######## rv_mem_arb ########
**rv_mem_arb: cells colored by class**

Scale bar: 50 um. Fill, decap, tap and diode cells in gray.
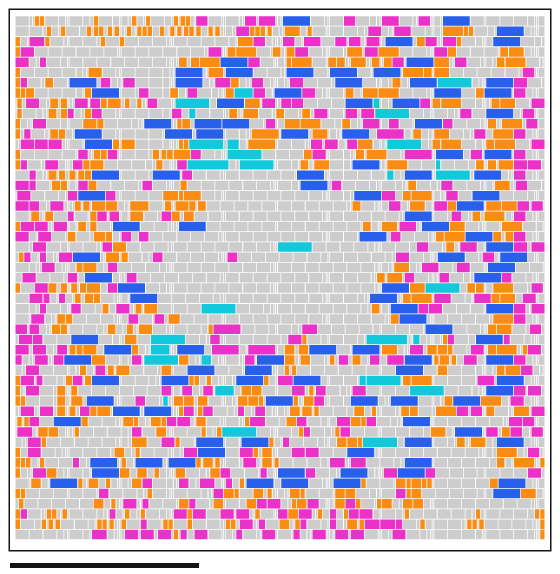

### config.mk
export PLATFORM = sky130hd
export DESIGN_NAME = rv_mem_arb
export DESIGN_NICKNAME = d
export VERILOG_FILES = /design/src/rtl/rv_mem_arb_pkg.sv /design/src/rtl/rv_mem_arb_perf.sv /design/src/rtl/rv_mem_arb.sv
export SDC_FILE = /design/constraint.sdc
export NUM_CORES = 1
export LEC_CHECK = 0
export CAP_MARGIN = 20
export CORE_MARGIN = 1
export CORE_UTILIZATION = 30
export DETAILED_ROUTE_END_ITERATION = 6
export PLACE_DENSITY_LB_ADDON = 0.12
export SLEW_MARGIN = 10
export SYNTH_ARGS = -nofsm -noshare
export SYNTH_HDL_FRONTEND = slang
export SYNTH_HIERARCHICAL = 1
export SYNTH_SLANG_ARGS = --single-unit
### constraint.sdc
create_clock -name clk -period 2.6 [get_ports clk]
set_input_delay 0.52 -clock clk [delete_from_list [all_inputs] [get_ports clk]]
set_output_delay 0.52 -clock clk [all_outputs]
set_load 0.02 [all_outputs]
### src/rtl/rv_mem_arb_pkg.sv
// rv_mem_arb_pkg: shared types and defaults for the memory arbiter
package rv_mem_arb_pkg;
  typedef logic [31:0] u32_t;
  typedef logic [7:0] u8_t;
  typedef logic [3:0] u4_t;
  typedef enum logic [1:0] {GNT_NONE, GNT_I, GNT_D} grant_t;
  localparam int MEM_ARB_WAIT_DEF = 4;
endpackage

### src/rtl/rv_mem_arb_perf.sv
// rv_mem_arb_perf: free-running grant/conflict counters, wrapping at 2^32
module rv_mem_arb_perf
  import rv_mem_arb_pkg::*;
(
  input  logic   clk,
  input  logic   xreset,
  input  grant_t gnt,
  input  logic   conf,
  output u32_t   perf_dgnt,
  output u32_t   perf_ignt,
  output u32_t   perf_conf
);
  always_ff @(posedge clk) begin
    if (!xreset) begin
      perf_dgnt <= '0;
      perf_ignt <= '0;
      perf_conf <= '0;
    end else begin
      perf_dgnt <= perf_dgnt + 32'(gnt == GNT_D);
      perf_ignt <= perf_ignt + 32'(gnt == GNT_I);
      perf_conf <= perf_conf + 32'(conf);
    end
  end
endmodule

### src/rtl/rv_mem_arb.sv
// rv_mem_arb: fetch/data arbiter onto a 1-cycle-latency single-port RAM
// Define MEM_ARB_PERF_EN to build the performance counters; otherwise perf_* read 0.
module rv_mem_arb
  import rv_mem_arb_pkg::*;
#(
  parameter int AW       = 16,
  parameter int MAX_WAIT = MEM_ARB_WAIT_DEF
) (
  input  logic          clk,
  input  logic          xreset,
  input  logic          i_req,
  input  logic [AW-1:0] i_adr,
  output logic          i_ack,
  output logic          i_rdy,
  output u32_t          i_rdata,
  input  logic          d_req,
  input  u4_t           d_we,
  input  logic [AW-1:0] d_adr,
  input  u32_t          d_wdata,
  output logic          d_ack,
  output logic          d_rdy,
  output u32_t          d_rdata,
  output logic          m_en,
  output u4_t           m_we,
  output logic [AW-1:0] m_adr,
  output u32_t          m_wdata,
  input  u32_t          m_rdata,
  output u32_t          perf_dgnt,
  output u32_t          perf_ignt,
  output u32_t          perf_conf
);
  grant_t        gnt, pend;
  logic [3:0]    wcnt;
  logic          force_i;
  logic [AW-1:0] adr_q;
  u32_t          wdata_q, i_hold, d_hold;
  assign force_i = wcnt == 4'(MAX_WAIT);
  // data wins conflicts unless fetch has already lost MAX_WAIT times in a row
  assign gnt = !xreset ? GNT_NONE :
               (d_req && !(i_req && force_i)) ? GNT_D :
               i_req ? GNT_I : GNT_NONE;
  assign i_ack   = gnt == GNT_I;
  assign d_ack   = gnt == GNT_D;
  assign m_en    = gnt != GNT_NONE;
  assign m_we    = d_ack ? d_we : '0;
  assign m_adr   = !xreset ? '0 : d_ack ? d_adr : i_ack ? i_adr : adr_q;
  assign m_wdata = !xreset ? '0 : m_en ? d_wdata : wdata_q;
  assign i_rdy   = xreset && pend == GNT_I;
  assign d_rdy   = xreset && pend == GNT_D;
  assign i_rdata = i_rdy ? m_rdata : i_hold;
  assign d_rdata = d_rdy ? m_rdata : d_hold;
  always_ff @(posedge clk) begin
    if (!xreset) begin
      wcnt    <= '0;
      pend    <= GNT_NONE;
      adr_q   <= '0;
      wdata_q <= '0;
      i_hold  <= '0;
      d_hold  <= '0;
    end else begin
      wcnt    <= (i_req && !i_ack) ? (force_i ? wcnt : wcnt + 4'd1) : 4'd0;
      pend    <= gnt;
      adr_q   <= m_adr;
      wdata_q <= m_wdata;
      i_hold  <= i_rdata;
      d_hold  <= d_rdata;
    end
  end
`ifdef MEM_ARB_PERF_EN
  rv_mem_arb_perf u_perf (
    .clk      (clk),
    .xreset   (xreset),
    .gnt      (gnt),
    .conf     (i_req && d_req),
    .perf_dgnt(perf_dgnt),
    .perf_ignt(perf_ignt),
    .perf_conf(perf_conf)
  );
`else
  assign perf_dgnt = '0;
  assign perf_ignt = '0;
  assign perf_conf = '0;
`endif
endmodule

######## ifetch_unit ########
<file path="src/rtl/riscv_pkg.sv">
`default_nettype none
// ============================================================================
// Module   : riscv_pkg
// Brief    : Shared RV32 constants, field positions and fetch FSM encoding.
// Revision : 1.0
// ============================================================================
package riscv_pkg;

  localparam logic [6:0] OP_R      = 7'b0110011;
  localparam logic [6:0] OP_I      = 7'b0010011;
  localparam logic [6:0] OP_LOAD   = 7'b0000011;
  localparam logic [6:0] OP_STORE  = 7'b0100011;
  localparam logic [6:0] OP_LUI    = 7'b0110111;
  localparam logic [6:0] OP_BRANCH = 7'b1100011;

  localparam logic [31:0] NOP_INSTR = 32'h0000_0013;

  localparam int OPCODE_LSB = 0;
  localparam int OPCODE_MSB = 6;
  localparam int RD_LSB     = 7;
  localparam int RD_MSB     = 11;
  localparam int FUNCT3_LSB = 12;
  localparam int FUNCT3_MSB = 14;
  localparam int RS1_LSB    = 15;
  localparam int RS1_MSB    = 19;
  localparam int RS2_LSB    = 20;
  localparam int RS2_MSB    = 24;
  localparam int FUNCT7_LSB = 25;
  localparam int FUNCT7_MSB = 31;

  typedef enum logic [1:0] {
    S_REQ   = 2'd0,
    S_WAIT  = 2'd1,
    S_VALID = 2'd2
  } fetch_state_e;

endpackage
`default_nettype wire

</file>
<file path="src/rtl/instr_fields.sv">
`default_nettype none
// ============================================================================
// Module   : instr_fields
// Brief    : Pure slicer of a 32-bit RV32 instruction into its fixed fields.
// Revision : 1.0
// ============================================================================
module instr_fields
  import riscv_pkg::*;
(
  input  logic [31:0] instr_i,
  output logic [6:0]  opcode_o,
  output logic [4:0]  rd_o,
  output logic [2:0]  funct3_o,
  output logic [4:0]  rs1_o,
  output logic [4:0]  rs2_o,
  output logic [6:0]  funct7_o
);

  assign opcode_o = instr_i[OPCODE_MSB:OPCODE_LSB];
  assign rd_o     = instr_i[RD_MSB:RD_LSB];
  assign funct3_o = instr_i[FUNCT3_MSB:FUNCT3_LSB];
  assign rs1_o    = instr_i[RS1_MSB:RS1_LSB];
  assign rs2_o    = instr_i[RS2_MSB:RS2_LSB];
  assign funct7_o = instr_i[FUNCT7_MSB:FUNCT7_LSB];

endmodule
`default_nettype wire

</file>
<file path="src/rtl/ifetch_unit.sv">
`default_nettype none
// ============================================================================
// Module   : ifetch_unit
// Brief    : Single-outstanding instruction fetch stage with redirect/stall.
// Revision : 1.0
// ============================================================================
module ifetch_unit
  import riscv_pkg::*;
#(
  parameter logic [31:0] RESET_PC = 32'h0000_0000,
  parameter int          XLEN     = 32
) (
  input  logic            clk,
  input  logic            rst_n,
  output logic            imem_req_valid,
  input  logic            imem_req_ready,
  output logic [XLEN-1:0] imem_req_addr,
  input  logic            imem_rsp_valid,
  input  logic [XLEN-1:0] imem_rsp_data,
  input  logic            redirect_valid,
  input  logic [XLEN-1:0] redirect_pc,
  input  logic            stall,
  output logic            instr_valid,
  output logic [XLEN-1:0] instr,
  output logic [XLEN-1:0] pc,
  output logic [6:0]      opcode,
  output logic [4:0]      rd,
  output logic [2:0]      funct3,
  output logic [4:0]      rs1,
  output logic [4:0]      rs2,
  output logic [6:0]      funct7,
  output logic            fetch_misaligned
);

  if (XLEN != 32) begin : g_xlen_check
    $error("ifetch_unit supports XLEN=32 only");
  end

  fetch_state_e    state_q, state_d;
  logic [XLEN-1:0] fetch_pc_q, fetch_pc_d;
  logic [XLEN-1:0] req_pc_q, req_pc_d;
  logic [XLEN-1:0] instr_q, instr_d;
  logic [XLEN-1:0] pc_q, pc_d;
  logic            valid_q, valid_d;
  logic            drop_q, drop_d;
  logic            mis_q, mis_d;

  always_ff @(posedge clk or negedge rst_n) begin
    if (!rst_n) begin
      state_q    <= S_REQ;
      fetch_pc_q <= RESET_PC;
      req_pc_q   <= RESET_PC;
      instr_q    <= NOP_INSTR;
      pc_q       <= RESET_PC;
      valid_q    <= 1'b0;
      drop_q     <= 1'b0;
      mis_q      <= 1'b0;
    end else begin
      state_q    <= state_d;
      fetch_pc_q <= fetch_pc_d;
      req_pc_q   <= req_pc_d;
      instr_q    <= instr_d;
      pc_q       <= pc_d;
      valid_q    <= valid_d;
      drop_q     <= drop_d;
      mis_q      <= mis_d;
    end
  end

  always_comb begin
    state_d    = state_q;
    fetch_pc_d = fetch_pc_q;
    req_pc_d   = req_pc_q;
    instr_d    = instr_q;
    pc_d       = pc_q;
    valid_d    = valid_q;
    drop_d     = drop_q;
    mis_d      = mis_q;

    case (state_q)
      S_REQ: begin
        if (imem_req_ready) begin
          req_pc_d = fetch_pc_q;
          state_d  = S_WAIT;
          // The accepted request is now stale; its response must be eaten.
          if (redirect_valid) drop_d = 1'b1;
        end
      end
      S_WAIT: begin
        if (imem_rsp_valid) begin
          if (drop_q || redirect_valid) begin
            drop_d  = 1'b0;
            state_d = S_REQ;
          end else begin
            instr_d = imem_rsp_data;
            pc_d    = req_pc_q;
            valid_d = 1'b1;
            state_d = S_VALID;
          end
        end else if (redirect_valid) begin
          drop_d = 1'b1;
        end
      end
      S_VALID: begin
        if (redirect_valid) begin
          valid_d = 1'b0;
          state_d = S_REQ;
        end else if (!stall) begin
          valid_d    = 1'b0;
          fetch_pc_d = pc_q + 32'd4;
          state_d    = S_REQ;
        end
      end
      default: state_d = S_REQ;
    endcase

    if (redirect_valid) begin
      fetch_pc_d = {redirect_pc[XLEN-1:2], 2'b00};
      mis_d      = |redirect_pc[1:0];
    end
  end

  // Gated by rst_n so no request is advertised while reset is held.
  assign imem_req_valid   = (state_q == S_REQ) && rst_n;
  assign imem_req_addr    = fetch_pc_q;
  assign instr_valid      = valid_q;
  assign instr            = instr_q;
  assign pc               = pc_q;
  assign fetch_misaligned = mis_q;

  instr_fields u_instr_fields (
    .instr_i  (instr_q),
    .opcode_o (opcode),
    .rd_o     (rd),
    .funct3_o (funct3),
    .rs1_o    (rs1),
    .rs2_o    (rs2),
    .funct7_o (funct7)
  );

endmodule
`default_nettype wire

</file>
<file path="config.mk">
export PLATFORM = sky130hd
export DESIGN_NAME = ifetch_unit
export DESIGN_NICKNAME = d
export VERILOG_FILES = /design/src/rtl/riscv_pkg.sv /design/src/rtl/instr_fields.sv /design/src/rtl/ifetch_unit.sv
export SDC_FILE = /design/constraint.sdc
export NUM_CORES = 1
export LEC_CHECK = 0
export CAP_MARGIN = 25
export CELL_PAD_IN_SITES_DETAIL_PLACEMENT = 0
export CELL_PAD_IN_SITES_GLOBAL_PLACEMENT = 2
export CORE_MARGIN = 3
export CORE_UTILIZATION = 26
export DETAILED_ROUTE_END_ITERATION = 12
export MAX_ROUTING_LAYER = met4
export PLACE_DENSITY = 0.85
export SLEW_MARGIN = 15
export SYNTH_ARGS = -nofsm -noshare
export SYNTH_HDL_FRONTEND = slang
export SYNTH_SLANG_ARGS = --single-unit
</file>
<file path="constraint.sdc">
create_clock -name clk -period 1.79 [get_ports clk]
set_input_delay 0.537 -clock clk [delete_from_list [all_inputs] [get_ports clk]]
set_output_delay 0.537 -clock clk [all_outputs]
set_load 0.02 [all_outputs]
</file>
######## pic_tmr0_wdt ########
[config.mk]
export PLATFORM = sky130hd
export DESIGN_NAME = pic_tmr0_wdt
export DESIGN_NICKNAME = d
export VERILOG_FILES = /design/src/rtl/pic_tmr_pkg.sv /design/src/rtl/pic_tmr0_wdt_t0cki_edge.sv /design/src/rtl/pic_tmr0_wdt.sv
export SDC_FILE = /design/constraint.sdc
export NUM_CORES = 1
export LEC_CHECK = 0
export ABC_AREA = 1
export CORE_MARGIN = 5
export CORE_UTILIZATION = 30
export DETAILED_ROUTE_END_ITERATION = 12
export PLACE_DENSITY = 0.51
export SYNTH_ARGS = -nofsm -noshare
export SYNTH_HDL_FRONTEND = slang
export SYNTH_SLANG_ARGS = --single-unit
[constraint.sdc]
create_clock -name clk -period 4.6 [get_ports clk]
set_input_delay 0.92 -clock clk [delete_from_list [all_inputs] [get_ports clk]]
set_output_delay 0.92 -clock clk [all_outputs]
set_load 0.005 [all_outputs]
[src/rtl/pic_tmr_pkg.sv]
// rtl/pic_tmr_pkg.sv - OPTION register bit positions and prescaler mask helper
package pic_tmr_pkg;

    localparam int OPT_T0CS  = 5;
    localparam int OPT_T0SE  = 4;
    localparam int OPT_PSA   = 3;
    localparam int OPT_PS_HI = 2;
    localparam int OPT_PS_LO = 0;

    localparam int PS_MASK_W = 16;

    // Low-bit mask of the prescaler that must read all ones for a carry out.
    // TMR0 side uses PS+1 bits (1:2 .. 1:256), WDT side uses PS bits (1:1 .. 1:128).
    function automatic logic [PS_MASK_W-1:0] ps_mask(input logic [2:0] ps, input logic tmr_side);
        logic [3:0] n;
        n = {1'b0, ps} + {3'b000, tmr_side};
        return (PS_MASK_W'(1) << n) - PS_MASK_W'(1);
    endfunction

endpackage

[src/rtl/pic_tmr0_wdt_t0cki_edge.sv]
// rtl/pic_tmr0_wdt_t0cki_edge.sv - selectable-edge detector for the TMR0 external count input
module t0cki_edge (
    input  logic clk,
    input  logic rst,
    input  logic t0cki,
    input  logic t0se,
    output logic evt
);

    logic t0cki_q;
    logic t0cki_d;

    // History copy follows the (already synchronous) pin every cycle.
    always_comb begin
        t0cki_d = t0cki;
    end

    // History register.
    always_ff @(posedge clk) begin
        if (rst) begin
            t0cki_q <= 1'b0;
        end else begin
            t0cki_q <= t0cki_d;
        end
    end

    // T0SE=0 counts rising edges, T0SE=1 counts falling edges.
    always_comb begin
        evt = t0se ? (t0cki_q & ~t0cki) : (~t0cki_q & t0cki);
    end

endmodule

[src/rtl/pic_tmr0_wdt.sv]
// rtl/pic_tmr0_wdt.sv - TMR0 and watchdog sharing one prescaler; TMR0_IRQ_EN adds the t0if flag
module pic_tmr0_wdt
    import pic_tmr_pkg::*;
#(
    parameter int TMR_W = 8,
    parameter int WDT_W = 10,
    parameter int PSC_W = 8
) (
    input  logic             clk,
    input  logic             rst,
    input  logic [5:0]       option,
    input  logic             t0cki,
    input  logic             tmr_wr,
    input  logic [TMR_W-1:0] tmr_wdata,
    input  logic             clrwdt,
    input  logic             sleep,
    input  logic             wdt_tick,
    output logic [TMR_W-1:0] tmr_val,
    output logic             tmr_ovf,
    output logic             wdt_timeout
`ifdef TMR0_IRQ_EN
    ,
    input  logic             t0if_clr,
    output logic             t0if
`endif
);

    logic             t0cs;
    logic             t0se;
    logic             psa;
    logic [2:0]       ps;
    logic [PSC_W-1:0] tmr_mask;
    logic [PSC_W-1:0] wdt_mask;
    logic             edge_evt;

    logic [TMR_W-1:0] tmr_q, tmr_d;
    logic [PSC_W-1:0] psc_q, psc_d;
    logic [WDT_W-1:0] base_q, base_d;
    logic [1:0]       inh_q, inh_d;
    logic             psa_q, psa_d;
    logic             tmr_ovf_q, tmr_ovf_d;
    logic             wdt_timeout_q, wdt_timeout_d;

    logic             src_evt;
    logic             cnt_evt;
    logic             tmr_inc;
    logic             base_ovf;
    logic             wdt_clr;

    assign t0cs     = option[OPT_T0CS];
    assign t0se     = option[OPT_T0SE];
    assign psa      = option[OPT_PSA];
    assign ps       = option[OPT_PS_HI:OPT_PS_LO];
    assign tmr_mask = PSC_W'(ps_mask(ps, 1'b1));
    assign wdt_mask = PSC_W'(ps_mask(ps, 1'b0));

    t0cki_edge u_t0cki_edge (
        .clk   (clk),
        .rst   (rst),
        .t0cki (t0cki),
        .t0se  (t0se),
        .evt   (edge_evt)
    );

    // Next-state for TMR0, the shared prescaler, WDT base counter and write inhibit.
    always_comb begin
        tmr_d         = tmr_q;
        psc_d         = psc_q;
        base_d        = base_q;
        inh_d         = inh_q;
        psa_d         = psa;
        tmr_ovf_d     = 1'b0;
        wdt_timeout_d = 1'b0;

        // While a write is settling the whole TMR0 chain (prescaler included) is frozen.
        src_evt  = t0cs ? edge_evt : 1'b1;
        cnt_evt  = src_evt && (inh_q == 2'd0);
        tmr_inc  = cnt_evt && (psa || ((psc_q & tmr_mask) == tmr_mask));
        base_ovf = wdt_tick && (&base_q);
        wdt_clr  = clrwdt || sleep;

        if (tmr_wr) begin
            tmr_d = tmr_wdata;
            inh_d = 2'd2;
        end else begin
            if (inh_q != 2'd0) begin
                inh_d = inh_q - 2'd1;
            end
            if (tmr_inc) begin
                tmr_d     = tmr_q + TMR_W'(1);
                tmr_ovf_d = &tmr_q;
            end
        end

        if (wdt_clr) begin
            base_d = '0;
        end else if (wdt_tick) begin
            base_d = base_q + WDT_W'(1);
        end
        wdt_timeout_d = !wdt_clr && base_ovf && (!psa || ((psc_q & wdt_mask) == wdt_mask));

        // Reassigning the prescaler always starts it from zero.
        if (psa != psa_q) begin
            psc_d = '0;
        end else if ((!psa && tmr_wr) || (psa && wdt_clr)) begin
            psc_d = '0;
        end else if ((!psa && cnt_evt) || (psa && base_ovf)) begin
            psc_d = psc_q + PSC_W'(1);
        end
    end

    // State registers.
    always_ff @(posedge clk) begin
        if (rst) begin
            tmr_q         <= '0;
            psc_q         <= '0;
            base_q        <= '0;
            inh_q         <= '0;
            psa_q         <= 1'b0;
            tmr_ovf_q     <= 1'b0;
            wdt_timeout_q <= 1'b0;
        end else begin
            tmr_q         <= tmr_d;
            psc_q         <= psc_d;
            base_q        <= base_d;
            inh_q         <= inh_d;
            psa_q         <= psa_d;
            tmr_ovf_q     <= tmr_ovf_d;
            wdt_timeout_q <= wdt_timeout_d;
        end
    end

    assign tmr_val     = tmr_q;
    assign tmr_ovf     = tmr_ovf_q;
    assign wdt_timeout = wdt_timeout_q;

`ifdef TMR0_IRQ_EN
    logic t0if_q, t0if_d;

    // Flag is set by the registered overflow pulse; a set wins over a same-cycle clear.
    always_comb begin
        t0if_d = t0if_q;
        if (tmr_ovf_q) begin
            t0if_d = 1'b1;
        end else if (t0if_clr) begin
            t0if_d = 1'b0;
        end
    end

    // Interrupt flag register.
    always_ff @(posedge clk) begin
        if (rst) begin
            t0if_q <= 1'b0;
        end else begin
            t0if_q <= t0if_d;
        end
    end

    assign t0if = t0if_q;
`endif

endmodule
**ifetch_unit: cells colored by class**

Scale bar: 50 um. Fill, decap, tap and diode cells in gray.
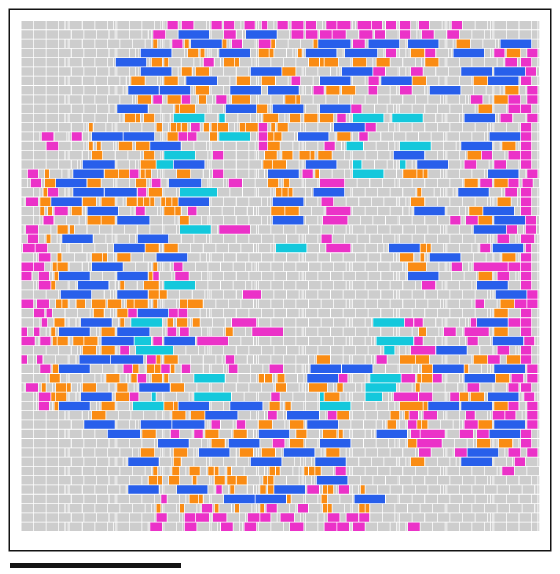
class	color	cells
flip-flops	blue	133
other buffers and delay cells	magenta	272
clock drivers and dummy loads	cyan	31
all other logic	orange	310
final core occ: 41.2%
Core Region: 22700 sq um
row count: 55
Design Area, Final: 9350 sq um

==> results.ini, ifetch_unit <==
[die]
die_y_um = 158
fp-utilization_pct = 26.5

[routing]
vias_per_cell = 4.55
drt-met1-wl_um = 8680
vias = 4700
first_pass_iters = 4
top_layer = met4
drc_errors = 0
wl_met2_um = 9020

[status]
outcome = finished with violations
violations = negative setup slack

[cells_and_area]
final_cell_count_no_fill = 1032
seq_area_sq_um = 3350
top_area_cell_class = flip-flops and latches
nMultiInputCombCells = 305
nClkBuffers = 23
layout-drive-gt1-share_pct = 34.2

[logic_synthesis]
synth_area_sq_um = 6020
ff_type = dfrtp_1
synthAoiAreaFrac_pct = 5.32
synth.distinct_cells = 35
yosys.area.top_type = dfrtp_1
synth_xor_xnor_area_share_pct = 3.79
synth-seq-cells = 133
synthSimpleGateAreaFrac_pct = 10.8
ys_sh_adder_pct = 0.208

[placed_design]
place_ws_ns = -0.476
dpl-instance-area_sq_um = 8550

[global_route]
grt_max_degree = 108
grt_pass1_vias = 4743
use_met2_pct = 23.7
met1_usage_pct = 18.9
track_usage_pct = 14.7

[final_timing]
finalWorstSetupSlack_ns = -0.139
setup_viol = 66
maxSlewViolCount = 0

[setup_path]
reg2reg_to = pc[25]$_DFFE_PN0P_
path_delay_family = simple AND/OR/NAND/NOR gates
required_ns = 2.09
path_max_fanout = 10

[power_and_ir_drop]
power_leader = combinational cells

[clocking]
clock-root-buffer = clkbuf_16

[job]
cap_violations = 0

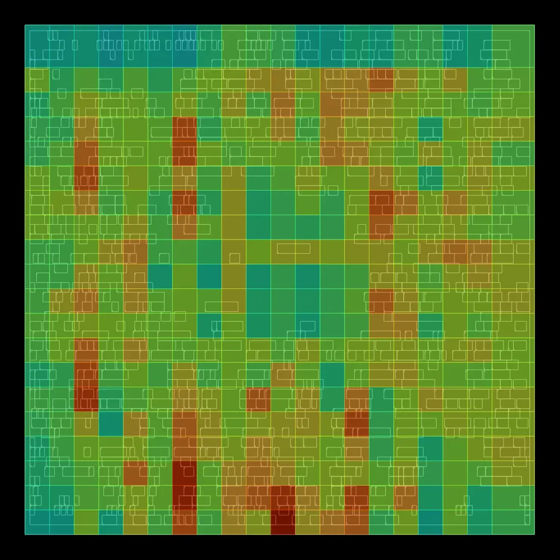
**Above:** rv_mem_arb (congestion heat map).
All-Layer GR Usage: 15.3%
GR Layer Usage met2: 26.6%
met1 Use GR: 17.3%
GR Util met3: 4.76%

About 'cells colored by class' of rv_mem_arb:
class	color	cells
clock drivers and dummy loads	cyan	31
all other logic	orange	466
flip-flops	blue	118
other buffers and delay cells	magenta	310

==> results.ini, rv_mem_arb <==
[logic_synthesis]
synth-seq-cells = 118
synth_xor_xnor_area_share_pct = 0
ys_seq_share_pct = 39.6
netlist_logic_family_top = multiplexers
synthCells = 624
yosys_cells = 624

[setup_path]
crit_type = reg -> out
path_cells = inv_1, ha_1, and4b_2, and2b_4, and2_1, clkdlybuf4s15_2
cp_num_cells = 6
r2r-start = wcnt[0]$_SDFFE_PN0P_
max_stage_delay_ns = 0.33
r2r_cells = 7
path_max_fanout = 7
rrSetupSlack_ns = 0.97
slowest_stage = dfxtp_1
crit_buf_inv = 2

[placed_design]
dp_hpwl_um = 12100
place_ws_ns = -0.589
portBuffers = 224
place_inst = 1159
gp_congestion = 0.839
dpl-instance-area_sq_um = 8690

[global_route]
grt_max_degree = 38
globalRouteOverflowTotal = 0

[cells_and_area]
top_regs = d_hold: 32 flops, i_hold: 32 flops, wdata_q: 32 flops
comb_area_share_pct = 33.6
nMultiInputCombCells = 460
buffers_excl_clock = 310
nClkBuffers = 22
areaGrowthSynthToFinish_pct = 52.2
final_core_util_pct = 46.7
layout-drive-gt1-share_pct = 25.3
fin_nets = 1019
seq_cells = 118
most-common-layout-cells = dfxtp_1, clkdlybuf4s50_1, conb_1
diodes = 0
seq_area_sq_um = 2360

[die]
ios = 321
die_y_um = 143

[routing]
routed_wl_um = 15600
ant_nets = 0
first_pass_iters = 4
vias = 4960
wl_met2_um = 7670
drt_iter0_drc = 97
post_drt_wl_per_cell_um = 13.1
vias_per_cell = 4.17

[power_and_ir_drop]
p_total_w = 0.00513
p_per_area_nw_per_um2 = 564
clock_power_w = 0.00227
power_switching_w = 0.00133
peakVddDrop_v = 0.000370
power_leader = clock

[final_timing]
setup_viol = 0
whs_ns = 0.463
fin_crit_ns = 2.53
period_used_pct = 97.2

[worst_hold_path]
hold_class = reg -> reg

[clocking]
clock-root-buffer = clkbuf_16
numCtsBuffers = 17

[status]
outcome = finished, final reports clean

[job]
warnings = 27

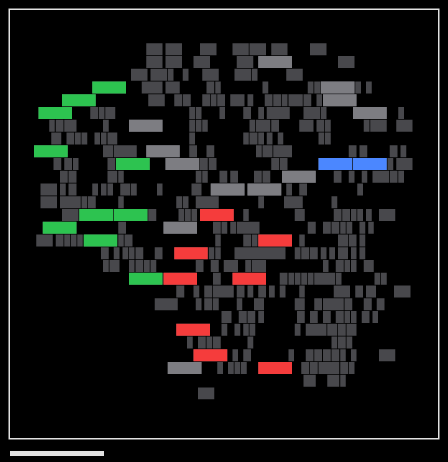
**Above:** pic_tmr0_wdt (sequential cells colored by netlist name).
Scale bar: 20 um.
netlist name	color	placed flops
inh_q	blue	2
base_q	green	10
psc_q	red	8
not colored	12

==> results.ini, pic_tmr0_wdt <==
[routing]
routed_wl_um = 4870
top_layer = met4
drt-met1-wl_um = 2310
wl_met2_um = 2260

[power_and_ir_drop]
p_comb_share_pct = 16.6
seq_power_share_pct = 43.6
p_seq_w = 0.000294
p_int_w = 0.000497
peakVddDrop_v = 0.000132
power.share.clock_pct = 39.8
swShare_pct = 26.3
power_leader = registers
clock_power_w = 0.000268

[setup_path]
required_ns = 4.81
startpoint = option[2]
max_stage_delay_ns = 0.65
reg2reg_to = psc_q[4]$_SDFFE_PP0P_
cp.arrival_ns = 3.62
crit_type = in -> reg

[logic_synthesis]
synth.distinct_cells = 31
topCellsByArea = dfxtp_1, nand2_1, nand3_1
yosys.area.top_type = dfxtp_1
synthCells = 306
ys_seq_share_pct = 32.3
synthSimpleGateAreaFrac_pct = 36.7
top_cell_area_share_pct = 32.3

[final_timing]
fin_tns_setup_ns = 0
maxSlewViolCount = 0
fin_crit_ns = 3.41
period_used_pct = 74.1
tightest_slew_ns = 0.488
fin_skew_ns = 0.0135

[cells_and_area]
layout-drive-gt1-share_pct = 4.72
nClkBuffers = 6
buffers_excl_clock = 30
top_register = base_q
final_cell_area_sq_um = 2450

[die]
die_w_um = 91.4
die_y_um = 91.4
rows = 29
ios = 31

[clocking]
path_clk_slew_ns = 0.08
numCtsBuffers = 5
htreeDepth = 2
insertion_delay_ns = 0.29

[global_route]
top_usage_layer = met2
grt_max_degree = 13
met1_usage_pct = 16.0
use_met2_pct = 18.1

[worst_hold_path]
min_from = inh_q[0]$_SDFFE_PP0P_
hold_path_depth = 1

[job]
warnings = 27

[status]
outcome = finished, final reports clean

[placed_design]
place_inst = 408
place_ws_ns = 0.904
gp_congestion = 0.862


## Gallery

Local utilization.
image #1
14 x 14 tiles, from black (low) to pale yellow (high), 0 to 100% covered.
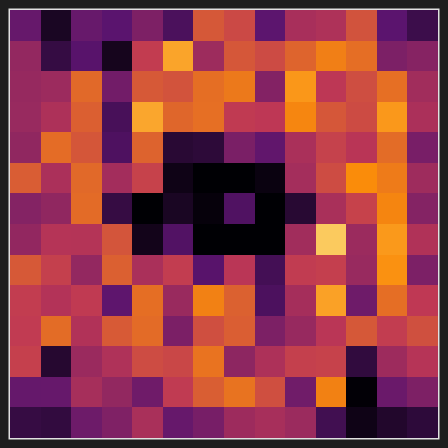
image #2
16 x 16 tiles, from black (low) to pale yellow (high), 0 to 100% covered.
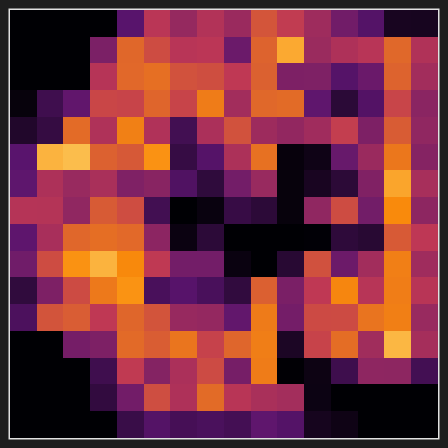
image #3
9 x 9 tiles, from black (low) to pale yellow (high), 0 to 100% covered.
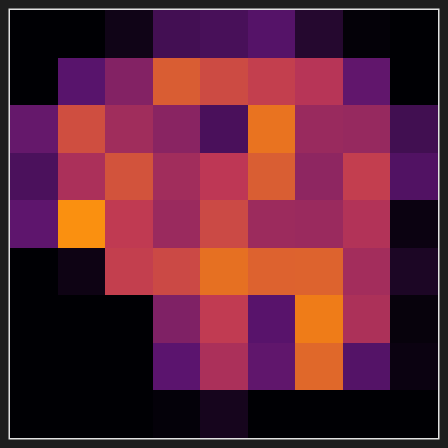
image #3 -> pic_tmr0_wdt
image #1 -> rv_mem_arb
image #2 -> ifetch_unit


######## mem_dma ########
**mem_dma: sequential cells colored by netlist name**

Scale bar: 50 um.
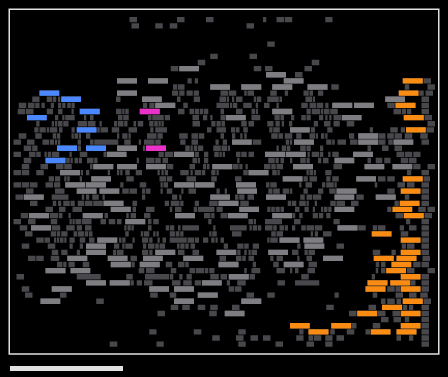

$ cat src/rtl/mem_dma_pkg.sv
// mem_dma_pkg: shared types and constants for the word-copy DMA engine.
package mem_dma_pkg;

   // Byte stride between consecutive 32-bit words.
   localparam int WORD_BYTES = 4;

   // Width of every memory byte address and pointer.
   localparam int ADDR_W = 32;

   // Top-level FSM states; the encoding is fixed so it can be mirrored by
   // plain localparam constants inside the engine.
   typedef enum logic [1:0] {
      IDLE  = 2'd0,
      READ  = 2'd1,
      WRITE = 2'd2,
      DONE  = 2'd3
   } mem_dma_state_e;

   // A byte address is word aligned when its two low bits are zero.
   function automatic logic is_word_aligned(input logic [1:0] addr_lsb);
      return (addr_lsb == 2'b00);
   endfunction

endpackage

$ cat src/rtl/mem_dma.sv
// mem_dma: copies len 32-bit words from src_addr to dst_addr, one read and
// one write per word, in strictly ascending word order. Misaligned requests
// are rejected with err alongside done. Every output is a register loaded
// from the next-state decode, so the bus sees clean Moore-style values and an
// asynchronous reset clears them immediately.
module mem_dma
   import mem_dma_pkg::*;
#(
   parameter int LEN_W = 8
) (
   input  logic              clk,
   input  logic              reset,
   input  logic              start,
   input  logic [31:0]       src_addr,
   input  logic [31:0]       dst_addr,
   input  logic [LEN_W-1:0]  len,
   output logic              busy,
   output logic              done,
   output logic              err,
   output logic              mem_rd,
   output logic              mem_wr,
   output logic [31:0]       mem_addr,
   output logic [31:0]       mem_wdata,
   input  logic [31:0]       mem_rdata
);

   localparam logic [1:0] ST_IDLE  = 2'(IDLE);
   localparam logic [1:0] ST_READ  = 2'(READ);
   localparam logic [1:0] ST_WRITE = 2'(WRITE);
   localparam logic [1:0] ST_DONE  = 2'(DONE);

   localparam logic [ADDR_W-1:0] WORD_STEP = ADDR_W'(WORD_BYTES);
   localparam logic [LEN_W-1:0]  CNT_ZERO  = {LEN_W{1'b0}};
   localparam logic [LEN_W-1:0]  CNT_ONE   = LEN_W'(1);

   // Architectural state.
   logic [1:0]        r_state;
   logic [ADDR_W-1:0] r_src_ptr;
   logic [ADDR_W-1:0] r_dst_ptr;
   logic [LEN_W-1:0]  r_cnt;
   logic [31:0]       r_buf;
   logic              r_err_flag;

   // Registered outputs.
   logic              r_busy;
   logic              r_done;
   logic              r_err;
   logic              r_mem_rd;
   logic              r_mem_wr;
   logic [31:0]       r_mem_addr;
   logic [31:0]       r_mem_wdata;

   // Next-state values.
   logic [1:0]        w_state_nx;
   logic [ADDR_W-1:0] w_src_nx;
   logic [ADDR_W-1:0] w_dst_nx;
   logic [LEN_W-1:0]  w_cnt_nx;
   logic [31:0]       w_buf_nx;
   logic              w_err_flag_nx;
   logic              w_misaligned;

   // Next output values, decoded from the next state.
   logic              w_busy_nx;
   logic              w_done_nx;
   logic              w_err_nx;
   logic              w_mem_rd_nx;
   logic              w_mem_wr_nx;
   logic [31:0]       w_mem_addr_nx;
   logic [31:0]       w_mem_wdata_nx;

   assign w_misaligned = !is_word_aligned(src_addr[1:0]) ||
                         !is_word_aligned(dst_addr[1:0]);

   // FSM transitions and datapath updates (pointers, counter, data buffer).
   always_comb begin
      w_state_nx    = r_state;
      w_src_nx      = r_src_ptr;
      w_dst_nx      = r_dst_ptr;
      w_cnt_nx      = r_cnt;
      w_buf_nx      = r_buf;
      w_err_flag_nx = r_err_flag;
      case (r_state)
         ST_IDLE: begin
            if (start) begin
               w_src_nx = src_addr;
               w_dst_nx = dst_addr;
               w_cnt_nx = len;
               if (w_misaligned) begin
                  w_state_nx    = ST_DONE;
                  w_err_flag_nx = 1'b1;
               end else if (len == CNT_ZERO) begin
                  w_state_nx    = ST_DONE;
                  w_err_flag_nx = 1'b0;
               end else begin
                  w_state_nx    = ST_READ;
                  w_err_flag_nx = 1'b0;
               end
            end else begin
               w_state_nx = ST_IDLE;
            end
         end
         ST_READ: begin
            // Memory read data is combinational, so it is valid this cycle.
            w_buf_nx   = mem_rdata;
            w_state_nx = ST_WRITE;
         end
         ST_WRITE: begin
            // Pointers wrap modulo 2^32 by plain unsigned overflow.
            w_src_nx = r_src_ptr + WORD_STEP;
            w_dst_nx = r_dst_ptr + WORD_STEP;
            w_cnt_nx = r_cnt - CNT_ONE;
            if (r_cnt == CNT_ONE) begin
               w_state_nx = ST_DONE;
            end else begin
               w_state_nx = ST_READ;
            end
         end
         ST_DONE: begin
            w_state_nx    = ST_IDLE;
            w_err_flag_nx = 1'b0;
         end
         default: begin
            w_state_nx    = ST_IDLE;
            w_err_flag_nx = 1'b0;
         end
      endcase
   end

   // Output decode from the next state, so the output registers present the
   // values that belong to the state being entered.
   always_comb begin
      w_busy_nx      = (w_state_nx != ST_IDLE);
      w_done_nx      = (w_state_nx == ST_DONE);
      w_err_nx       = (w_state_nx == ST_DONE) && w_err_flag_nx;
      w_mem_rd_nx    = 1'b0;
      w_mem_wr_nx    = 1'b0;
      w_mem_addr_nx  = 32'h0000_0000;
      w_mem_wdata_nx = 32'h0000_0000;
      case (w_state_nx)
         ST_READ: begin
            w_mem_rd_nx   = 1'b1;
            w_mem_addr_nx = w_src_nx;
         end
         ST_WRITE: begin
            w_mem_wr_nx    = 1'b1;
            w_mem_addr_nx  = w_dst_nx;
            w_mem_wdata_nx = w_buf_nx;
         end
         default: begin
            w_mem_rd_nx    = 1'b0;
            w_mem_wr_nx    = 1'b0;
            w_mem_addr_nx  = 32'h0000_0000;
            w_mem_wdata_nx = 32'h0000_0000;
         end
      endcase
   end

   // State and datapath registers; reset abandons any transfer in flight.
   always_ff @(posedge clk or posedge reset) begin
      if (reset) begin
         r_state    <= ST_IDLE;
         r_src_ptr  <= 32'h0000_0000;
         r_dst_ptr  <= 32'h0000_0000;
         r_cnt      <= CNT_ZERO;
         r_buf      <= 32'h0000_0000;
         r_err_flag <= 1'b0;
      end else begin
         r_state    <= w_state_nx;
         r_src_ptr  <= w_src_nx;
         r_dst_ptr  <= w_dst_nx;
         r_cnt      <= w_cnt_nx;
         r_buf      <= w_buf_nx;
         r_err_flag <= w_err_flag_nx;
      end
   end

   // Output registers; reset drops a pending write before it reaches memory.
   always_ff @(posedge clk or posedge reset) begin
      if (reset) begin
         r_busy      <= 1'b0;
         r_done      <= 1'b0;
         r_err       <= 1'b0;
         r_mem_rd    <= 1'b0;
         r_mem_wr    <= 1'b0;
         r_mem_addr  <= 32'h0000_0000;
         r_mem_wdata <= 32'h0000_0000;
      end else begin
         r_busy      <= w_busy_nx;
         r_done      <= w_done_nx;
         r_err       <= w_err_nx;
         r_mem_rd    <= w_mem_rd_nx;
         r_mem_wr    <= w_mem_wr_nx;
         r_mem_addr  <= w_mem_addr_nx;
         r_mem_wdata <= w_mem_wdata_nx;
      end
   end

   assign busy      = r_busy;
   assign done      = r_done;
   assign err       = r_err;
   assign mem_rd    = r_mem_rd;
   assign mem_wr    = r_mem_wr;
   assign mem_addr  = r_mem_addr;
   assign mem_wdata = r_mem_wdata;

endmodule

$ cat config.mk
export PLATFORM = sky130hd
export DESIGN_NAME = mem_dma
export DESIGN_NICKNAME = d
export VERILOG_FILES = /design/src/rtl/mem_dma_pkg.sv /design/src/rtl/mem_dma.sv
export SDC_FILE = /design/constraint.sdc
export NUM_CORES = 1
export LEC_CHECK = 0
export CAP_MARGIN = 20
export CORE_ASPECT_RATIO = 0.8
export CORE_UTILIZATION = 28
export CTS_BUF_LIST = sky130_fd_sc_hd__clkbuf_2
export DETAILED_ROUTE_END_ITERATION = 6
export PLACE_DENSITY_LB_ADDON = 0.3
export SLEW_MARGIN = 20
export SYNTH_ARGS = -nofsm -noshare
export SYNTH_HDL_FRONTEND = slang
export SYNTH_SLANG_ARGS = --single-unit
$ cat constraint.sdc
create_clock -name clk -period 9.7 [get_ports clk]
set_input_delay 1.455 -clock clk [delete_from_list [all_inputs] [get_ports clk]]
set_output_delay 1.455 -clock clk [all_outputs]
set_load 0.005 [all_outputs]
######## ppe_packet_rx ########
`src/rtl/ppe_packet_rx.sv`:
```
// ppe_packet_rx: responder end of the 4-phase bundled-data PE packet link.
// Synchronizes in_req, captures the packet, decodes address/opcode, assembles
// the five 8-bit weights from two weight packets and presents spike rows with
// the live weights on a valid/ready port.
// Optional feature: define PPE_RX_ADDR_CHECK_EN to drop packets whose address
// differs from MY_ADDR (acked, dropped, addr_err pulse). Without it the address
// field is ignored and addr_err stays 0.
module ppe_packet_rx #(
  parameter int WIDTH   = 30,
  parameter int ADDR_W  = 4,
  parameter int MY_ADDR = 5
) (
  input  logic             clk,
  input  logic             rst_n,
  input  logic             in_req,
  input  logic [WIDTH-1:0] in_data,
  output logic             in_ack,
  output logic             out_valid,
  input  logic             out_ready,
  output logic [24:0]      out_spikes,
  output logic [39:0]      out_weights,
  output logic             weights_loaded,
  output logic             addr_err,
  output logic             seq_err
);

  typedef enum logic [1:0] {
    IDLE    = 2'd0,
    CAPTURE = 2'd1,
    ACK     = 2'd2,
    RELEASE = 2'd3
  } state_t;

  state_t           state;
  state_t           next_state;
  logic             req_meta;
  logic             req_s;
  logic [WIDTH-1:0] pkt;
  logic             wcnt;
  logic [7:0]       w0, w1, w2, w3, w4;
  logic             is_input;
  logic             addr_match;
  logic             load_row;
  logic             load_w;
  logic             drop_addr;
  logic             drop_seq;
  logic             ack_d;

  assign is_input    = pkt[WIDTH-ADDR_W-1];
  assign out_weights = {w4, w3, w2, w1, w0};

`ifdef PPE_RX_ADDR_CHECK_EN
  assign addr_match = (pkt[WIDTH-1 -: ADDR_W] == ADDR_W'(MY_ADDR));
`else
  logic unused_addr;
  assign addr_match  = 1'b1;
  assign unused_addr = ^{pkt[WIDTH-1 -: ADDR_W], (MY_ADDR != 0)};
`endif

  // Two-flop synchronizer bringing the asynchronous request into clk.
  always_ff @(posedge clk or negedge rst_n) begin
    if (!rst_n) begin
      req_meta <= 1'b0;
      req_s    <= 1'b0;
    end else begin
      req_meta <= in_req;
      req_s    <= req_meta;
    end
  end

  // State register; the packet is latched on the IDLE->CAPTURE edge.
  always_ff @(posedge clk or negedge rst_n) begin
    if (!rst_n) begin
      state <= IDLE;
      pkt   <= '0;
    end else begin
      state <= next_state;
      if (state == IDLE && req_s) begin
        pkt <= in_data;
      end
    end
  end

  // Next-state decode and one-cycle action strobes for the datapath.
  always_comb begin
    next_state = state;
    load_row   = 1'b0;
    load_w     = 1'b0;
    drop_addr  = 1'b0;
    drop_seq   = 1'b0;
    ack_d      = in_ack;
    case (state)
      IDLE: begin
        if (req_s) next_state = CAPTURE;
      end
      CAPTURE: begin
        if (!addr_match) begin
          drop_addr  = 1'b1;
          next_state = ACK;
        end else if (!is_input) begin
          load_w     = 1'b1;
          next_state = ACK;
        end else if (!weights_loaded) begin
          drop_seq   = 1'b1;
          next_state = ACK;
        end else if (out_valid && !out_ready) begin
          next_state = CAPTURE;
        end else begin
          load_row   = 1'b1;
          next_state = ACK;
        end
        if (next_state == ACK) ack_d = 1'b1;
      end
      ACK: begin
        if (!req_s) next_state = RELEASE;
      end
      RELEASE: begin
        ack_d      = 1'b0;
        next_state = IDLE;
      end
      default: next_state = IDLE;
    endcase
  end

  // Acknowledge, error pulses, weight assembly and the output row register.
  always_ff @(posedge clk or negedge rst_n) begin
    if (!rst_n) begin
      in_ack         <= 1'b0;
      addr_err       <= 1'b0;
      seq_err        <= 1'b0;
      wcnt           <= 1'b0;
      weights_loaded <= 1'b0;
      w0             <= '0;
      w1             <= '0;
      w2             <= '0;
      w3             <= '0;
      w4             <= '0;
      out_valid      <= 1'b0;
      out_spikes     <= '0;
    end else begin
      in_ack   <= ack_d;
      addr_err <= drop_addr;
      seq_err  <= drop_seq;
      if (load_w) begin
        if (!wcnt) begin
          w0   <= pkt[7:0];
          w1   <= pkt[15:8];
          w2   <= pkt[23:16];
          wcnt <= 1'b1;
        end else begin
          w3             <= pkt[7:0];
          w4             <= pkt[15:8];
          wcnt           <= 1'b0;
          weights_loaded <= 1'b1;
        end
      end
      if (load_row) begin
        out_spikes <= pkt[24:0];
        out_valid  <= 1'b1;
      end else if (out_valid && out_ready) begin
        out_valid <= 1'b0;
      end
    end
  end

endmodule

```
`config.mk`:
```
export PLATFORM = sky130hd
export DESIGN_NAME = ppe_packet_rx
export DESIGN_NICKNAME = d
export VERILOG_FILES = /design/src/rtl/ppe_packet_rx.sv
export SDC_FILE = /design/constraint.sdc
export NUM_CORES = 1
export LEC_CHECK = 0
export CAP_MARGIN = 0
export CORE_MARGIN = 2
export CORE_UTILIZATION = 35
export CTS_CLUSTER_SIZE = 12
export DETAILED_ROUTE_END_ITERATION = 16
export GPL_TIMING_DRIVEN = 1
export PLACE_DENSITY = 0.73
export SYNTH_ARGS = -nofsm -noshare
export SYNTH_HDL_FRONTEND = slang
export SYNTH_SLANG_ARGS = --single-unit
```
`constraint.sdc`:
```
create_clock -name clk -period 2.64 [get_ports clk]
set_input_delay 0.792 -clock clk [delete_from_list [all_inputs] [get_ports clk]]
set_output_delay 0.792 -clock clk [all_outputs]
set_load 0.01 [all_outputs]
```
**ppe_packet_rx: local utilization**

11 x 11 tiles, from black (low) to pale yellow (high), 0 to 100% covered.
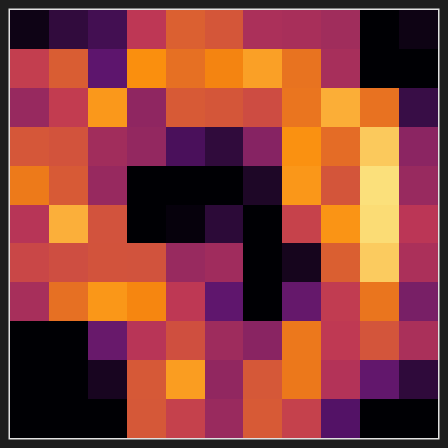
emptiest ninth of the die	center
tiles over 75% full	12%
nearly empty tiles	17%
final core occ: 48.1%
floorplan utilization: 35.7%
Core Region: 10700 sq um

==> results.ini, ppe_packet_rx <==
[setup_path]
crit_type = reg -> out
reg2reg_to = out_spikes[14]$_DFFE_PN0P_
path_delay_family = buffers and inverters
slowest_stage = clkdlybuf4s50_1
path_cells = clkdlybuf4s50_1
required_ns = 1.85
end_kind = output port

[logic_synthesis]
ff_type = dfrtp_1
yosys.area.top_type = dfrtp_1
synth_dominant_cell_count = dfrtp_1
async_reset_ff_share_pct = 100
synthSimpleGateAreaFrac_pct = 3.23
mux_area_share_pct = 27.9
yosys_warnings = 0
yosys_cells = 224
ys_seq_share_pct = 65.3

[placed_design]
dpl-instance-area_sq_um = 4980
gp_congestion = 0.710
place_ws_ns = 0.335

[final_timing]
maxSlewViolCount = 0
setup_viol = 0
whs_ns = 0.319

[power_and_ir_drop]
clock_power_w = 0.000944
p_seq_w = 0.00279
p_per_area_nw_per_um2 = 1230

[routing]
post_drt_wl_per_cell_um = 15.6
wl_met3_um = 436
drc_errors = 0
vias = 2187

[die]
taps = 140
die_y_um = 109

[clocking]
insertion_delay_ns = 0.35
path_clk_slew_ns = 0.09
clock-root-buffer = clkbuf_8
numCtsBuffers = 9
cts_buffer_depth = 2
cts_setup_buffers = 0

[global_route]
globalRouteOverflowTotal = 0

[cells_and_area]
comb_area_share_pct = 23.9
seq_area_sq_um = 2500
clkCellAreaFrac_pct = 3.70
seq-cell-share_pct = 48.4

[status]
outcome = finished, final reports clean

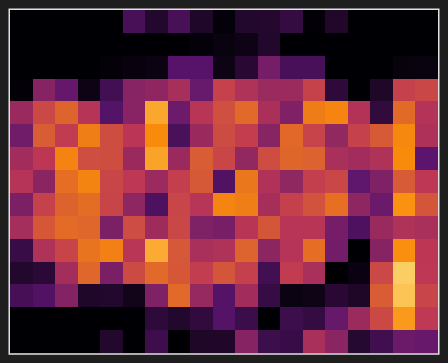
**Above:** mem_dma (local utilization).
19 x 15 tiles, from black (low) to pale yellow (high), 0 to 100% covered.
emptiest ninth of the die	upper left
fullest tile	89%
nearly empty tiles	18%
mean over tiles	34%
tiles over 75% full	2.8%
final core occ: 37.0%
floorplan utilization: 28.8%
Core Region: 27600 sq um

Notes on 'sequential cells colored by netlist name' of mem_dma above:
netlist name	color	placed flops
mem_wdata	orange	32
r_cnt	blue	8
r_state	magenta	2

==> results.ini, mem_dma <==
[routing]
wl_met3_um = 2150
post_drt_wl_per_cell_um = 20.1
vias = 7066
routed_wl_um = 26500

[global_route]
use_met2_pct = 26.0
top_usage_layer = met1
grt_max_degree = 89

[power_and_ir_drop]
swShare_pct = 24.2
leakagePower_nw = 4.03
power_leader = registers
p_int_w = 0.000815
p_comb_share_pct = 7.3
power.share.clock_pct = 36.7

[setup_path]
cp.arrival_ns = 4.02
cp-start-kind = input port
rrSetupSlack_ns = 6.38
max_stage_delay_ns = 0.61
reg2reg_to = mem_addr[8]$_DFF_PP0_
path_cells = clkdlybuf4s50_1, or4_1, o211ai_1, and2_1, inv_2, a22o_1

[worst_hold_path]
min_from = r_dst_ptr[0]$_DFF_PP0_
hold_path_depth = 1
min_to = r_dst_ptr[0]$_DFF_PP0_

[cells_and_area]
clkCellAreaFrac_pct = 2.55
layout-drive-gt1-share_pct = 10.5
most-common-layout-cells = clkdlybuf4s50_1, dfrtp_1, nand2_1
areaGrowthSynthToFinish_pct = 28.6
fillCellCount = 2856
comb_area_share_pct = 39.1

[logic_synthesis]
mux_area_share_pct = 4.99
yosys_cells = 799
ys_sh_adder_pct = 1.10
fp_nets = 913
ys_seq_share_pct = 45.4
yosys_area_sq_um = 7930

[final_timing]
fin_crit_ns = 3.38
maxSlewViolCount = 0
tightest_slew_ns = 0.898
relSlewSlack_pct = 38.9
fmax_ghz = 0.296
finalHoldViolCount = 0

[die]
die_w_um = 190
taps = 364
ios = 176

[placed_design]
place_ws_ns = 5.57
place_inst = 1286
portBuffers = 175

[status]
outcome = finished, final reports clean

[clocking]
htreeDepth = 4
clkSinkCount = 144


## Gallery

Cells colored by class.
shot_01.png
Scale bar: 20 um. Fill, decap, tap and diode cells in gray.
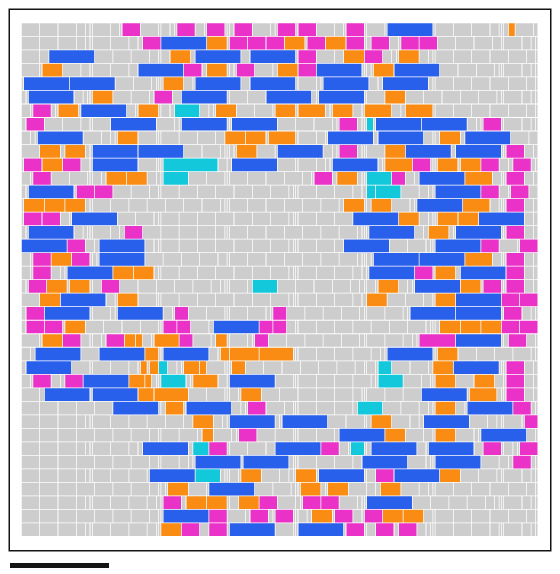
shot_02.png
Scale bar: 50 um. Fill, decap, tap and diode cells in gray.
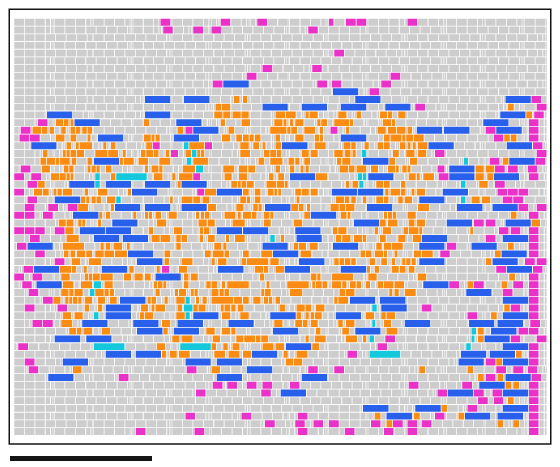
ppe_packet_rx -> shot_01.png
mem_dma -> shot_02.png
Of these, most cells: shot_02.png


######## lsu_dmem_master ########
File: config.mk
export PLATFORM = sky130hd
export DESIGN_NAME = lsu_dmem_master
export DESIGN_NICKNAME = d
export VERILOG_FILES = /design/src/rtl/lsu_pkg.sv /design/src/rtl/lsu_lane_unit.sv /design/src/rtl/lsu_dmem_master.sv
export SDC_FILE = /design/constraint.sdc
export NUM_CORES = 1
export LEC_CHECK = 0
export CORE_MARGIN = 2
export CORE_UTILIZATION = 47
export CTS_BUF_LIST = sky130_fd_sc_hd__clkbuf_16
export CTS_CLUSTER_SIZE = 40
export DETAILED_ROUTE_END_ITERATION = 10
export MAX_ROUTING_LAYER = met4
export PLACE_DENSITY_LB_ADDON = 0.05
export SYNTH_ARGS = -nofsm -noshare
export SYNTH_HDL_FRONTEND = slang
export SYNTH_SLANG_ARGS = --single-unit
File: constraint.sdc
create_clock -name clk -period 7.6 [get_ports clk]
set_input_delay 1.52 -clock clk [delete_from_list [all_inputs] [get_ports clk]]
set_output_delay 1.52 -clock clk [all_outputs]
set_load 0.03 [all_outputs]
File: src/rtl/lsu_pkg.sv
// Shared encodings for the MEM-stage load/store unit: funct3 codes, FSM states,
// response error codes and the request classifier.
package lsu_pkg;

  localparam logic [2:0] F3_B  = 3'b000;
  localparam logic [2:0] F3_H  = 3'b001;
  localparam logic [2:0] F3_W  = 3'b010;
  localparam logic [2:0] F3_BU = 3'b100;
  localparam logic [2:0] F3_HU = 3'b101;

  localparam logic [1:0] ERR_OK  = 2'd0;
  localparam logic [1:0] ERR_MIS = 2'd1;
  localparam logic [1:0] ERR_OOR = 2'd2;
  localparam logic [1:0] ERR_ILL = 2'd3;

  typedef enum logic [1:0] {
    S_IDLE = 2'd0,
    S_RD   = 2'd1,
    S_WR   = 2'd2,
    S_RESP = 2'd3
  } state_t;

  // Priority illegal > misaligned > out-of-range. The range test uses the full
  // 30-bit word index so high addresses can never alias into the memory.
  function automatic logic [1:0] lsu_classify(input logic        we,
                                              input logic [2:0]  funct3,
                                              input logic [31:0] addr,
                                              input int          addr_words);
    logic illegal;
    logic misaligned;
    logic out_of_range;
    if (we) illegal = !(funct3 inside {F3_B, F3_H, F3_W});
    else    illegal = !(funct3 inside {F3_B, F3_H, F3_W, F3_BU, F3_HU});
    misaligned   = ((funct3 == F3_H || funct3 == F3_HU) && addr[0]) ||
                   (funct3 == F3_W && addr[1:0] != 2'b00);
    out_of_range = {2'b00, addr[31:2]} >= $unsigned(addr_words);
    if (illegal)           return ERR_ILL;
    else if (misaligned)   return ERR_MIS;
    else if (out_of_range) return ERR_OOR;
    else                   return ERR_OK;
  endfunction

endpackage

File: src/rtl/lsu_lane_unit.sv
// Combinational byte-lane logic: load lane select/extension and the
// read-modify-write merge for sub-word stores.
module lsu_lane_unit
  import lsu_pkg::*;
(
  input  logic [31:0] word,
  input  logic [31:0] wdata,
  input  logic [1:0]  byte_off,
  input  logic [2:0]  funct3,
  output logic [31:0] load_data,
  output logic [31:0] store_word
);

  logic [31:0] shifted;

  // NOTE: every output of a combinational block gets a default first, so no
  // path through the case statements can leave a value held (a latch).
  always_comb begin
    shifted   = word >> {byte_off, 3'b000};
    load_data = word;
    case (funct3)
      F3_B:    load_data = {{24{shifted[7]}}, shifted[7:0]};
      F3_BU:   load_data = {24'h0, shifted[7:0]};
      F3_H:    load_data = {{16{shifted[15]}}, shifted[15:0]};
      F3_HU:   load_data = {16'h0, shifted[15:0]};
      default: load_data = word;
    endcase

    store_word = wdata;
    case (funct3)
      F3_B: begin
        store_word = word;
        store_word[{byte_off, 3'b000} +: 8] = wdata[7:0];
      end
      F3_H: begin
        store_word = word;
        store_word[{byte_off[1], 4'b0000} +: 16] = wdata[15:0];
      end
      default: store_word = wdata;
    endcase
  end

endmodule

File: src/rtl/lsu_dmem_master.sv
// MEM-stage load/store initiator: one request per handshake, word-indexed
// data memory access with read-modify-write for byte/half stores.
module lsu_dmem_master
  import lsu_pkg::*;
#(
  parameter int ADDR_WORDS = 64,
  parameter int IDX_W      = 6
) (
  input  logic        clk,
  input  logic        reset,
  input  logic        req_valid,
  output logic        req_ready,
  input  logic        req_we,
  input  logic [2:0]  req_funct3,
  input  logic [31:0] req_addr,
  input  logic [31:0] req_wdata,
  output logic        rsp_valid,
  input  logic        rsp_ready,
  output logic [31:0] rsp_rdata,
  output logic [1:0]  rsp_err,
  output logic        busy,
  output logic        mem_read,
  output logic        mem_write,
  output logic [31:0] mem_addr,
  output logic [31:0] mem_wdata,
  input  logic [31:0] mem_rdata
);

  state_t            state_q, state_d;
  logic              we_q;
  logic [2:0]        funct3_q;
  logic [IDX_W-1:0]  idx_q;
  logic [1:0]        off_q;
  logic [31:0]       wdata_q;
  logic [31:0]       word_q;
  logic [1:0]        err_q;
  logic [1:0]        req_err;
  logic              accept;
  logic [31:0]       load_data;
  logic [31:0]       store_word;

  assign req_err = lsu_classify(req_we, req_funct3, req_addr, ADDR_WORDS);
  assign accept  = (state_q == S_IDLE) && req_valid;

  // NOTE: sequential state uses non-blocking (<=) so every register samples
  // the values from before the edge, independent of statement order.
  always_ff @(posedge clk) begin
    if (reset) begin
      state_q  <= S_IDLE;
      we_q     <= 1'b0;
      funct3_q <= 3'b000;
      idx_q    <= '0;
      off_q    <= 2'b00;
      wdata_q  <= 32'h0;
      word_q   <= 32'h0;
      err_q    <= ERR_OK;
    end else begin
      state_q <= state_d;
      if (accept) begin
        we_q     <= req_we;
        funct3_q <= req_funct3;
        idx_q    <= req_addr[IDX_W+1:2];
        off_q    <= req_addr[1:0];
        wdata_q  <= req_wdata;
        word_q   <= 32'h0;
        err_q    <= req_err;
      end else if (state_q == S_RD) begin
        word_q <= mem_rdata;
      end
    end
  end

  always_comb begin
    state_d = state_q;
    case (state_q)
      S_IDLE: begin
        if (req_valid) begin
          if (req_err != ERR_OK)                     state_d = S_RESP;
          else if (!req_we || req_funct3 != F3_W)    state_d = S_RD;
          else                                       state_d = S_WR;
        end
      end
      S_RD:    state_d = we_q ? S_WR : S_RESP;
      S_WR:    state_d = S_RESP;
      S_RESP:  if (rsp_ready) state_d = S_IDLE;
      default: state_d = S_IDLE;
    endcase
  end

  lsu_lane_unit u_lane (
    .word       (word_q),
    .wdata      (wdata_q),
    .byte_off   (off_q),
    .funct3     (funct3_q),
    .load_data  (load_data),
    .store_word (store_word)
  );

  // Outputs are gated by reset so they drop in the reset cycle itself, not
  // one edge later when the state register clears.
  always_comb begin
    req_ready = (state_q == S_IDLE) && !reset;
    busy      = !req_ready && !reset;
    mem_read  = (state_q == S_RD) && !reset;
    mem_write = (state_q == S_WR) && !reset;
    mem_addr  = (mem_read || mem_write) ? 32'(idx_q) : 32'h0;
    mem_wdata = mem_write ? store_word : 32'h0;
    rsp_valid = (state_q == S_RESP) && !reset;
    rsp_err   = rsp_valid ? err_q : ERR_OK;
    rsp_rdata = (rsp_valid && !we_q && err_q == ERR_OK) ? load_data : 32'h0;
  end

endmodule

######## alkqshf ########
[src/rtl/alk_pkg.sv]
// Shared ALK Q-shifter types: sequencer states, DQ bit positions, MUX shift-select masks.
package alk_pkg;

    typedef enum logic [1:0] {
        ST_IDLE = 2'd0,
        ST_RUN  = 2'd1,
        ST_DONE = 2'd2
    } alk_state_e;

    localparam int DQ_DIR = 0;
    localparam int DQ_SRC = 1;

    // A MUX code selects a shift when every SET bit is 1 and every CLR bit is 0 (1, 3, 9, B).
    localparam logic [3:0] MUX_SHF_SET = 4'b0001;
    localparam logic [3:0] MUX_SHF_CLR = 4'b0100;

    function automatic logic mux_is_shift(input logic [3:0] mux);
        return ((mux & MUX_SHF_SET) == MUX_SHF_SET) && ((mux & MUX_SHF_CLR) == 4'b0000);
    endfunction

endpackage

[src/rtl/alkqdec.sv]
// Purpose: decode MUX field plus DQ direction bit into no-shift / shift-left / shift-right.
// Latency: purely combinational, zero cycles.
// Backpressure: none; outputs track inputs continuously.
module alkqdec
    import alk_pkg::*;
(
    input  logic [3:0] mux_h,
    input  logic       dq_dir_h,
    output logic       q_noshf_h,
    output logic       q_shl_l,
    output logic       q_shr_l
);

    logic shf;

    always_comb begin
        shf       = mux_is_shift(mux_h);
        q_noshf_h = ~shf;
        q_shl_l   = ~(shf & ~dq_dir_h);
        q_shr_l   = ~(shf & dq_dir_h);
    end

endmodule

[src/rtl/alkqshf.sv]
// Purpose: Q register with decoded single shifts and counted shift sequences (start/done); ALK_QROT_EN adds rotate.
// Latency: load/shift visible 1 cycle after sampling; N-step sequence shifts at edges 1..N, done_h after edge N+1.
// Backpressure: start_h and q_load_h are ignored while RUN or DONE; busy_h marks the RUN window.
module alkqshf
    import alk_pkg::*;
#(
    parameter int WIDTH = 32,
    parameter int CNT_W = 6
) (
    input  logic             clk_h,
    input  logic             reset_h,
    input  logic [3:0]       mux_h,
    input  logic [1:0]       dq_h,
    input  logic             q_load_h,
    input  logic [WIDTH-1:0] q_d_h,
    input  logic             sin_l_h,
    input  logic             sin_r_h,
    input  logic             start_h,
    input  logic [CNT_W-1:0] count_h,
    output logic [WIDTH-1:0] q_h,
    output logic             sout_h,
    output logic             q_noshf_h,
    output logic             q_shl_l,
    output logic             q_shr_l,
    output logic             busy_h,
    output logic             done_h
);

    alk_state_e       state_q, state_d;
    logic [CNT_W-1:0] cnt_q, cnt_d;
    logic [WIDTH-1:0] qreg_q, qreg_d;
    logic             dir_q, dir_d;
    logic             busy_q, busy_d;
    logic             done_q, done_d;
`ifdef ALK_QROT_EN
    logic             src_q, src_d;
`else
    logic             unused_dq_src;
    assign unused_dq_src = dq_h[DQ_SRC];
`endif

    logic             rot_sel;
    logic             shl_in;
    logic             shr_in;
    logic [WIDTH-1:0] q_left;
    logic [WIDTH-1:0] q_right;
    logic             dir_eff;

    alkqdec u_dec (
        .mux_h     (mux_h),
        .dq_dir_h  (dq_h[DQ_DIR]),
        .q_noshf_h (q_noshf_h),
        .q_shl_l   (q_shl_l),
        .q_shr_l   (q_shr_l)
    );

    always_comb begin
`ifdef ALK_QROT_EN
        rot_sel = (state_q == ST_RUN) ? src_q : dq_h[DQ_SRC];
`else
        rot_sel = 1'b0;
`endif
        shl_in  = rot_sel ? qreg_q[WIDTH-1] : sin_l_h;
        shr_in  = rot_sel ? qreg_q[0] : sin_r_h;
        q_left  = {qreg_q[WIDTH-2:0], shl_in};
        q_right = {shr_in, qreg_q[WIDTH-1:1]};
        dir_eff = (state_q == ST_RUN) ? dir_q : dq_h[DQ_DIR];
    end

    always_comb begin
        state_d = state_q;
        cnt_d   = cnt_q;
        qreg_d  = qreg_q;
        dir_d   = dir_q;
`ifdef ALK_QROT_EN
        src_d   = src_q;
`endif
        case (state_q)
            ST_IDLE: begin
                if (q_load_h) begin
                    qreg_d = q_d_h;
                end else if (!q_shl_l) begin
                    qreg_d = q_left;
                end else if (!q_shr_l) begin
                    qreg_d = q_right;
                end
                if (start_h) begin
                    cnt_d   = count_h;
                    dir_d   = dq_h[DQ_DIR];
`ifdef ALK_QROT_EN
                    src_d   = dq_h[DQ_SRC];
`endif
                    state_d = (count_h == '0) ? ST_DONE : ST_RUN;
                end
            end
            ST_RUN: begin
                qreg_d = dir_q ? q_right : q_left;
                cnt_d  = cnt_q - CNT_W'(1);
                if (cnt_q == CNT_W'(1)) begin
                    state_d = ST_DONE;
                end
            end
            ST_DONE: begin
                state_d = ST_IDLE;
            end
            default: begin
                state_d = ST_IDLE;
            end
        endcase
        busy_d = (state_d == ST_RUN);
        // The pulse trails the DONE state by a cycle, so it lands on the first cycle a new start is accepted.
        done_d = (state_q == ST_DONE);
    end

    always_ff @(posedge clk_h) begin
        if (reset_h) begin
            state_q <= ST_IDLE;
            cnt_q   <= '0;
            qreg_q  <= '0;
            dir_q   <= 1'b0;
            busy_q  <= 1'b0;
            done_q  <= 1'b0;
`ifdef ALK_QROT_EN
            src_q   <= 1'b0;
`endif
        end else begin
            state_q <= state_d;
            cnt_q   <= cnt_d;
            qreg_q  <= qreg_d;
            dir_q   <= dir_d;
            busy_q  <= busy_d;
            done_q  <= done_d;
`ifdef ALK_QROT_EN
            src_q   <= src_d;
`endif
        end
    end

    assign q_h    = qreg_q;
    assign sout_h = dir_eff ? qreg_q[0] : qreg_q[WIDTH-1];
    assign busy_h = busy_q;
    assign done_h = done_q;

endmodule
[config.mk]
export PLATFORM = sky130hd
export DESIGN_NAME = alkqshf
export DESIGN_NICKNAME = d
export VERILOG_FILES = /design/src/rtl/alk_pkg.sv /design/src/rtl/alkqdec.sv /design/src/rtl/alkqshf.sv
export SDC_FILE = /design/constraint.sdc
export NUM_CORES = 1
export LEC_CHECK = 0
export CORE_MARGIN = 2
export CORE_UTILIZATION = 49
export DETAILED_ROUTE_END_ITERATION = 10
export GPL_TIMING_DRIVEN = 0
export PLACE_DENSITY_LB_ADDON = 0.2
export SLEW_MARGIN = 5
export SYNTH_ARGS = -nofsm -noshare
export SYNTH_HDL_FRONTEND = slang
export SYNTH_SLANG_ARGS = --single-unit
[constraint.sdc]
create_clock -name clk_h -period 1.5 [get_ports clk_h]
set_input_delay 0.3 -clock clk_h [delete_from_list [all_inputs] [get_ports clk_h]]
set_output_delay 0.3 -clock clk_h [all_outputs]
set_load 0.05 [all_outputs]
######## alien_march_controller ########
**config.mk**
```make
export PLATFORM = sky130hd
export DESIGN_NAME = alien_march_controller
export DESIGN_NICKNAME = d
export VERILOG_FILES = /design/src/rtl/alien_pkg.sv /design/src/rtl/formation_extent.sv /design/src/rtl/alien_march_controller.sv
export SDC_FILE = /design/constraint.sdc
export NUM_CORES = 1
export LEC_CHECK = 0
export CELL_PAD_IN_SITES_DETAIL_PLACEMENT = 1
export CELL_PAD_IN_SITES_GLOBAL_PLACEMENT = 1
export CORE_MARGIN = 4
export CORE_UTILIZATION = 48
export DETAILED_ROUTE_END_ITERATION = 10
export GPL_ROUTABILITY_DRIVEN = 0
export GPL_TIMING_DRIVEN = 0
export PLACE_DENSITY = 0.94
export SYNTH_ARGS = -nofsm -noshare
export SYNTH_HDL_FRONTEND = slang
export SYNTH_SLANG_ARGS = --single-unit
```
**constraint.sdc**
```tcl
create_clock -name clk -period 10.9 [get_ports clk]
set_input_delay 1.09 -clock clk [delete_from_list [all_inputs] [get_ports clk]]
set_output_delay 1.09 -clock clk [all_outputs]
set_load 0.01 [all_outputs]
```
**src/rtl/alien_pkg.sv**
```systemverilog
// Shared types and constants for the alien march sequencing logic.
package alien_pkg;

    typedef enum logic [1:0] {
        IDLE    = 2'd0,
        MARCH   = 2'd1,
        CLEARED = 2'd2,
        INVADED = 2'd3
    } march_state_t;

    localparam logic DIR_LEFT  = 1'b0;
    localparam logic DIR_RIGHT = 1'b1;

    typedef logic [3:0] level_t;
    localparam level_t LEVEL_MAX = 4'd15;

endpackage

```
**src/rtl/formation_extent.sv**
```systemverilog
// Combinational bounding box and population of the live part of the formation.
module formation_extent #(
    parameter int NUM_ROWS = 3,
    parameter int NUM_COLS = 5,
    localparam int CW   = (NUM_COLS > 1) ? $clog2(NUM_COLS) : 1,
    localparam int RW   = (NUM_ROWS > 1) ? $clog2(NUM_ROWS) : 1,
    localparam int CNTW = $clog2(NUM_ROWS * NUM_COLS + 1)
) (
    input  logic [NUM_ROWS-1:0][NUM_COLS-1:0] alive_matrix,
    output logic [CW-1:0]                     lcol,
    output logic [CW-1:0]                     rcol,
    output logic [RW-1:0]                     brow,
    output logic [CNTW-1:0]                   count,
    output logic                              any
);

    logic [NUM_COLS-1:0] col_any;
    logic [NUM_ROWS-1:0] row_any;

    always_comb begin
        col_any = '0;
        row_any = '0;
        count   = '0;
        lcol    = '0;
        rcol    = '0;
        brow    = '0;
        for (int r = 0; r < NUM_ROWS; r++) begin
            for (int c = 0; c < NUM_COLS; c++) begin
                if (alive_matrix[r][c]) begin
                    col_any[c] = 1'b1;
                    row_any[r] = 1'b1;
                end
                count = count + CNTW'(alive_matrix[r][c]);
            end
        end
        // Scan downward so the last hit is the leftmost occupied column.
        for (int c = NUM_COLS - 1; c >= 0; c--) begin
            if (col_any[c]) lcol = CW'(c);
        end
        for (int c = 0; c < NUM_COLS; c++) begin
            if (col_any[c]) rcol = CW'(c);
        end
        for (int r = 0; r < NUM_ROWS; r++) begin
            if (row_any[r]) brow = RW'(r);
        end
    end

    assign any = |row_any;

endmodule

```
**src/rtl/alien_march_controller.sv**
```systemverilog
// Formation march sequencer: step timing, edge reversal with descent,
// wave-clear / invasion detection and level counting.
module alien_march_controller
    import alien_pkg::*;
#(
    parameter int NUM_ROWS     = 3,
    parameter int NUM_COLS     = 5,
    parameter int START_X      = 100,
    parameter int START_Y      = 50,
    parameter int SPACING_X    = 64,
    parameter int SPACING_Y    = 32,
    parameter int ALIEN_W      = 32,
    parameter int ALIEN_H      = 24,
    parameter int SCREEN_LEFT  = 0,
    parameter int SCREEN_RIGHT = 640,
    parameter int STEP_X       = 8,
    parameter int STEP_Y       = 16,
    parameter int INVADE_Y     = 400,
    parameter int MIN_FRAMES   = 2
) (
    input  logic                              clk,
    input  logic                              rst_n,
    input  logic                              frame_tick,
    input  logic                              start,
    input  logic [NUM_ROWS-1:0][NUM_COLS-1:0] alive_matrix,
    output logic signed [15:0]                offset_x,
    output logic signed [15:0]                offset_y,
    output logic                              direction,
    output logic                              step_pulse,
    output logic                              descend_pulse,
    output logic                              wave_cleared,
    output logic                              invaded,
    output level_t                            level,
    output logic [1:0]                        state
);

    localparam int CW   = (NUM_COLS > 1) ? $clog2(NUM_COLS) : 1;
    localparam int RW   = (NUM_ROWS > 1) ? $clog2(NUM_ROWS) : 1;
    localparam int CNTW = $clog2(NUM_ROWS * NUM_COLS + 1);

    localparam logic signed [16:0] START_X_S      = 17'(START_X);
    localparam logic signed [16:0] START_Y_S      = 17'(START_Y);
    localparam logic signed [16:0] SPACING_X_S    = 17'(SPACING_X);
    localparam logic signed [16:0] SPACING_Y_S    = 17'(SPACING_Y);
    localparam logic signed [16:0] ALIEN_W_S      = 17'(ALIEN_W);
    localparam logic signed [16:0] ALIEN_H_S      = 17'(ALIEN_H);
    localparam logic signed [16:0] SCREEN_LEFT_S  = 17'(SCREEN_LEFT);
    localparam logic signed [16:0] SCREEN_RIGHT_S = 17'(SCREEN_RIGHT);
    localparam logic signed [16:0] STEP_X_S       = 17'(STEP_X);
    localparam logic signed [16:0] STEP_Y_S       = 17'(STEP_Y);
    localparam logic signed [16:0] INVADE_Y_S     = 17'(INVADE_Y);
    localparam logic signed [16:0] MIN_FRAMES_S   = 17'(MIN_FRAMES);
    localparam logic signed [15:0] STEP_X16       = 16'(STEP_X);
    localparam logic signed [15:0] STEP_Y16       = 16'(STEP_Y);

    function automatic level_t level_inc(input level_t lvl);
        return (lvl == LEVEL_MAX) ? lvl : lvl + 4'd1;
    endfunction

    logic [CW-1:0]   lcol;
    logic [CW-1:0]   rcol;
    logic [RW-1:0]   brow;
    logic [CNTW-1:0] count;
    logic            any;

    formation_extent #(
        .NUM_ROWS(NUM_ROWS),
        .NUM_COLS(NUM_COLS)
    ) u_extent (
        .alive_matrix(alive_matrix),
        .lcol        (lcol),
        .rcol        (rcol),
        .brow        (brow),
        .count       (count),
        .any         (any)
    );

    march_state_t       state_q;
    logic [15:0]        frame_cnt;
    logic signed [16:0] left_edge;
    logic signed [16:0] right_edge;
    logic signed [16:0] bottom_edge;
    logic signed [16:0] interval_raw;
    logic signed [16:0] interval;
    logic               boundary;
    logic               hit_edge;
    logic               invade_next;

    assign left_edge   = START_X_S + 17'(offset_x) + $signed(17'(lcol)) * SPACING_X_S;
    assign right_edge  = START_X_S + 17'(offset_x) + $signed(17'(rcol)) * SPACING_X_S + ALIEN_W_S;
    assign bottom_edge = START_Y_S + 17'(offset_y) + $signed(17'(brow)) * SPACING_Y_S + ALIEN_H_S;

    // Fewer survivors and higher levels shorten the interval, floored at MIN_FRAMES.
    assign interval_raw = MIN_FRAMES_S + $signed(17'(count)) - $signed(17'(level));
    assign interval     = (interval_raw < MIN_FRAMES_S) ? MIN_FRAMES_S : interval_raw;
    assign boundary     = ($signed({1'b0, frame_cnt}) + 17'sd1) >= interval;

    assign hit_edge    = (direction == DIR_RIGHT) ? ((right_edge + STEP_X_S) > SCREEN_RIGHT_S)
                                                  : ((left_edge - STEP_X_S) < SCREEN_LEFT_S);
    assign invade_next = (bottom_edge + STEP_Y_S) >= INVADE_Y_S;

    assign state = state_q;

    always_ff @(posedge clk or negedge rst_n) begin
        if (!rst_n) begin
            state_q       <= IDLE;
            frame_cnt     <= '0;
            offset_x      <= '0;
            offset_y      <= '0;
            direction     <= DIR_RIGHT;
            step_pulse    <= 1'b0;
            descend_pulse <= 1'b0;
            wave_cleared  <= 1'b0;
            invaded       <= 1'b0;
            level         <= '0;
        end else begin
            step_pulse    <= 1'b0;
            descend_pulse <= 1'b0;
            wave_cleared  <= 1'b0;
            case (state_q)
                IDLE, INVADED: begin
                    if (start) begin
                        state_q   <= MARCH;
                        frame_cnt <= '0;
                        offset_x  <= '0;
                        offset_y  <= '0;
                        direction <= DIR_RIGHT;
                        level     <= '0;
                        invaded   <= 1'b0;
                    end
                end
                CLEARED: begin
                    if (start) begin
                        state_q   <= MARCH;
                        frame_cnt <= '0;
                        offset_x  <= '0;
                        offset_y  <= '0;
                        direction <= DIR_RIGHT;
                    end
                end
                MARCH: begin
                    if (!any) begin
                        state_q      <= CLEARED;
                        wave_cleared <= 1'b1;
                        level        <= level_inc(level);
                    end else if (frame_tick) begin
                        if (boundary) begin
                            frame_cnt  <= '0;
                            step_pulse <= 1'b1;
                            if (hit_edge) begin
                                offset_y      <= offset_y + STEP_Y16;
                                direction     <= ~direction;
                                descend_pulse <= 1'b1;
                                if (invade_next) begin
                                    state_q <= INVADED;
                                    invaded <= 1'b1;
                                end
                            end else if (direction == DIR_RIGHT) begin
                                offset_x <= offset_x + STEP_X16;
                            end else begin
                                offset_x <= offset_x - STEP_X16;
                            end
                        end else begin
                            frame_cnt <= frame_cnt + 16'd1;
                        end
                    end
                end
                default: state_q <= IDLE;
            endcase
        end
    end

endmodule

```
######## bus_width_increase_flat ########
`src/rtl/bus_width_increase_if.sv`:
```
// Narrow-in / wide-out valid-ready stream bundle for the bus width increaser.
interface bus_width_increase_if #(
  parameter int SIZE_IN  = 8,
  parameter int SIZE_OUT = 32
);
  logic                         input_ready;
  logic                         input_valid;
  logic [SIZE_IN-1:0]           data_in;
  logic                         input_last;
  logic                         output_ready;
  logic                         output_valid;
  logic [SIZE_OUT-1:0]          data_out;
  logic [SIZE_OUT/SIZE_IN-1:0]  output_keep;
  logic                         output_last;

  modport slave (
    output input_ready, output_valid, data_out, output_keep, output_last,
    input  input_valid, data_in, input_last, output_ready
  );

  modport master (
    input  input_ready, output_valid, data_out, output_keep, output_last,
    output input_valid, data_in, input_last, output_ready
  );
endinterface

```
`src/rtl/bus_width_increase.sv`:
```
// Packs narrow beats into wide words; accumulator plus output register give
// one beat per cycle while a finished word waits for the consumer.
module bus_width_increase #(
  parameter int SIZE_IN       = 8,
  parameter int SIZE_OUT      = 32,
  parameter bit LITTLE_ENDIAN = 1'b1
) (
  input  logic clk,
  input  logic rst_n,
  bus_width_increase_if.slave bus
);
  localparam int BEATS = SIZE_OUT / SIZE_IN;
  localparam int CW    = (BEATS > 1) ? $clog2(BEATS) : 1;

  if ((SIZE_OUT % SIZE_IN) != 0 || SIZE_OUT < 2 * SIZE_IN) begin : g_size_check
    $error("bus_width_increase: SIZE_OUT must be a multiple of SIZE_IN and >= 2*SIZE_IN");
  end

  logic [SIZE_OUT-1:0] acc_data;
  logic [SIZE_OUT-1:0] ins_data;
  logic [BEATS-1:0]    acc_keep;
  logic [BEATS-1:0]    ins_keep;
  logic [CW-1:0]       count;
  logic                acc_full;
  logic                acc_last;
  logic                accept;
  logic                drain;
  logic                complete;
  logic                out_free;
  logic                hold_acc;

  assign accept   = bus.input_valid && bus.input_ready;
  assign drain    = bus.output_valid && bus.output_ready;
  assign out_free = !bus.output_valid || bus.output_ready;
  assign complete = accept && (bus.input_last || (count == CW'(BEATS - 1)));
  // A completed word parks in the accumulator only if the output register can't take it.
  assign hold_acc = acc_full ? !drain : (complete && !out_free);

  always_comb begin
    ins_data = acc_data;
    ins_keep = acc_keep;
    for (int i = 0; i < BEATS; i++) begin
      if (count == CW'(i)) begin
        if (LITTLE_ENDIAN)
          ins_data[i*SIZE_IN +: SIZE_IN] = bus.data_in;
        else
          ins_data[(BEATS-1-i)*SIZE_IN +: SIZE_IN] = bus.data_in;
        ins_keep[i] = 1'b1;
      end
    end
  end

  always_ff @(posedge clk) begin
    if (!rst_n) begin
      acc_data         <= '0;
      acc_keep         <= '0;
      acc_last         <= 1'b0;
      acc_full         <= 1'b0;
      count            <= '0;
      bus.input_ready  <= 1'b0;
      bus.output_valid <= 1'b0;
      bus.data_out     <= '0;
      bus.output_keep  <= '0;
      bus.output_last  <= 1'b0;
    end else begin
      acc_full        <= hold_acc;
      bus.input_ready <= !hold_acc;
      if (drain)
        bus.output_valid <= 1'b0;

      if (acc_full && drain) begin
        bus.output_valid <= 1'b1;
        bus.data_out     <= acc_data;
        bus.output_keep  <= acc_keep;
        bus.output_last  <= acc_last;
        acc_data         <= '0;
        acc_keep         <= '0;
        acc_last         <= 1'b0;
      end else if (accept) begin
        if (complete && out_free) begin
          bus.output_valid <= 1'b1;
          bus.data_out     <= ins_data;
          bus.output_keep  <= ins_keep;
          bus.output_last  <= bus.input_last;
          acc_data         <= '0;
          acc_keep         <= '0;
          count            <= '0;
        end else if (complete) begin
          acc_data <= ins_data;
          acc_keep <= ins_keep;
          acc_last <= bus.input_last;
          count    <= '0;
        end else begin
          acc_data <= ins_data;
          acc_keep <= ins_keep;
          count    <= count + CW'(1);
        end
      end
    end
  end
endmodule

```
`src/flat_wrapper.sv`:
```
// flat-port wrapper written by rule: the top's interface ports become plain ports
module bus_width_increase_flat 
#(
  parameter int SIZE_IN       = 8,
  parameter int SIZE_OUT      = 32,
  parameter bit LITTLE_ENDIAN = 1'b1
)
  (clk, rst_n, bus_input_ready, bus_output_valid, bus_data_out, bus_output_keep, bus_output_last, bus_input_valid, bus_data_in, bus_input_last, bus_output_ready);
  bus_width_increase_if #(.SIZE_IN(SIZE_IN), .SIZE_OUT(SIZE_OUT)) bus_i ();
  input  logic clk;
  input  logic rst_n;
  output wire logic [$bits(bus_i.input_ready)-1:0] bus_input_ready;
  output wire logic [$bits(bus_i.output_valid)-1:0] bus_output_valid;
  output wire logic [$bits(bus_i.data_out)-1:0] bus_data_out;
  output wire logic [$bits(bus_i.output_keep)-1:0] bus_output_keep;
  output wire logic [$bits(bus_i.output_last)-1:0] bus_output_last;
  input wire logic [$bits(bus_i.input_valid)-1:0] bus_input_valid;
  input wire logic [$bits(bus_i.data_in)-1:0] bus_data_in;
  input wire logic [$bits(bus_i.input_last)-1:0] bus_input_last;
  input wire logic [$bits(bus_i.output_ready)-1:0] bus_output_ready;
  assign bus_input_ready = bus_i.input_ready;
  assign bus_output_valid = bus_i.output_valid;
  assign bus_data_out = bus_i.data_out;
  assign bus_output_keep = bus_i.output_keep;
  assign bus_output_last = bus_i.output_last;
  assign bus_i.input_valid = bus_input_valid;
  assign bus_i.data_in = bus_data_in;
  assign bus_i.input_last = bus_input_last;
  assign bus_i.output_ready = bus_output_ready;
  bus_width_increase #(.SIZE_IN(SIZE_IN), .SIZE_OUT(SIZE_OUT), .LITTLE_ENDIAN(LITTLE_ENDIAN)) u_core (.clk(clk), .rst_n(rst_n), .bus(bus_i));
endmodule
```
`config.mk`:
```
export PLATFORM = sky130hd
export DESIGN_NAME = bus_width_increase_flat
export DESIGN_NICKNAME = d
export VERILOG_FILES = /design/src/rtl/bus_width_increase_if.sv /design/src/rtl/bus_width_increase.sv /design/src/flat_wrapper.sv
export SDC_FILE = /design/constraint.sdc
export NUM_CORES = 1
export LEC_CHECK = 0
export CORE_ASPECT_RATIO = 1.5
export CORE_MARGIN = 1
export CORE_UTILIZATION = 61
export DETAILED_ROUTE_END_ITERATION = 16
export GPL_ROUTABILITY_DRIVEN = 0
export PLACE_DENSITY = 0.91
export SLEW_MARGIN = 20
export SYNTH_ARGS = -nofsm -noshare
export SYNTH_HDL_FRONTEND = slang
export SYNTH_SLANG_ARGS = --single-unit
```
`constraint.sdc`:
```
create_clock -name clk -period 3.53 [get_ports clk]
set_input_delay 0.5295 -clock clk [delete_from_list [all_inputs] [get_ports clk]]
set_output_delay 0.5295 -clock clk [all_outputs]
set_load 0.1 [all_outputs]
```

==> layout pictures side by side <==
Sequential cells colored by netlist name.
Scale bar: 20 um.
panel A
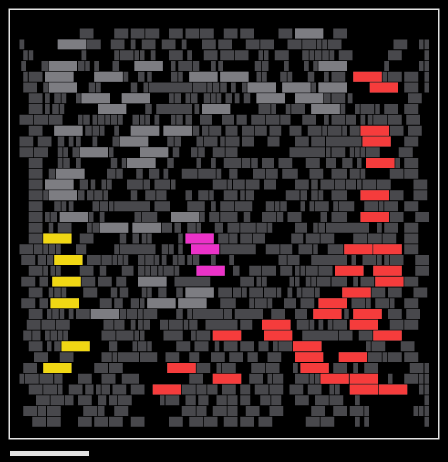
panel B
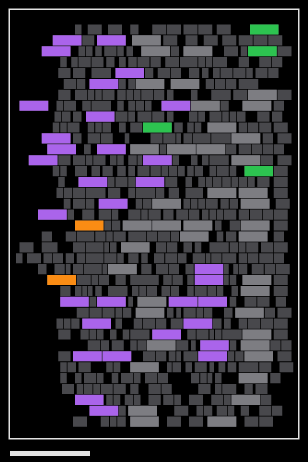
panel C
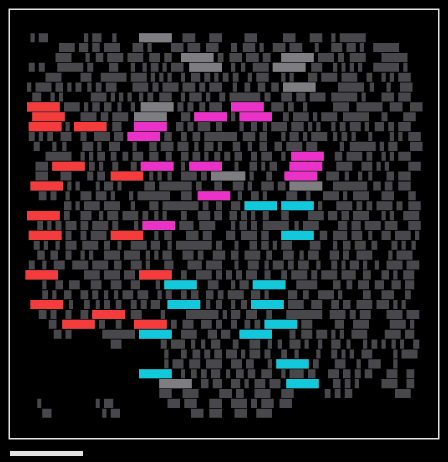
panel D
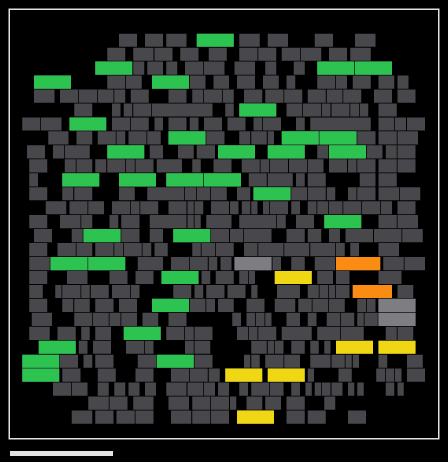
Panel C comes from alien_march_controller.
Panel B comes from bus_width_increase_flat.
Panel D comes from alkqshf.
Panel A comes from lsu_dmem_master.
- fewest cells: panel D
- largest die: panel C

Key to panel D:
netlist name	color	placed flops
q_h	green	32
state_q	orange	2
cnt_q	yellow	6

**alkqshf: congestion heat map**

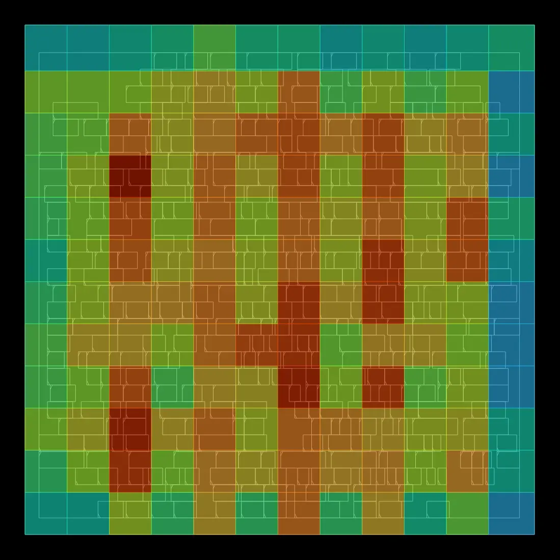
final core occ: 71.6%
met1 Use GR: 34.8%
grt peak-use layer: met2

==> results.ini, alkqshf <==
[status]
outcome = finished with violations
violations = negative setup slack

[logic_synthesis]
synthSimpleGateAreaFrac_pct = 12.8
yosys.area.top_type = dfxtp_1
yosys_area_sq_um = 3090
async_reset_ff_share_pct = 0
fp_nets = 389
synthAoiAreaFrac_pct = 29.1
avgSynthCellArea_sq_um = 9.17
synth_dominant_cell_count = mux2i_1
common_cells = mux2i_1, dfxtp_1, a21oi_1

[routing]
drt-met1-wl_um = 3970
routed_wl_um = 8770
vias = 3074
post_drt_wl_per_cell_um = 17.3
top_layer = met4
ant_nets = 0
vias_per_cell = 6.08
drc_errors = 0
drt_iter0_drc = 189

[setup_path]
path_delay_family = multiplexers
path_max_fanout = 2
crit_buf_inv = 1
rrSetupSlack_ns = 0.02
cp-endpoint = sout_h
end_kind = output port
cp.arrival_ns = 1.51
reg2reg_to = q_h[8]$_SDFFE_PP0P_
max_stage_delay_ns = 0.34
slowest_stage = dfxtp_2

[job]
warnings = 33

[die]
die_y_um = 83.4
ios = 88
die_area_sq_um = 6960
taps = 75

[final_timing]
finalWorstSetupSlack_ns = -0.309
fin_crit_ns = 1.81
setup_viol = 12
rsz0062_at_grt = true
fmax_ghz = 0.553
fin_tns_setup_ns = -1.47

[cells_and_area]
fillCellCount = 476
nClkBuffers = 6
seq-cell-share_pct = 20.2
seq_area_sq_um = 866
layout-drive-gt1-share_pct = 20.9
comb_area_share_pct = 47.5
top_area_cell_class = logic gates
buffers_excl_clock = 124
final_cell_area_sq_um = 4290
most-common-layout-cells = mux2i_1, dfxtp_1, clkdlybuf4s50_1

[clocking]
insertion_delay_ns = 0.29
cts_buffer_depth = 2
cts-resized-gates = 143

[placed_design]
gp_congestion = 0.850
dpl-instance-area_sq_um = 4010
portBuffers = 82

[worst_hold_path]
hold_path_depth = 3
min_to = cnt_q[4]$_SDFFE_PP0P_

[global_route]
met3_usage_pct = 5.17
grt_max_degree = 12

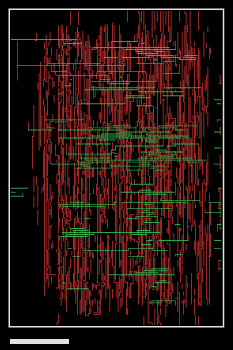
**Above:** bus_width_increase_flat (routed metal, one color a layer).
Scale bar: 20 um. Two of the layers only.
layer	color	wire length
met2	red	6250 um
met3	green	1220 um

==> results.ini, bus_width_increase_flat <==
[status]
outcome = finished, final reports clean

[logic_synthesis]
topCellsByArea = dfxtp_1, nand3_1, o2111ai_1
ys_sh_adder_pct = 1.12
yosys.area.top_type = dfxtp_1
synthCells = 540
ff_type = dfxtp_1
yosys_cells = 540
synth-seq-cells = 79

[clocking]
htreeDepth = 3
clock-root-buffer = clkbuf_8
cts_setup_buffers = 0
path_clk_slew_ns = 0.08
insertion_delay_ns = 0.36
numCtsBuffers = 9
cts_tree = yes

[setup_path]
path_max_fanout = 6
cp_num_cells = 1
required_ns = 3.00

[final_timing]
tightest_slew_ns = 1.00
finalWorstSetupSlack_ns = 1.03
fin_skew_ns = 0.00810
fin_tns_setup_ns = 0

[cells_and_area]
areaGrowthSynthToFinish_pct = 13.3
buffers_excl_clock = 68
diodes = 0
layout_top_cell = nand3_1
final_cell_area_sq_um = 5060
nClkBuffers = 13
top_area_cell_class = logic gates
comb_area_share_pct = 49.1
inv_count = 14

[routing]
wl_met2_um = 6250
first_pass_iters = 7
ant_nets = 0
vias = 4637

[die]
die_w_um = 71.9
fp-utilization_pct = 64.0
taps = 97

[global_route]
grt_pass1_wl_um = 21100
track_usage_pct = 34.9

[placed_design]
dpl-instance-area_sq_um = 4870

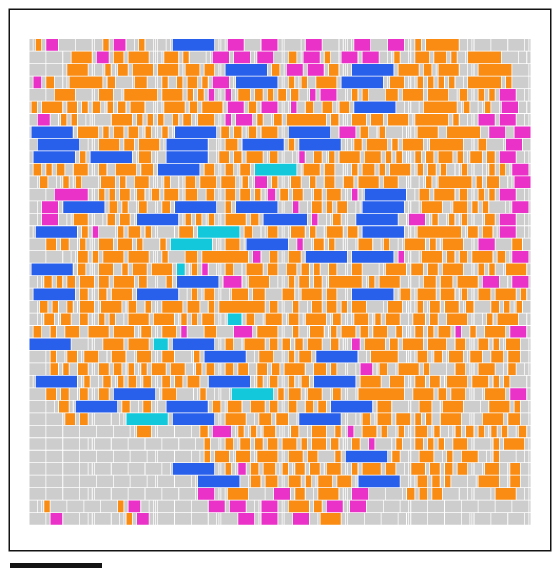
**Above:** alien_march_controller (cells colored by class).
Scale bar: 20 um. Fill, decap, tap and diode cells in gray.
class	color	cells
clock drivers and dummy loads	cyan	8
other buffers and delay cells	magenta	88
flip-flops	blue	52
all other logic	orange	613

==> results.ini, alien_march_controller <==
[clocking]
cts_buffer_depth = 2
cts_tree = yes
path_clk_slew_ns = 0.07

[logic_synthesis]
synthCells = 692
ys_seq_share_pct = 22.5
edf_count = 0
synth_dominant_cell_count = ha_1
top_cell_area_share_pct = 22.1
avgSynthCellArea_sq_um = 8.36
netlist_logic_family_top = simple AND/OR/NAND/NOR gates
yosys_warnings = 0

[cells_and_area]
nClkBuffers = 5
final_cell_area_sq_um = 6690
areaGrowthSynthToFinish_pct = 15.6
seq-cell-share_pct = 19.5
seq_area_sq_um = 1300
top_regs = frame_cnt: 16 flops, offset_x: 13 flops, offset_y: 12 flops
layout-drive-gt1-share_pct = 6.57
top_register = frame_cnt
fin_nets = 868
nMultiInputCombCells = 545
layout_top_cell = ha_1

[final_timing]
fin_skew_ns = 0.00976
finalHoldViolCount = 0
setup_viol = 0
rsz0062_at_grt = false
period_used_pct = 87.7
maxSlewViolCount = 0
finalWorstSetupSlack_ns = 1.34
whs_ns = 0.546

[die]
ios = 62
die_y_um = 118
core-area_sq_um = 11600
die_w_um = 118

[routing]
top_layer = met4
post_drt_wl_per_cell_um = 20.6
vias_per_cell = 6.29
drc_errors = 0
first_pass_iters = 5

[setup_path]
cp-endpoint = offset_x[9]$_DFFE_PN0P_
worst_path_most_repeated_cell = inv_1
path_delay_family = adder cells
cp_num_cells = 32
max_stage_delay_ns = 0.56
end_kind = flip-flop
crit_type = in -> reg
cp.arrival_ns = 9.76

[worst_hold_path]
min_to = frame_cnt[10]$_DFFE_PN0P_
hold_path_depth = 2

[status]
outcome = finished, final reports clean

[placed_design]
dpl-instance-area_sq_um = 6540
portBuffers = 54

[global_route]
met3_usage_pct = 3.75
track_usage_pct = 26.5
grt_pass1_vias = 6224

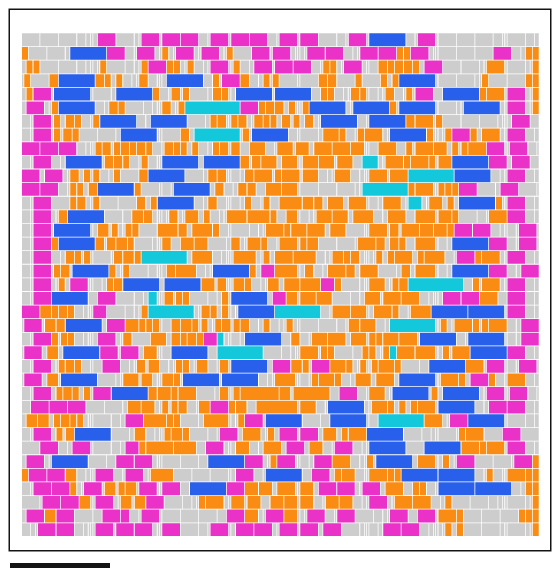
**Above:** lsu_dmem_master (cells colored by class).
Scale bar: 20 um. Fill, decap, tap and diode cells in gray.
class	color	cells
flip-flops	blue	80
other buffers and delay cells	magenta	186
all other logic	orange	526
clock drivers and dummy loads	cyan	16
Core Region: 10400 sq um
Design Area, Final: 7090 sq um
flop share of the area: 22.6%
row count: 37
final core occ: 68.0%

==> results.ini, lsu_dmem_master <==
[final_timing]
fmax_ghz = 0.169
fin_skew_ns = 0.00548

[logic_synthesis]
ys_sh_adder_pct = 2.22
yosys_area_sq_um = 5080
topCellsByArea = dfxtp_1, mux2i_1, nand2_1
synth-seq-cells = 80

[clocking]
cts-hold-fix-buffers = 0

[job]
warnings = 33

[cells_and_area]
top_regs = wdata_q: 32 flops, word_q: 32 flops, idx_q: 6 flops
nClkBuffers = 9

[global_route]
track_usage_pct = 28.5
antenna_found_initial = 0

[status]
outcome = finished, final reports clean

[worst_hold_path]
hold_class = reg -> reg


######## ser_adder ########
--- config.mk ---
export PLATFORM = sky130hd
export DESIGN_NAME = ser_adder
export DESIGN_NICKNAME = d
export VERILOG_FILES = /design/src/rtl/ser_adder.sv
export SDC_FILE = /design/constraint.sdc
export NUM_CORES = 1
export LEC_CHECK = 0
export CAP_MARGIN = 20
export CORE_AREA = 2 2 57 59
export CTS_CLUSTER_DIAMETER = 200
export DETAILED_ROUTE_END_ITERATION = 16
export DIE_AREA = 0 0 59 61
export PLACE_DENSITY = 0.85
export SYNTH_ARGS = -nofsm -noshare
export SYNTH_HDL_FRONTEND = slang
export SYNTH_SLANG_ARGS = --single-unit
--- constraint.sdc ---
create_clock -name clk -period 3.06 [get_ports clk]
set_clock_uncertainty 0.1 [all_clocks]
set_input_delay 0.765 -clock clk [delete_from_list [all_inputs] [get_ports clk]]
set_output_delay 0.765 -clock clk [all_outputs]
set_load 0.01 [all_outputs]
--- src/rtl/ser_adder.sv ---
// ser_adder: bit-serial adder/subtractor, one full-adder slice, LSB first, W+1 cycle operation
// Ports:
//   clk, rst_n      clock, synchronous active-low reset
//   start           begin an operation (accepted in IDLE or DONE, ignored in RUN)
//   a, b, ci, sub   operands, carry-in, mode (0: a+b+ci, 1: a-b); sampled on accepted start
//   busy            high while result bits are being computed
//   done            one-cycle pulse, s/co/ovf final
//   s, co, ovf      result, carry-out (no-borrow in sub mode), signed overflow
module ser_adder #(
    parameter int W = 8
) (
    input  logic         clk,
    input  logic         rst_n,
    input  logic         start,
    input  logic [W-1:0] a,
    input  logic [W-1:0] b,
    input  logic         ci,
    input  logic         sub,
    output logic         busy,
    output logic         done,
    output logic [W-1:0] s,
    output logic         co,
    output logic         ovf
);
    typedef enum logic [1:0] {IDLE, RUN, DONE} state_t;
    state_t       r_state;
    logic [W-1:0] r_a, r_b, r_s;
    logic [5:0]   r_cnt;
    logic         r_c, r_busy, r_done, r_ovf;
    logic         w_sbit, w_cout, w_last;
    assign w_sbit = r_a[0] ^ r_b[0] ^ r_c;
    assign w_cout = (r_a[0] & r_b[0]) | (r_c & (r_a[0] ^ r_b[0]));
    assign w_last = r_cnt == 6'(W - 1);
    always_ff @(posedge clk) begin
        if (!rst_n) begin
            r_state <= IDLE;
            r_a     <= '0;
            r_b     <= '0;
            r_s     <= '0;
            r_cnt   <= '0;
            r_c     <= 1'b0;
            r_busy  <= 1'b0;
            r_done  <= 1'b0;
            r_ovf   <= 1'b0;
        end else begin
            case (r_state)
                IDLE, DONE: begin
                    r_done <= 1'b0;
                    if (start) begin
                        // subtraction is a + ~b + 1: invert b and preload carry with 1
                        r_a     <= a;
                        r_b     <= sub ? ~b : b;
                        r_c     <= sub | ci;
                        r_cnt   <= '0;
                        r_busy  <= 1'b1;
                        r_state <= RUN;
                    end else begin
                        r_state <= IDLE;
                    end
                end
                RUN: begin
                    r_c   <= w_cout;
                    r_a   <= r_a >> 1;
                    r_b   <= r_b >> 1;
                    // new bit enters at the MSB; after W shifts bit 0 sits at the LSB
                    r_s   <= W'({w_sbit, r_s} >> 1);
                    r_cnt <= r_cnt + 6'd1;
                    if (w_last) begin
                        // r_c here is the carry into the MSB slice
                        r_ovf   <= r_c ^ w_cout;
                        r_busy  <= 1'b0;
                        r_done  <= 1'b1;
                        r_state <= DONE;
                    end
                end
                default: r_state <= IDLE;
            endcase
        end
    end
    assign busy = r_busy;
    assign done = r_done;
    assign s    = r_s;
    assign co   = r_c;
    assign ovf  = r_ovf;
endmodule

######## mbist_controller ########
`src/rtl/mbist_controller.sv`:
```
// mbist_controller: March-style memory BIST sequencer and checker.
//
// For each background pattern q = 0..NUM_PATTERNS-1 the controller writes the
// whole array with the decoder output data_t, reads it back, and compares each
// returned word against the pattern that was registered when the read was issued.
//
// Ports:
//   clk, rst      clock (rising edge), asynchronous active-high reset
//   start         begin a run; honoured only in IDLE or DONE
//   q             pattern select driven to the external decoder
//   data_t        decoder output; also the memory write data
//   addr, we, re  memory address, write enable, read enable (1-cycle read latency)
//   rdata         memory read data
//   busy, done    run in progress / run finished (held until the next start)
//   fail          sticky mismatch flag for the current run
//   fail_count    mismatch count, saturating at 255
//   fail_addr     address of the first mismatch
//   fail_q        pattern select of the first mismatch
module mbist_controller #(
  parameter int ADDR_WIDTH   = 4,
  parameter int DATA_WIDTH   = 8,
  parameter int NUM_PATTERNS = 6
) (
  input  logic                  clk,
  input  logic                  rst,
  input  logic                  start,
  output logic [2:0]            q,
  input  logic [DATA_WIDTH-1:0] data_t,
  output logic [ADDR_WIDTH-1:0] addr,
  output logic                  we,
  output logic                  re,
  input  logic [DATA_WIDTH-1:0] rdata,
  output logic                  busy,
  output logic                  done,
  output logic                  fail,
  output logic [7:0]            fail_count,
  output logic [ADDR_WIDTH-1:0] fail_addr,
  output logic [2:0]            fail_q
);

  typedef enum logic [2:0] {
    IDLE  = 3'd0,
    WRITE = 3'd1,
    READ  = 3'd2,
    DRAIN = 3'd3,
    DONE  = 3'd4
  } state_t;

  localparam logic [ADDR_WIDTH-1:0] ADDR_LAST = '1;
  localparam logic [2:0]            Q_LAST    = 3'(NUM_PATTERNS - 1);

  state_t                  state;
  state_t                  state_nxt;
  logic [2:0]              q_nxt;
  logic [ADDR_WIDTH-1:0]   addr_nxt;
  logic                    clear_log;

  logic                    vld_p1;
  logic [ADDR_WIDTH-1:0]   addr_p1;
  logic [2:0]              q_p1;
  logic [DATA_WIDTH-1:0]   exp_p1;
  logic                    mismatch_p1;

  function automatic logic [7:0] sat_inc(input logic [7:0] cnt);
    return (cnt == 8'hFF) ? cnt : cnt + 8'd1;
  endfunction

  always_ff @(posedge clk or posedge rst) begin
    if (rst) begin
      state <= IDLE;
      q     <= '0;
      addr  <= '0;
    end else begin
      state <= state_nxt;
      q     <= q_nxt;
      addr  <= addr_nxt;
    end
  end

  always_comb begin
    state_nxt = state;
    q_nxt     = q;
    addr_nxt  = addr;
    clear_log = 1'b0;
    case (state)
      IDLE, DONE: begin
        if (start) begin
          state_nxt = WRITE;
          q_nxt     = '0;
          addr_nxt  = '0;
          clear_log = 1'b1;
        end
      end
      WRITE: begin
        addr_nxt = addr + ADDR_WIDTH'(1);
        if (addr == ADDR_LAST) begin
          state_nxt = READ;
          addr_nxt  = '0;
        end
      end
      READ: begin
        addr_nxt = addr + ADDR_WIDTH'(1);
        if (addr == ADDR_LAST) begin
          state_nxt = DRAIN;
          addr_nxt  = '0;
        end
      end
      DRAIN: begin
        // The final read of this pattern is being checked this cycle.
        addr_nxt = '0;
        if (q == Q_LAST) begin
          state_nxt = DONE;
        end else begin
          state_nxt = WRITE;
          q_nxt     = q + 3'd1;
        end
      end
      default: state_nxt = IDLE;
    endcase
  end

  assign we   = (state == WRITE);
  assign re   = (state == READ);
  assign busy = (state == WRITE) || (state == READ) || (state == DRAIN);
  assign done = (state == DONE);

  // Stage p1: read issued last cycle; rdata now valid, compare against pattern
  always_ff @(posedge clk or posedge rst) begin
    if (rst) begin
      vld_p1 <= 1'b0;
    end else begin
      vld_p1 <= re;
    end
  end

  always_ff @(posedge clk) begin
    addr_p1 <= addr;
    q_p1    <= q;
    exp_p1  <= data_t;
  end

  // 4-state compare so that X/Z read data is flagged as a mismatch.
  assign mismatch_p1 = vld_p1 && (rdata !== exp_p1);

  always_ff @(posedge clk or posedge rst) begin
    if (rst) begin
      fail       <= 1'b0;
      fail_count <= '0;
      fail_addr  <= '0;
      fail_q     <= '0;
    end else if (clear_log) begin
      fail       <= 1'b0;
      fail_count <= '0;
      fail_addr  <= '0;
      fail_q     <= '0;
    end else if (mismatch_p1) begin
      fail       <= 1'b1;
      fail_count <= sat_inc(fail_count);
      if (!fail) begin
        fail_addr <= addr_p1;
        fail_q    <= q_p1;
      end
    end
  end

endmodule

```
`config.mk`:
```
export PLATFORM = sky130hd
export DESIGN_NAME = mbist_controller
export DESIGN_NICKNAME = d
export VERILOG_FILES = /design/src/rtl/mbist_controller.sv
export SDC_FILE = /design/constraint.sdc
export NUM_CORES = 1
export LEC_CHECK = 0
export CORE_ASPECT_RATIO = 0.6
export CORE_UTILIZATION = 48
export DETAILED_ROUTE_END_ITERATION = 8
export GPL_TIMING_DRIVEN = 0
export PLACE_DENSITY = 0.78
export SLEW_MARGIN = 20
export SYNTH_ARGS = -nofsm -noshare
export SYNTH_HDL_FRONTEND = slang
export SYNTH_SLANG_ARGS = --single-unit
```
`constraint.sdc`:
```
create_clock -name clk -period 1.94 [get_ports clk]
set_clock_uncertainty 0.2 [all_clocks]
set_input_delay 0.388 -clock clk [delete_from_list [all_inputs] [get_ports clk]]
set_output_delay 0.388 -clock clk [all_outputs]
set_load 0.005 [all_outputs]
```
######## rw_port_arbiter ########
**config.mk**
```make
export PLATFORM = sky130hd
export DESIGN_NAME = rw_port_arbiter
export DESIGN_NICKNAME = d
export VERILOG_FILES = /design/src/rtl/rw_port_arbiter.sv
export SDC_FILE = /design/constraint.sdc
export NUM_CORES = 1
export LEC_CHECK = 0
export CAP_MARGIN = 20
export CORE_MARGIN = 1.5
export CORE_UTILIZATION = 37
export DETAILED_ROUTE_END_ITERATION = 8
export GPL_ROUTABILITY_DRIVEN = 0
export GPL_TIMING_DRIVEN = 0
export PLACE_DENSITY_LB_ADDON = 0.12
export SLEW_MARGIN = 20
export SYNTH_ARGS = -nofsm -noshare
export SYNTH_HDL_FRONTEND = slang
export SYNTH_SLANG_ARGS = --single-unit
```
**constraint.sdc**
```tcl
create_clock -name clk -period 1.3 [get_ports clk]
set_input_delay 0.325 -clock clk [delete_from_list [all_inputs] [get_ports clk]]
set_output_delay 0.325 -clock clk [all_outputs]
set_load 0.03 [all_outputs]
```
**src/rtl/rw_port_arbiter.sv**
```systemverilog
// rtl/rw_port_arbiter.sv - round-robin arbiter sharing one memory read/write port
//
// Purpose: N_REQ requesters share a single-port memory. Each access is granted
// round-robin and held until the memory answers with mem_ready, or until TIMEOUT
// BUSY cycles pass without an answer, in which case the access is aborted.
// Every output is registered.
//
// Ports:
//   clk        clock, all logic on posedge
//   reset      asynchronous, active-high reset
//   req        request level, one bit per requester
//   req_we     1=write, 0=read, per requester
//   req_addr   flattened addresses, requester i at [i*AW +: AW]
//   req_wdata  flattened write data, same packing
//   gnt        one-hot grant, held for the whole BUSY phase
//   done       one-cycle one-hot completion pulse
//   err        one-cycle one-hot timeout pulse
//   rdata      data of the last completed read
//   busy       high while an access is in flight
//   mem_read   memory read strobe
//   mem_write  memory write strobe
//   mem_addr   memory address, stable during BUSY
//   mem_wdata  memory write data, stable during BUSY
//   mem_rdata  memory read data, valid with mem_ready
//   mem_ready  memory access complete

module rw_port_arbiter #(
  parameter int N_REQ   = 2,
  parameter int AW      = 8,
  parameter int DW      = 8,
  parameter int TIMEOUT = 15
) (
  input  logic                clk,
  input  logic                reset,
  input  logic [N_REQ-1:0]    req,
  input  logic [N_REQ-1:0]    req_we,
  input  logic [N_REQ*AW-1:0] req_addr,
  input  logic [N_REQ*DW-1:0] req_wdata,
  output logic [N_REQ-1:0]    gnt,
  output logic [N_REQ-1:0]    done,
  output logic [N_REQ-1:0]    err,
  output logic [DW-1:0]       rdata,
  output logic                busy,
  output logic                mem_read,
  output logic                mem_write,
  output logic [AW-1:0]       mem_addr,
  output logic [DW-1:0]       mem_wdata,
  input  logic [DW-1:0]       mem_rdata,
  input  logic                mem_ready
);

  localparam int PW = $clog2(N_REQ);
  localparam int CW = $clog2(TIMEOUT);

  typedef enum logic {IDLE, BUSY} state_t;

  state_t        state, state_n;
  logic [PW-1:0] rr_ptr, rr_n;
  logic [PW-1:0] winner, winner_n;
  logic [CW-1:0] cnt, cnt_n;

  logic [N_REQ-1:0] gnt_n, done_n, err_n;
  logic [DW-1:0]    rdata_n, wdata_n;
  logic [AW-1:0]    addr_n;
  logic             busy_n, rd_n, wr_n;

  logic [AW-1:0] addr_arr  [N_REQ];
  logic [DW-1:0] wdata_arr [N_REQ];

  for (genvar g = 0; g < N_REQ; g++) begin : g_unpack
    assign addr_arr[g]  = req_addr[g*AW +: AW];
    assign wdata_arr[g] = req_wdata[g*DW +: DW];
  end

  // Round-robin search: first set request starting at rr_ptr, wrapping mod N_REQ.
  logic          found;
  logic [PW-1:0] win_idx;
  logic [PW:0]   cand;

  always_comb begin
    found   = 1'b0;
    win_idx = '0;
    cand    = '0;
    for (int i = 0; i < N_REQ; i++) begin
      cand = {1'b0, rr_ptr} + (PW+1)'(i);
      if (cand >= (PW+1)'(N_REQ)) cand = cand - (PW+1)'(N_REQ);
      if (!found && req[cand[PW-1:0]]) begin
        found   = 1'b1;
        win_idx = cand[PW-1:0];
      end
    end
  end

  // Pointer position just after the current winner, used on completion and abort.
  logic [PW:0]   adv;
  logic [PW-1:0] rr_after;

  always_comb begin
    adv = {1'b0, winner} + (PW+1)'(1);
    if (adv == (PW+1)'(N_REQ)) adv = '0;
    rr_after = adv[PW-1:0];
  end

  always_comb begin
    state_n  = state;
    rr_n     = rr_ptr;
    winner_n = winner;
    cnt_n    = cnt;
    gnt_n    = gnt;
    done_n   = '0;
    err_n    = '0;
    rdata_n  = rdata;
    busy_n   = busy;
    rd_n     = mem_read;
    wr_n     = mem_write;
    addr_n   = mem_addr;
    wdata_n  = mem_wdata;

    case (state)
      IDLE: begin
        if (found) begin
          state_n  = BUSY;
          winner_n = win_idx;
          cnt_n    = '0;
          gnt_n    = N_REQ'(1) << win_idx;
          busy_n   = 1'b1;
          rd_n     = !req_we[win_idx];
          wr_n     = req_we[win_idx];
          addr_n   = addr_arr[win_idx];
          wdata_n  = wdata_arr[win_idx];
        end
      end
      BUSY: begin
        // cnt holds the number of earlier BUSY cycles without ready, so this
        // edge ends BUSY cycle cnt+1; ready is checked first so it wins a tie.
        if (mem_ready || cnt == CW'(TIMEOUT - 1)) begin
          state_n = IDLE;
          cnt_n   = '0;
          gnt_n   = '0;
          busy_n  = 1'b0;
          rd_n    = 1'b0;
          wr_n    = 1'b0;
          rr_n    = rr_after;
          if (mem_ready) begin
            done_n = N_REQ'(1) << winner;
            if (mem_read) rdata_n = mem_rdata;
          end else begin
            err_n = N_REQ'(1) << winner;
          end
        end else begin
          cnt_n = cnt + CW'(1);
        end
      end
      default: state_n = IDLE;
    endcase
  end

  always_ff @(posedge clk or posedge reset) begin
    if (reset) begin
      state     <= IDLE;
      rr_ptr    <= '0;
      winner    <= '0;
      cnt       <= '0;
      gnt       <= '0;
      done      <= '0;
      err       <= '0;
      rdata     <= '0;
      busy      <= 1'b0;
      mem_read  <= 1'b0;
      mem_write <= 1'b0;
      mem_addr  <= '0;
      mem_wdata <= '0;
    end else begin
      state     <= state_n;
      rr_ptr    <= rr_n;
      winner    <= winner_n;
      cnt       <= cnt_n;
      gnt       <= gnt_n;
      done      <= done_n;
      err       <= err_n;
      rdata     <= rdata_n;
      busy      <= busy_n;
      mem_read  <= rd_n;
      mem_write <= wr_n;
      mem_addr  <= addr_n;
      mem_wdata <= wdata_n;
    end
  end

endmodule

```
**rw_port_arbiter: cells colored by class**

Scale bar: 20 um. Fill, decap, tap and diode cells in gray.
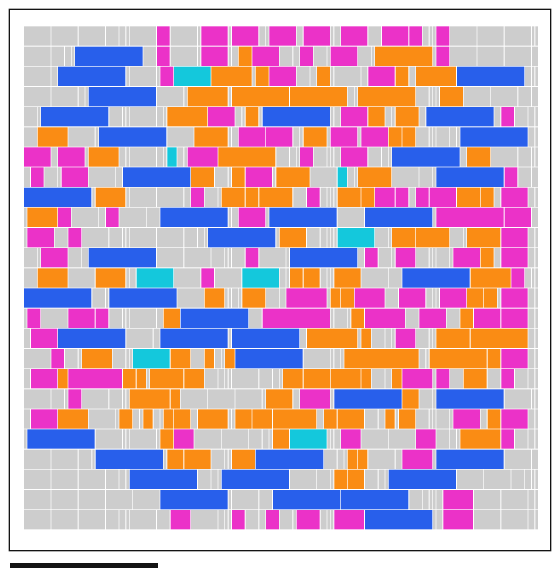
class	color	cells
flip-flops	blue	40
other buffers and delay cells	magenta	96
clock drivers and dummy loads	cyan	8
all other logic	orange	107

==> results.ini, rw_port_arbiter <==
[final_timing]
tightest_slew_ns = 0.370
finalWorstSetupSlack_ns = -0.0478
finalHoldViolCount = 0
whs_ns = 0.284
fin_crit_ns = 1.35
relSlewSlack_pct = 75.3
setup_viol = 13

[routing]
drt-met1-wl_um = 2220
drt_iter0_drc = 83
top_layer = met4
routed_wl_um = 5020
vias_per_cell = 5.16
drc_errors = 0
post_drt_wl_per_cell_um = 15.8

[die]
die_w_um = 72.9
ios = 80

[cells_and_area]
fillCellCount = 398
nClkBuffers = 8
fin_nets = 299
most-common-layout-cells = clkdlybuf4s50_1, dfrtp_1, buf_2
diodes = 0
comb_area_share_pct = 31.9
seq-cell-share_pct = 33.4
seq_area_sq_um = 1000
final_cell_count_no_fill = 318
layout_top_cell = clkdlybuf4s50_1
top_area_cell_class = flip-flops and latches

[status]
outcome = finished with violations
violations = negative setup slack

[placed_design]
dp_hpwl_um = 3290
place_ws_ns = -0.547
portBuffers = 79

[clocking]
cts_buffer_depth = 2
path_clk_slew_ns = 0.08
cts-hold-fix-buffers = 0
clkSinkCount = 40
cts_setup_buffers = 3
htreeDepth = 2
cts_tree = yes

[logic_synthesis]
edf_count = 0
ff_type = dfrtp_1
yosys.area.top_type = dfrtp_1
synth_dominant_cell_count = dfrtp_1
synth-seq-cells = 40
yosys_cells = 158
async_reset_ff_share_pct = 100
topCellsByArea = dfrtp_1, a2bb2oi_1, a31oi_1
mux_area_share_pct = 6.09
top_cell_area_share_pct = 55.4

[setup_path]
r2r_cells = 5
required_ns = 1.48
slowest_stage = dfrtp_1
startpoint = state$_DFF_PP0_
path_max_fanout = 10
crit_type = reg -> reg
cp_num_cells = 5
path_delay_family = AND-OR/OR-AND gates
path_cells = buf_6, o21bai_4, buf_8, a31oi_1, a2bb2oi_1

[global_route]
met3_usage_pct = 6.63
met1_usage_pct = 23.6

[power_and_ir_drop]
power_switching_w = 0.00236
peakVddDrop_v = 0.000986
swShare_pct = 41.5
pg_comb_w = 0.00288
p_per_area_nw_per_um2 = 1900
p_comb_share_pct = 50.8

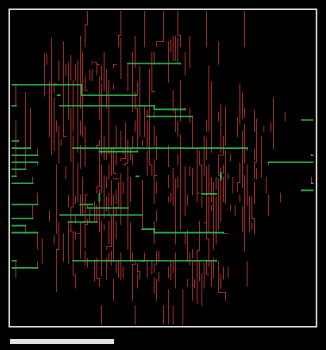
**Above:** ser_adder (routed metal, one color a layer).
Scale bar: 20 um. Two of the layers only.
layer	color	wire length
met2	red	1520 um
met3	green	249 um
All-Layer GR Usage: 18.5%
via count of the routed design: 1380

==> results.ini, ser_adder <==
[final_timing]
relSlewSlack_pct = 38.2
finalHoldViolCount = 0
finalWorstSetupSlack_ns = 0.840
fin_crit_ns = 2.22
whs_ns = 0.361
fin_tns_setup_ns = 0

[setup_path]
slowest_stage = clkdlybuf4s50_1
cp.arrival_ns = 1.36
r2r_cells = 4

[logic_synthesis]
edf_count = 0
topCellsByArea = dfxtp_1, a21oi_1, nand3_1
yosys_area_sq_um = 1530
synth_dominant_cell_count = dfxtp_1
netlist_logic_family_top = AND-OR/OR-AND gates
async_reset_ff_share_pct = 0

[cells_and_area]
seq-cell-share_pct = 37.8
fin_nets = 227
final_cell_area_sq_um = 1910
most-common-layout-cells = dfxtp_1, clkdlybuf4s50_1, a21oi_1
logic_area_sq_um = 738

[routing]
drt_iter0_drc = 52
first_pass_iters = 4
ant_nets = 0
drt-met1-wl_um = 1310

[clocking]
cts-hold-fix-buffers = 0

[status]
outcome = finished, final reports clean

[job]
cap_violations = 0

[placed_design]
dp_hpwl_um = 2100

[power_and_ir_drop]
p_seq_w = 0.000506
seq_power_share_pct = 56.3

[die]
core-area_sq_um = 2950

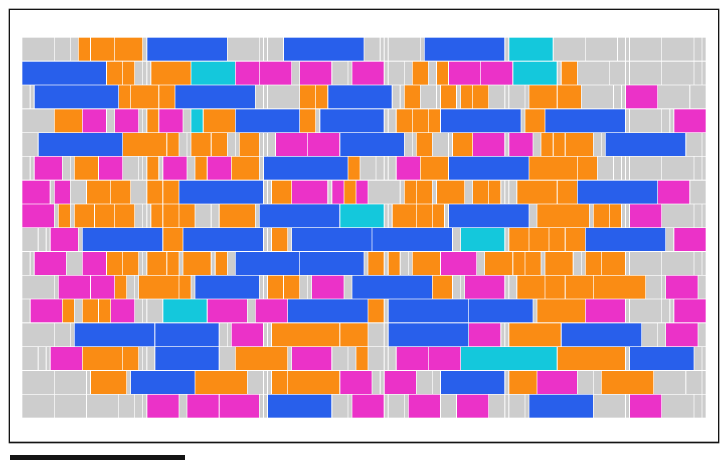
**Above:** mbist_controller (cells colored by class).
Scale bar: 20 um. Fill, decap, tap and diode cells in gray.
class	color	cells
all other logic	orange	123
clock drivers and dummy loads	cyan	8
other buffers and delay cells	magenta	61
flip-flops	blue	42

==> results.ini, mbist_controller <==
[clocking]
clkSinkCount = 42
htreeDepth = 2
cts_setup_buffers = 6
path_clk_slew_ns = 0.08
numCtsBuffers = 5

[cells_and_area]
top_regs = exp_p1: 8 flops, fail_count: 8 flops
nClkBuffers = 7
layout-drive-gt1-share_pct = 22.6
logic_area_sq_um = 833
nMultiInputCombCells = 115
area_share_nonclk_buffers_pct = 22.2
comb_area_share_pct = 32.1
final_cell_count_no_fill = 279
inv_count = 8

[power_and_ir_drop]
leakagePower_nw = 1.14
power_switching_w = 0.000752
p_per_area_nw_per_um2 = 996
p_int_w = 0.00183
swShare_pct = 29.1
p_seq_w = 0.00117

[routing]
ant_nets = 0
drt_iter0_drc = 129
drc_errors = 0
vias = 1536
post_drt_wl_per_cell_um = 16.1

[die]
fp-utilization_pct = 52.8
ios = 46
die_area_sq_um = 4000
taps = 45

[global_route]
top_usage_layer = met2
grt_pass1_vias = 1585
met1_usage_pct = 32.0

[status]
outcome = finished, final reports clean

[setup_path]
slowest_stage = clkdlybuf4s50_1
path_max_fanout = 6
rrSetupSlack_ns = 0.05
cp-start-kind = flip-flop
path_delay_family = buffers and inverters
crit_type = reg -> out
r2r_cells = 7
r2r-start = state[0]$_DFFE_PP0P_

[worst_hold_path]
hold_class = reg -> reg
min_to = fail_addr[0]$_DFFE_PP0P_

[logic_synthesis]
topCellsByArea = dfrtp_1, dfxtp_1, nand3_1
fp_nets = 194
ys_sh_adder_pct = 3.34
common_cells = dfrtp_1, nand2_1, dfxtp_1
synth_area_sq_um = 1800
netlist_logic_family_top = simple AND/OR/NAND/NOR gates
ff_type = dfrtp_1
yosys.area.top_type = dfrtp_1
ys_seq_share_pct = 54.4
synth_xor_xnor_area_share_pct = 4.88
yosys_cells = 171
synthSimpleGateAreaFrac_pct = 19.5
synth-seq-cells = 42

[job]
warnings = 27

[final_timing]
finalHoldViolCount = 0
finalWorstSetupSlack_ns = 0.0352
setup_viol = 0
period_used_pct = 98.2


==> gallery <==
Sequential cells colored by netlist name.
Scale bar: 20 um.
picture 1
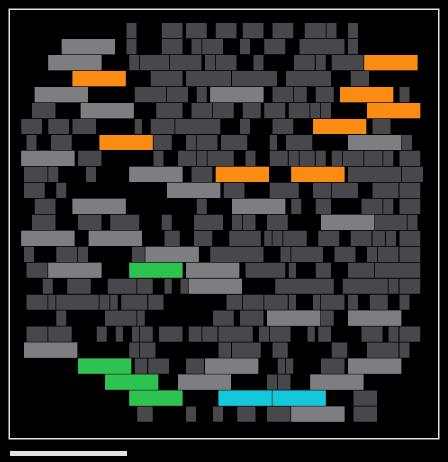
picture 2
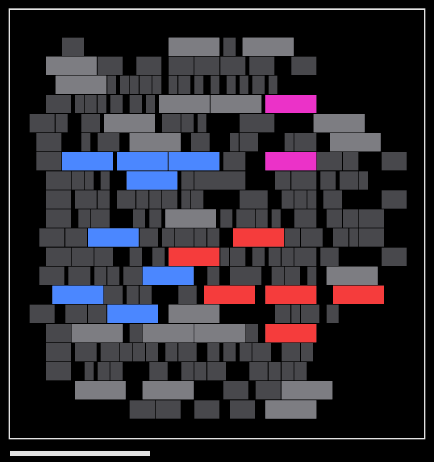
picture 3
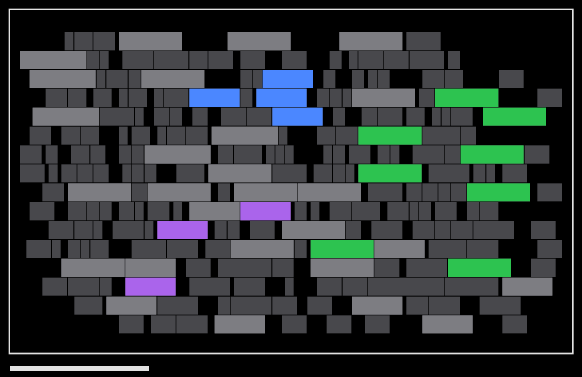
The one with the fewest cells is picture 2.
The one with the largest die is picture 1.
- ser_adder = picture 2
- mbist_controller = picture 3
- rw_port_arbiter = picture 1



==> screenshots <==
Cells colored by class.
Scale bar: 20 um. Fill, decap, tap and diode cells in gray.
Plate I
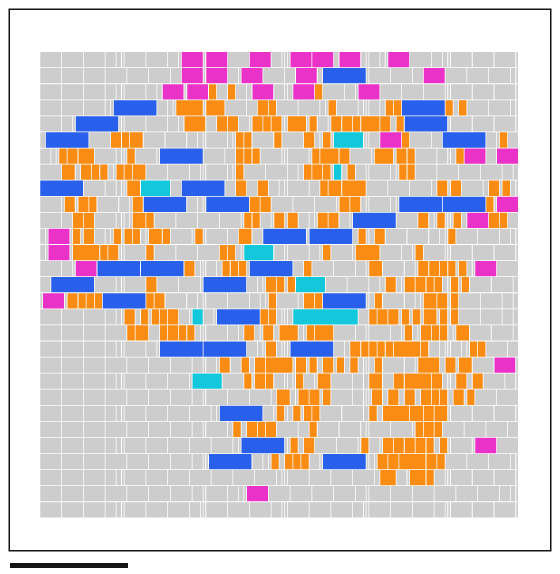
Plate II
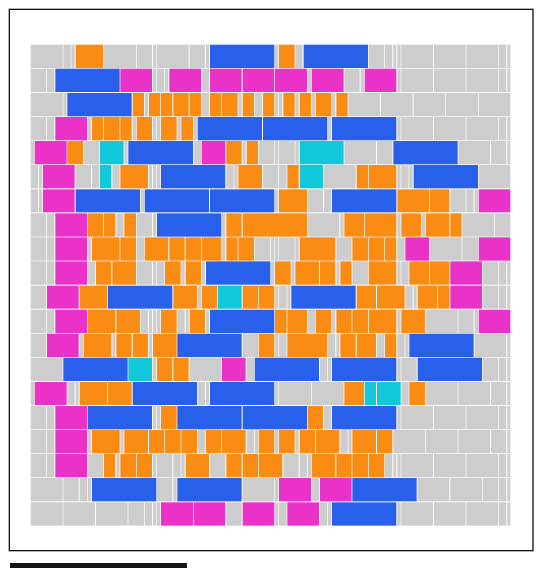
Plate III
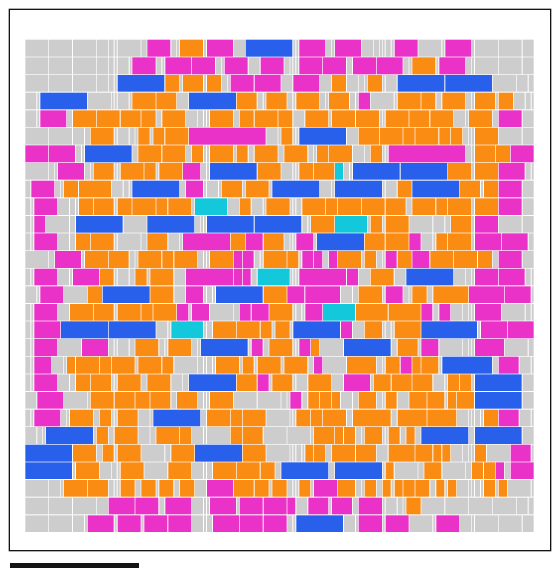
Plate IV
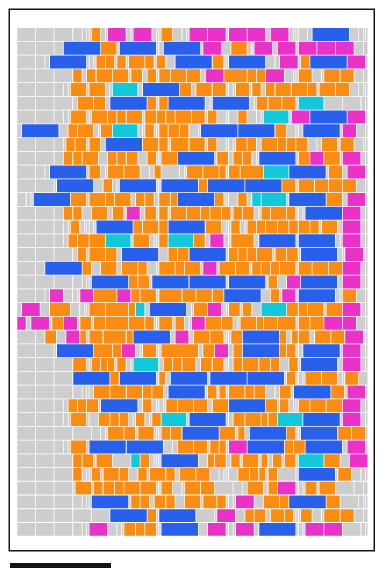
| picture | from |
|---|---|
| Plate III | alkqshf |
| Plate I | pic_tmr0_wdt |
| Plate IV | bus_width_increase_flat |
| Plate II | ser_adder |


## Gallery

Congestion heat map.
(a)
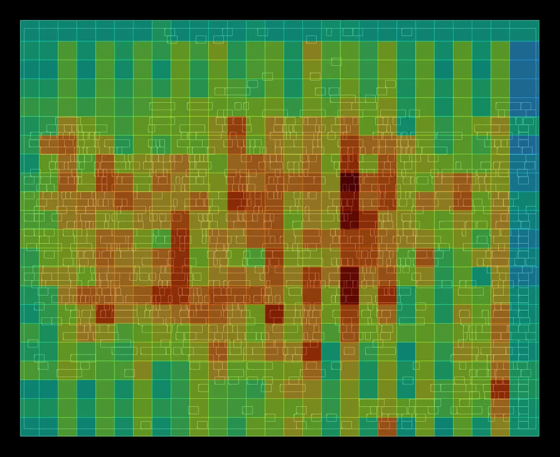
(b)
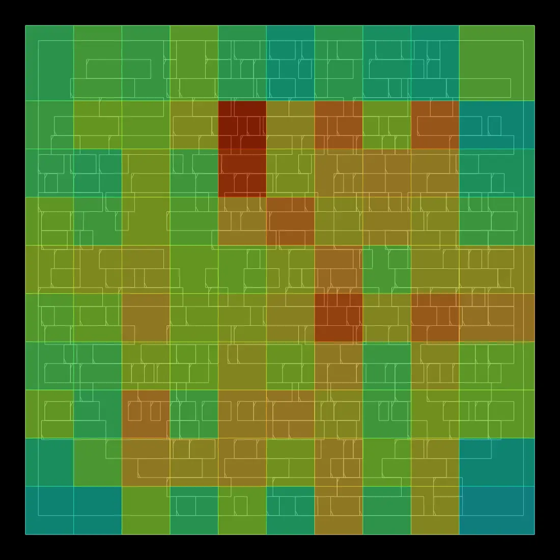
(c)
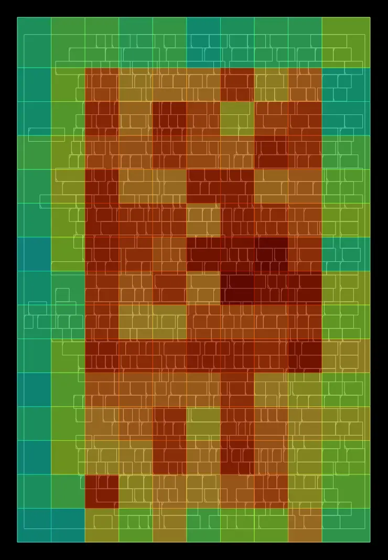
(d)
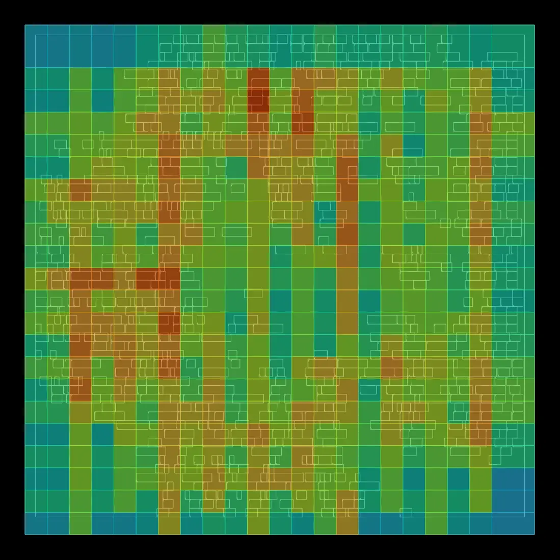
(e)
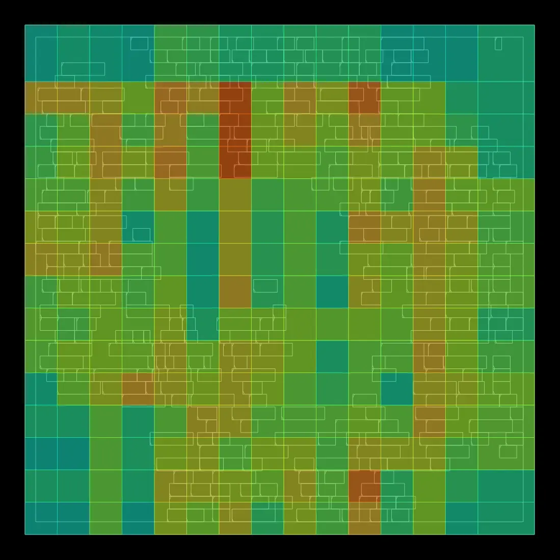
(f)
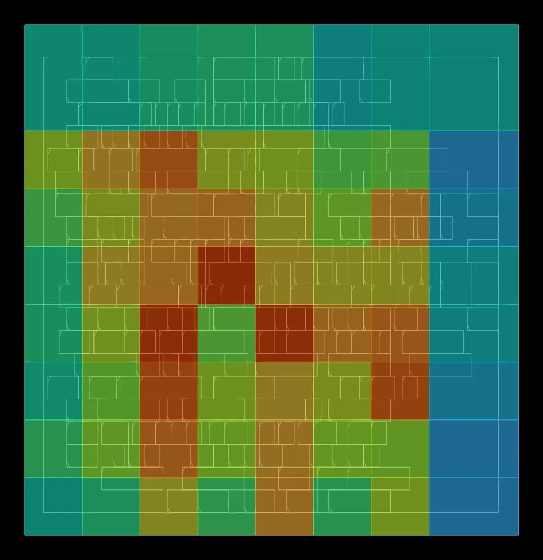
The one with the highest track usage is (c).
The one with the least wire per cell is (f).
ifetch_unit is (d).
mem_dma is (a).
ppe_packet_rx is (e).
ser_adder is (f).
bus_width_increase_flat is (c).
rw_port_arbiter is (b).

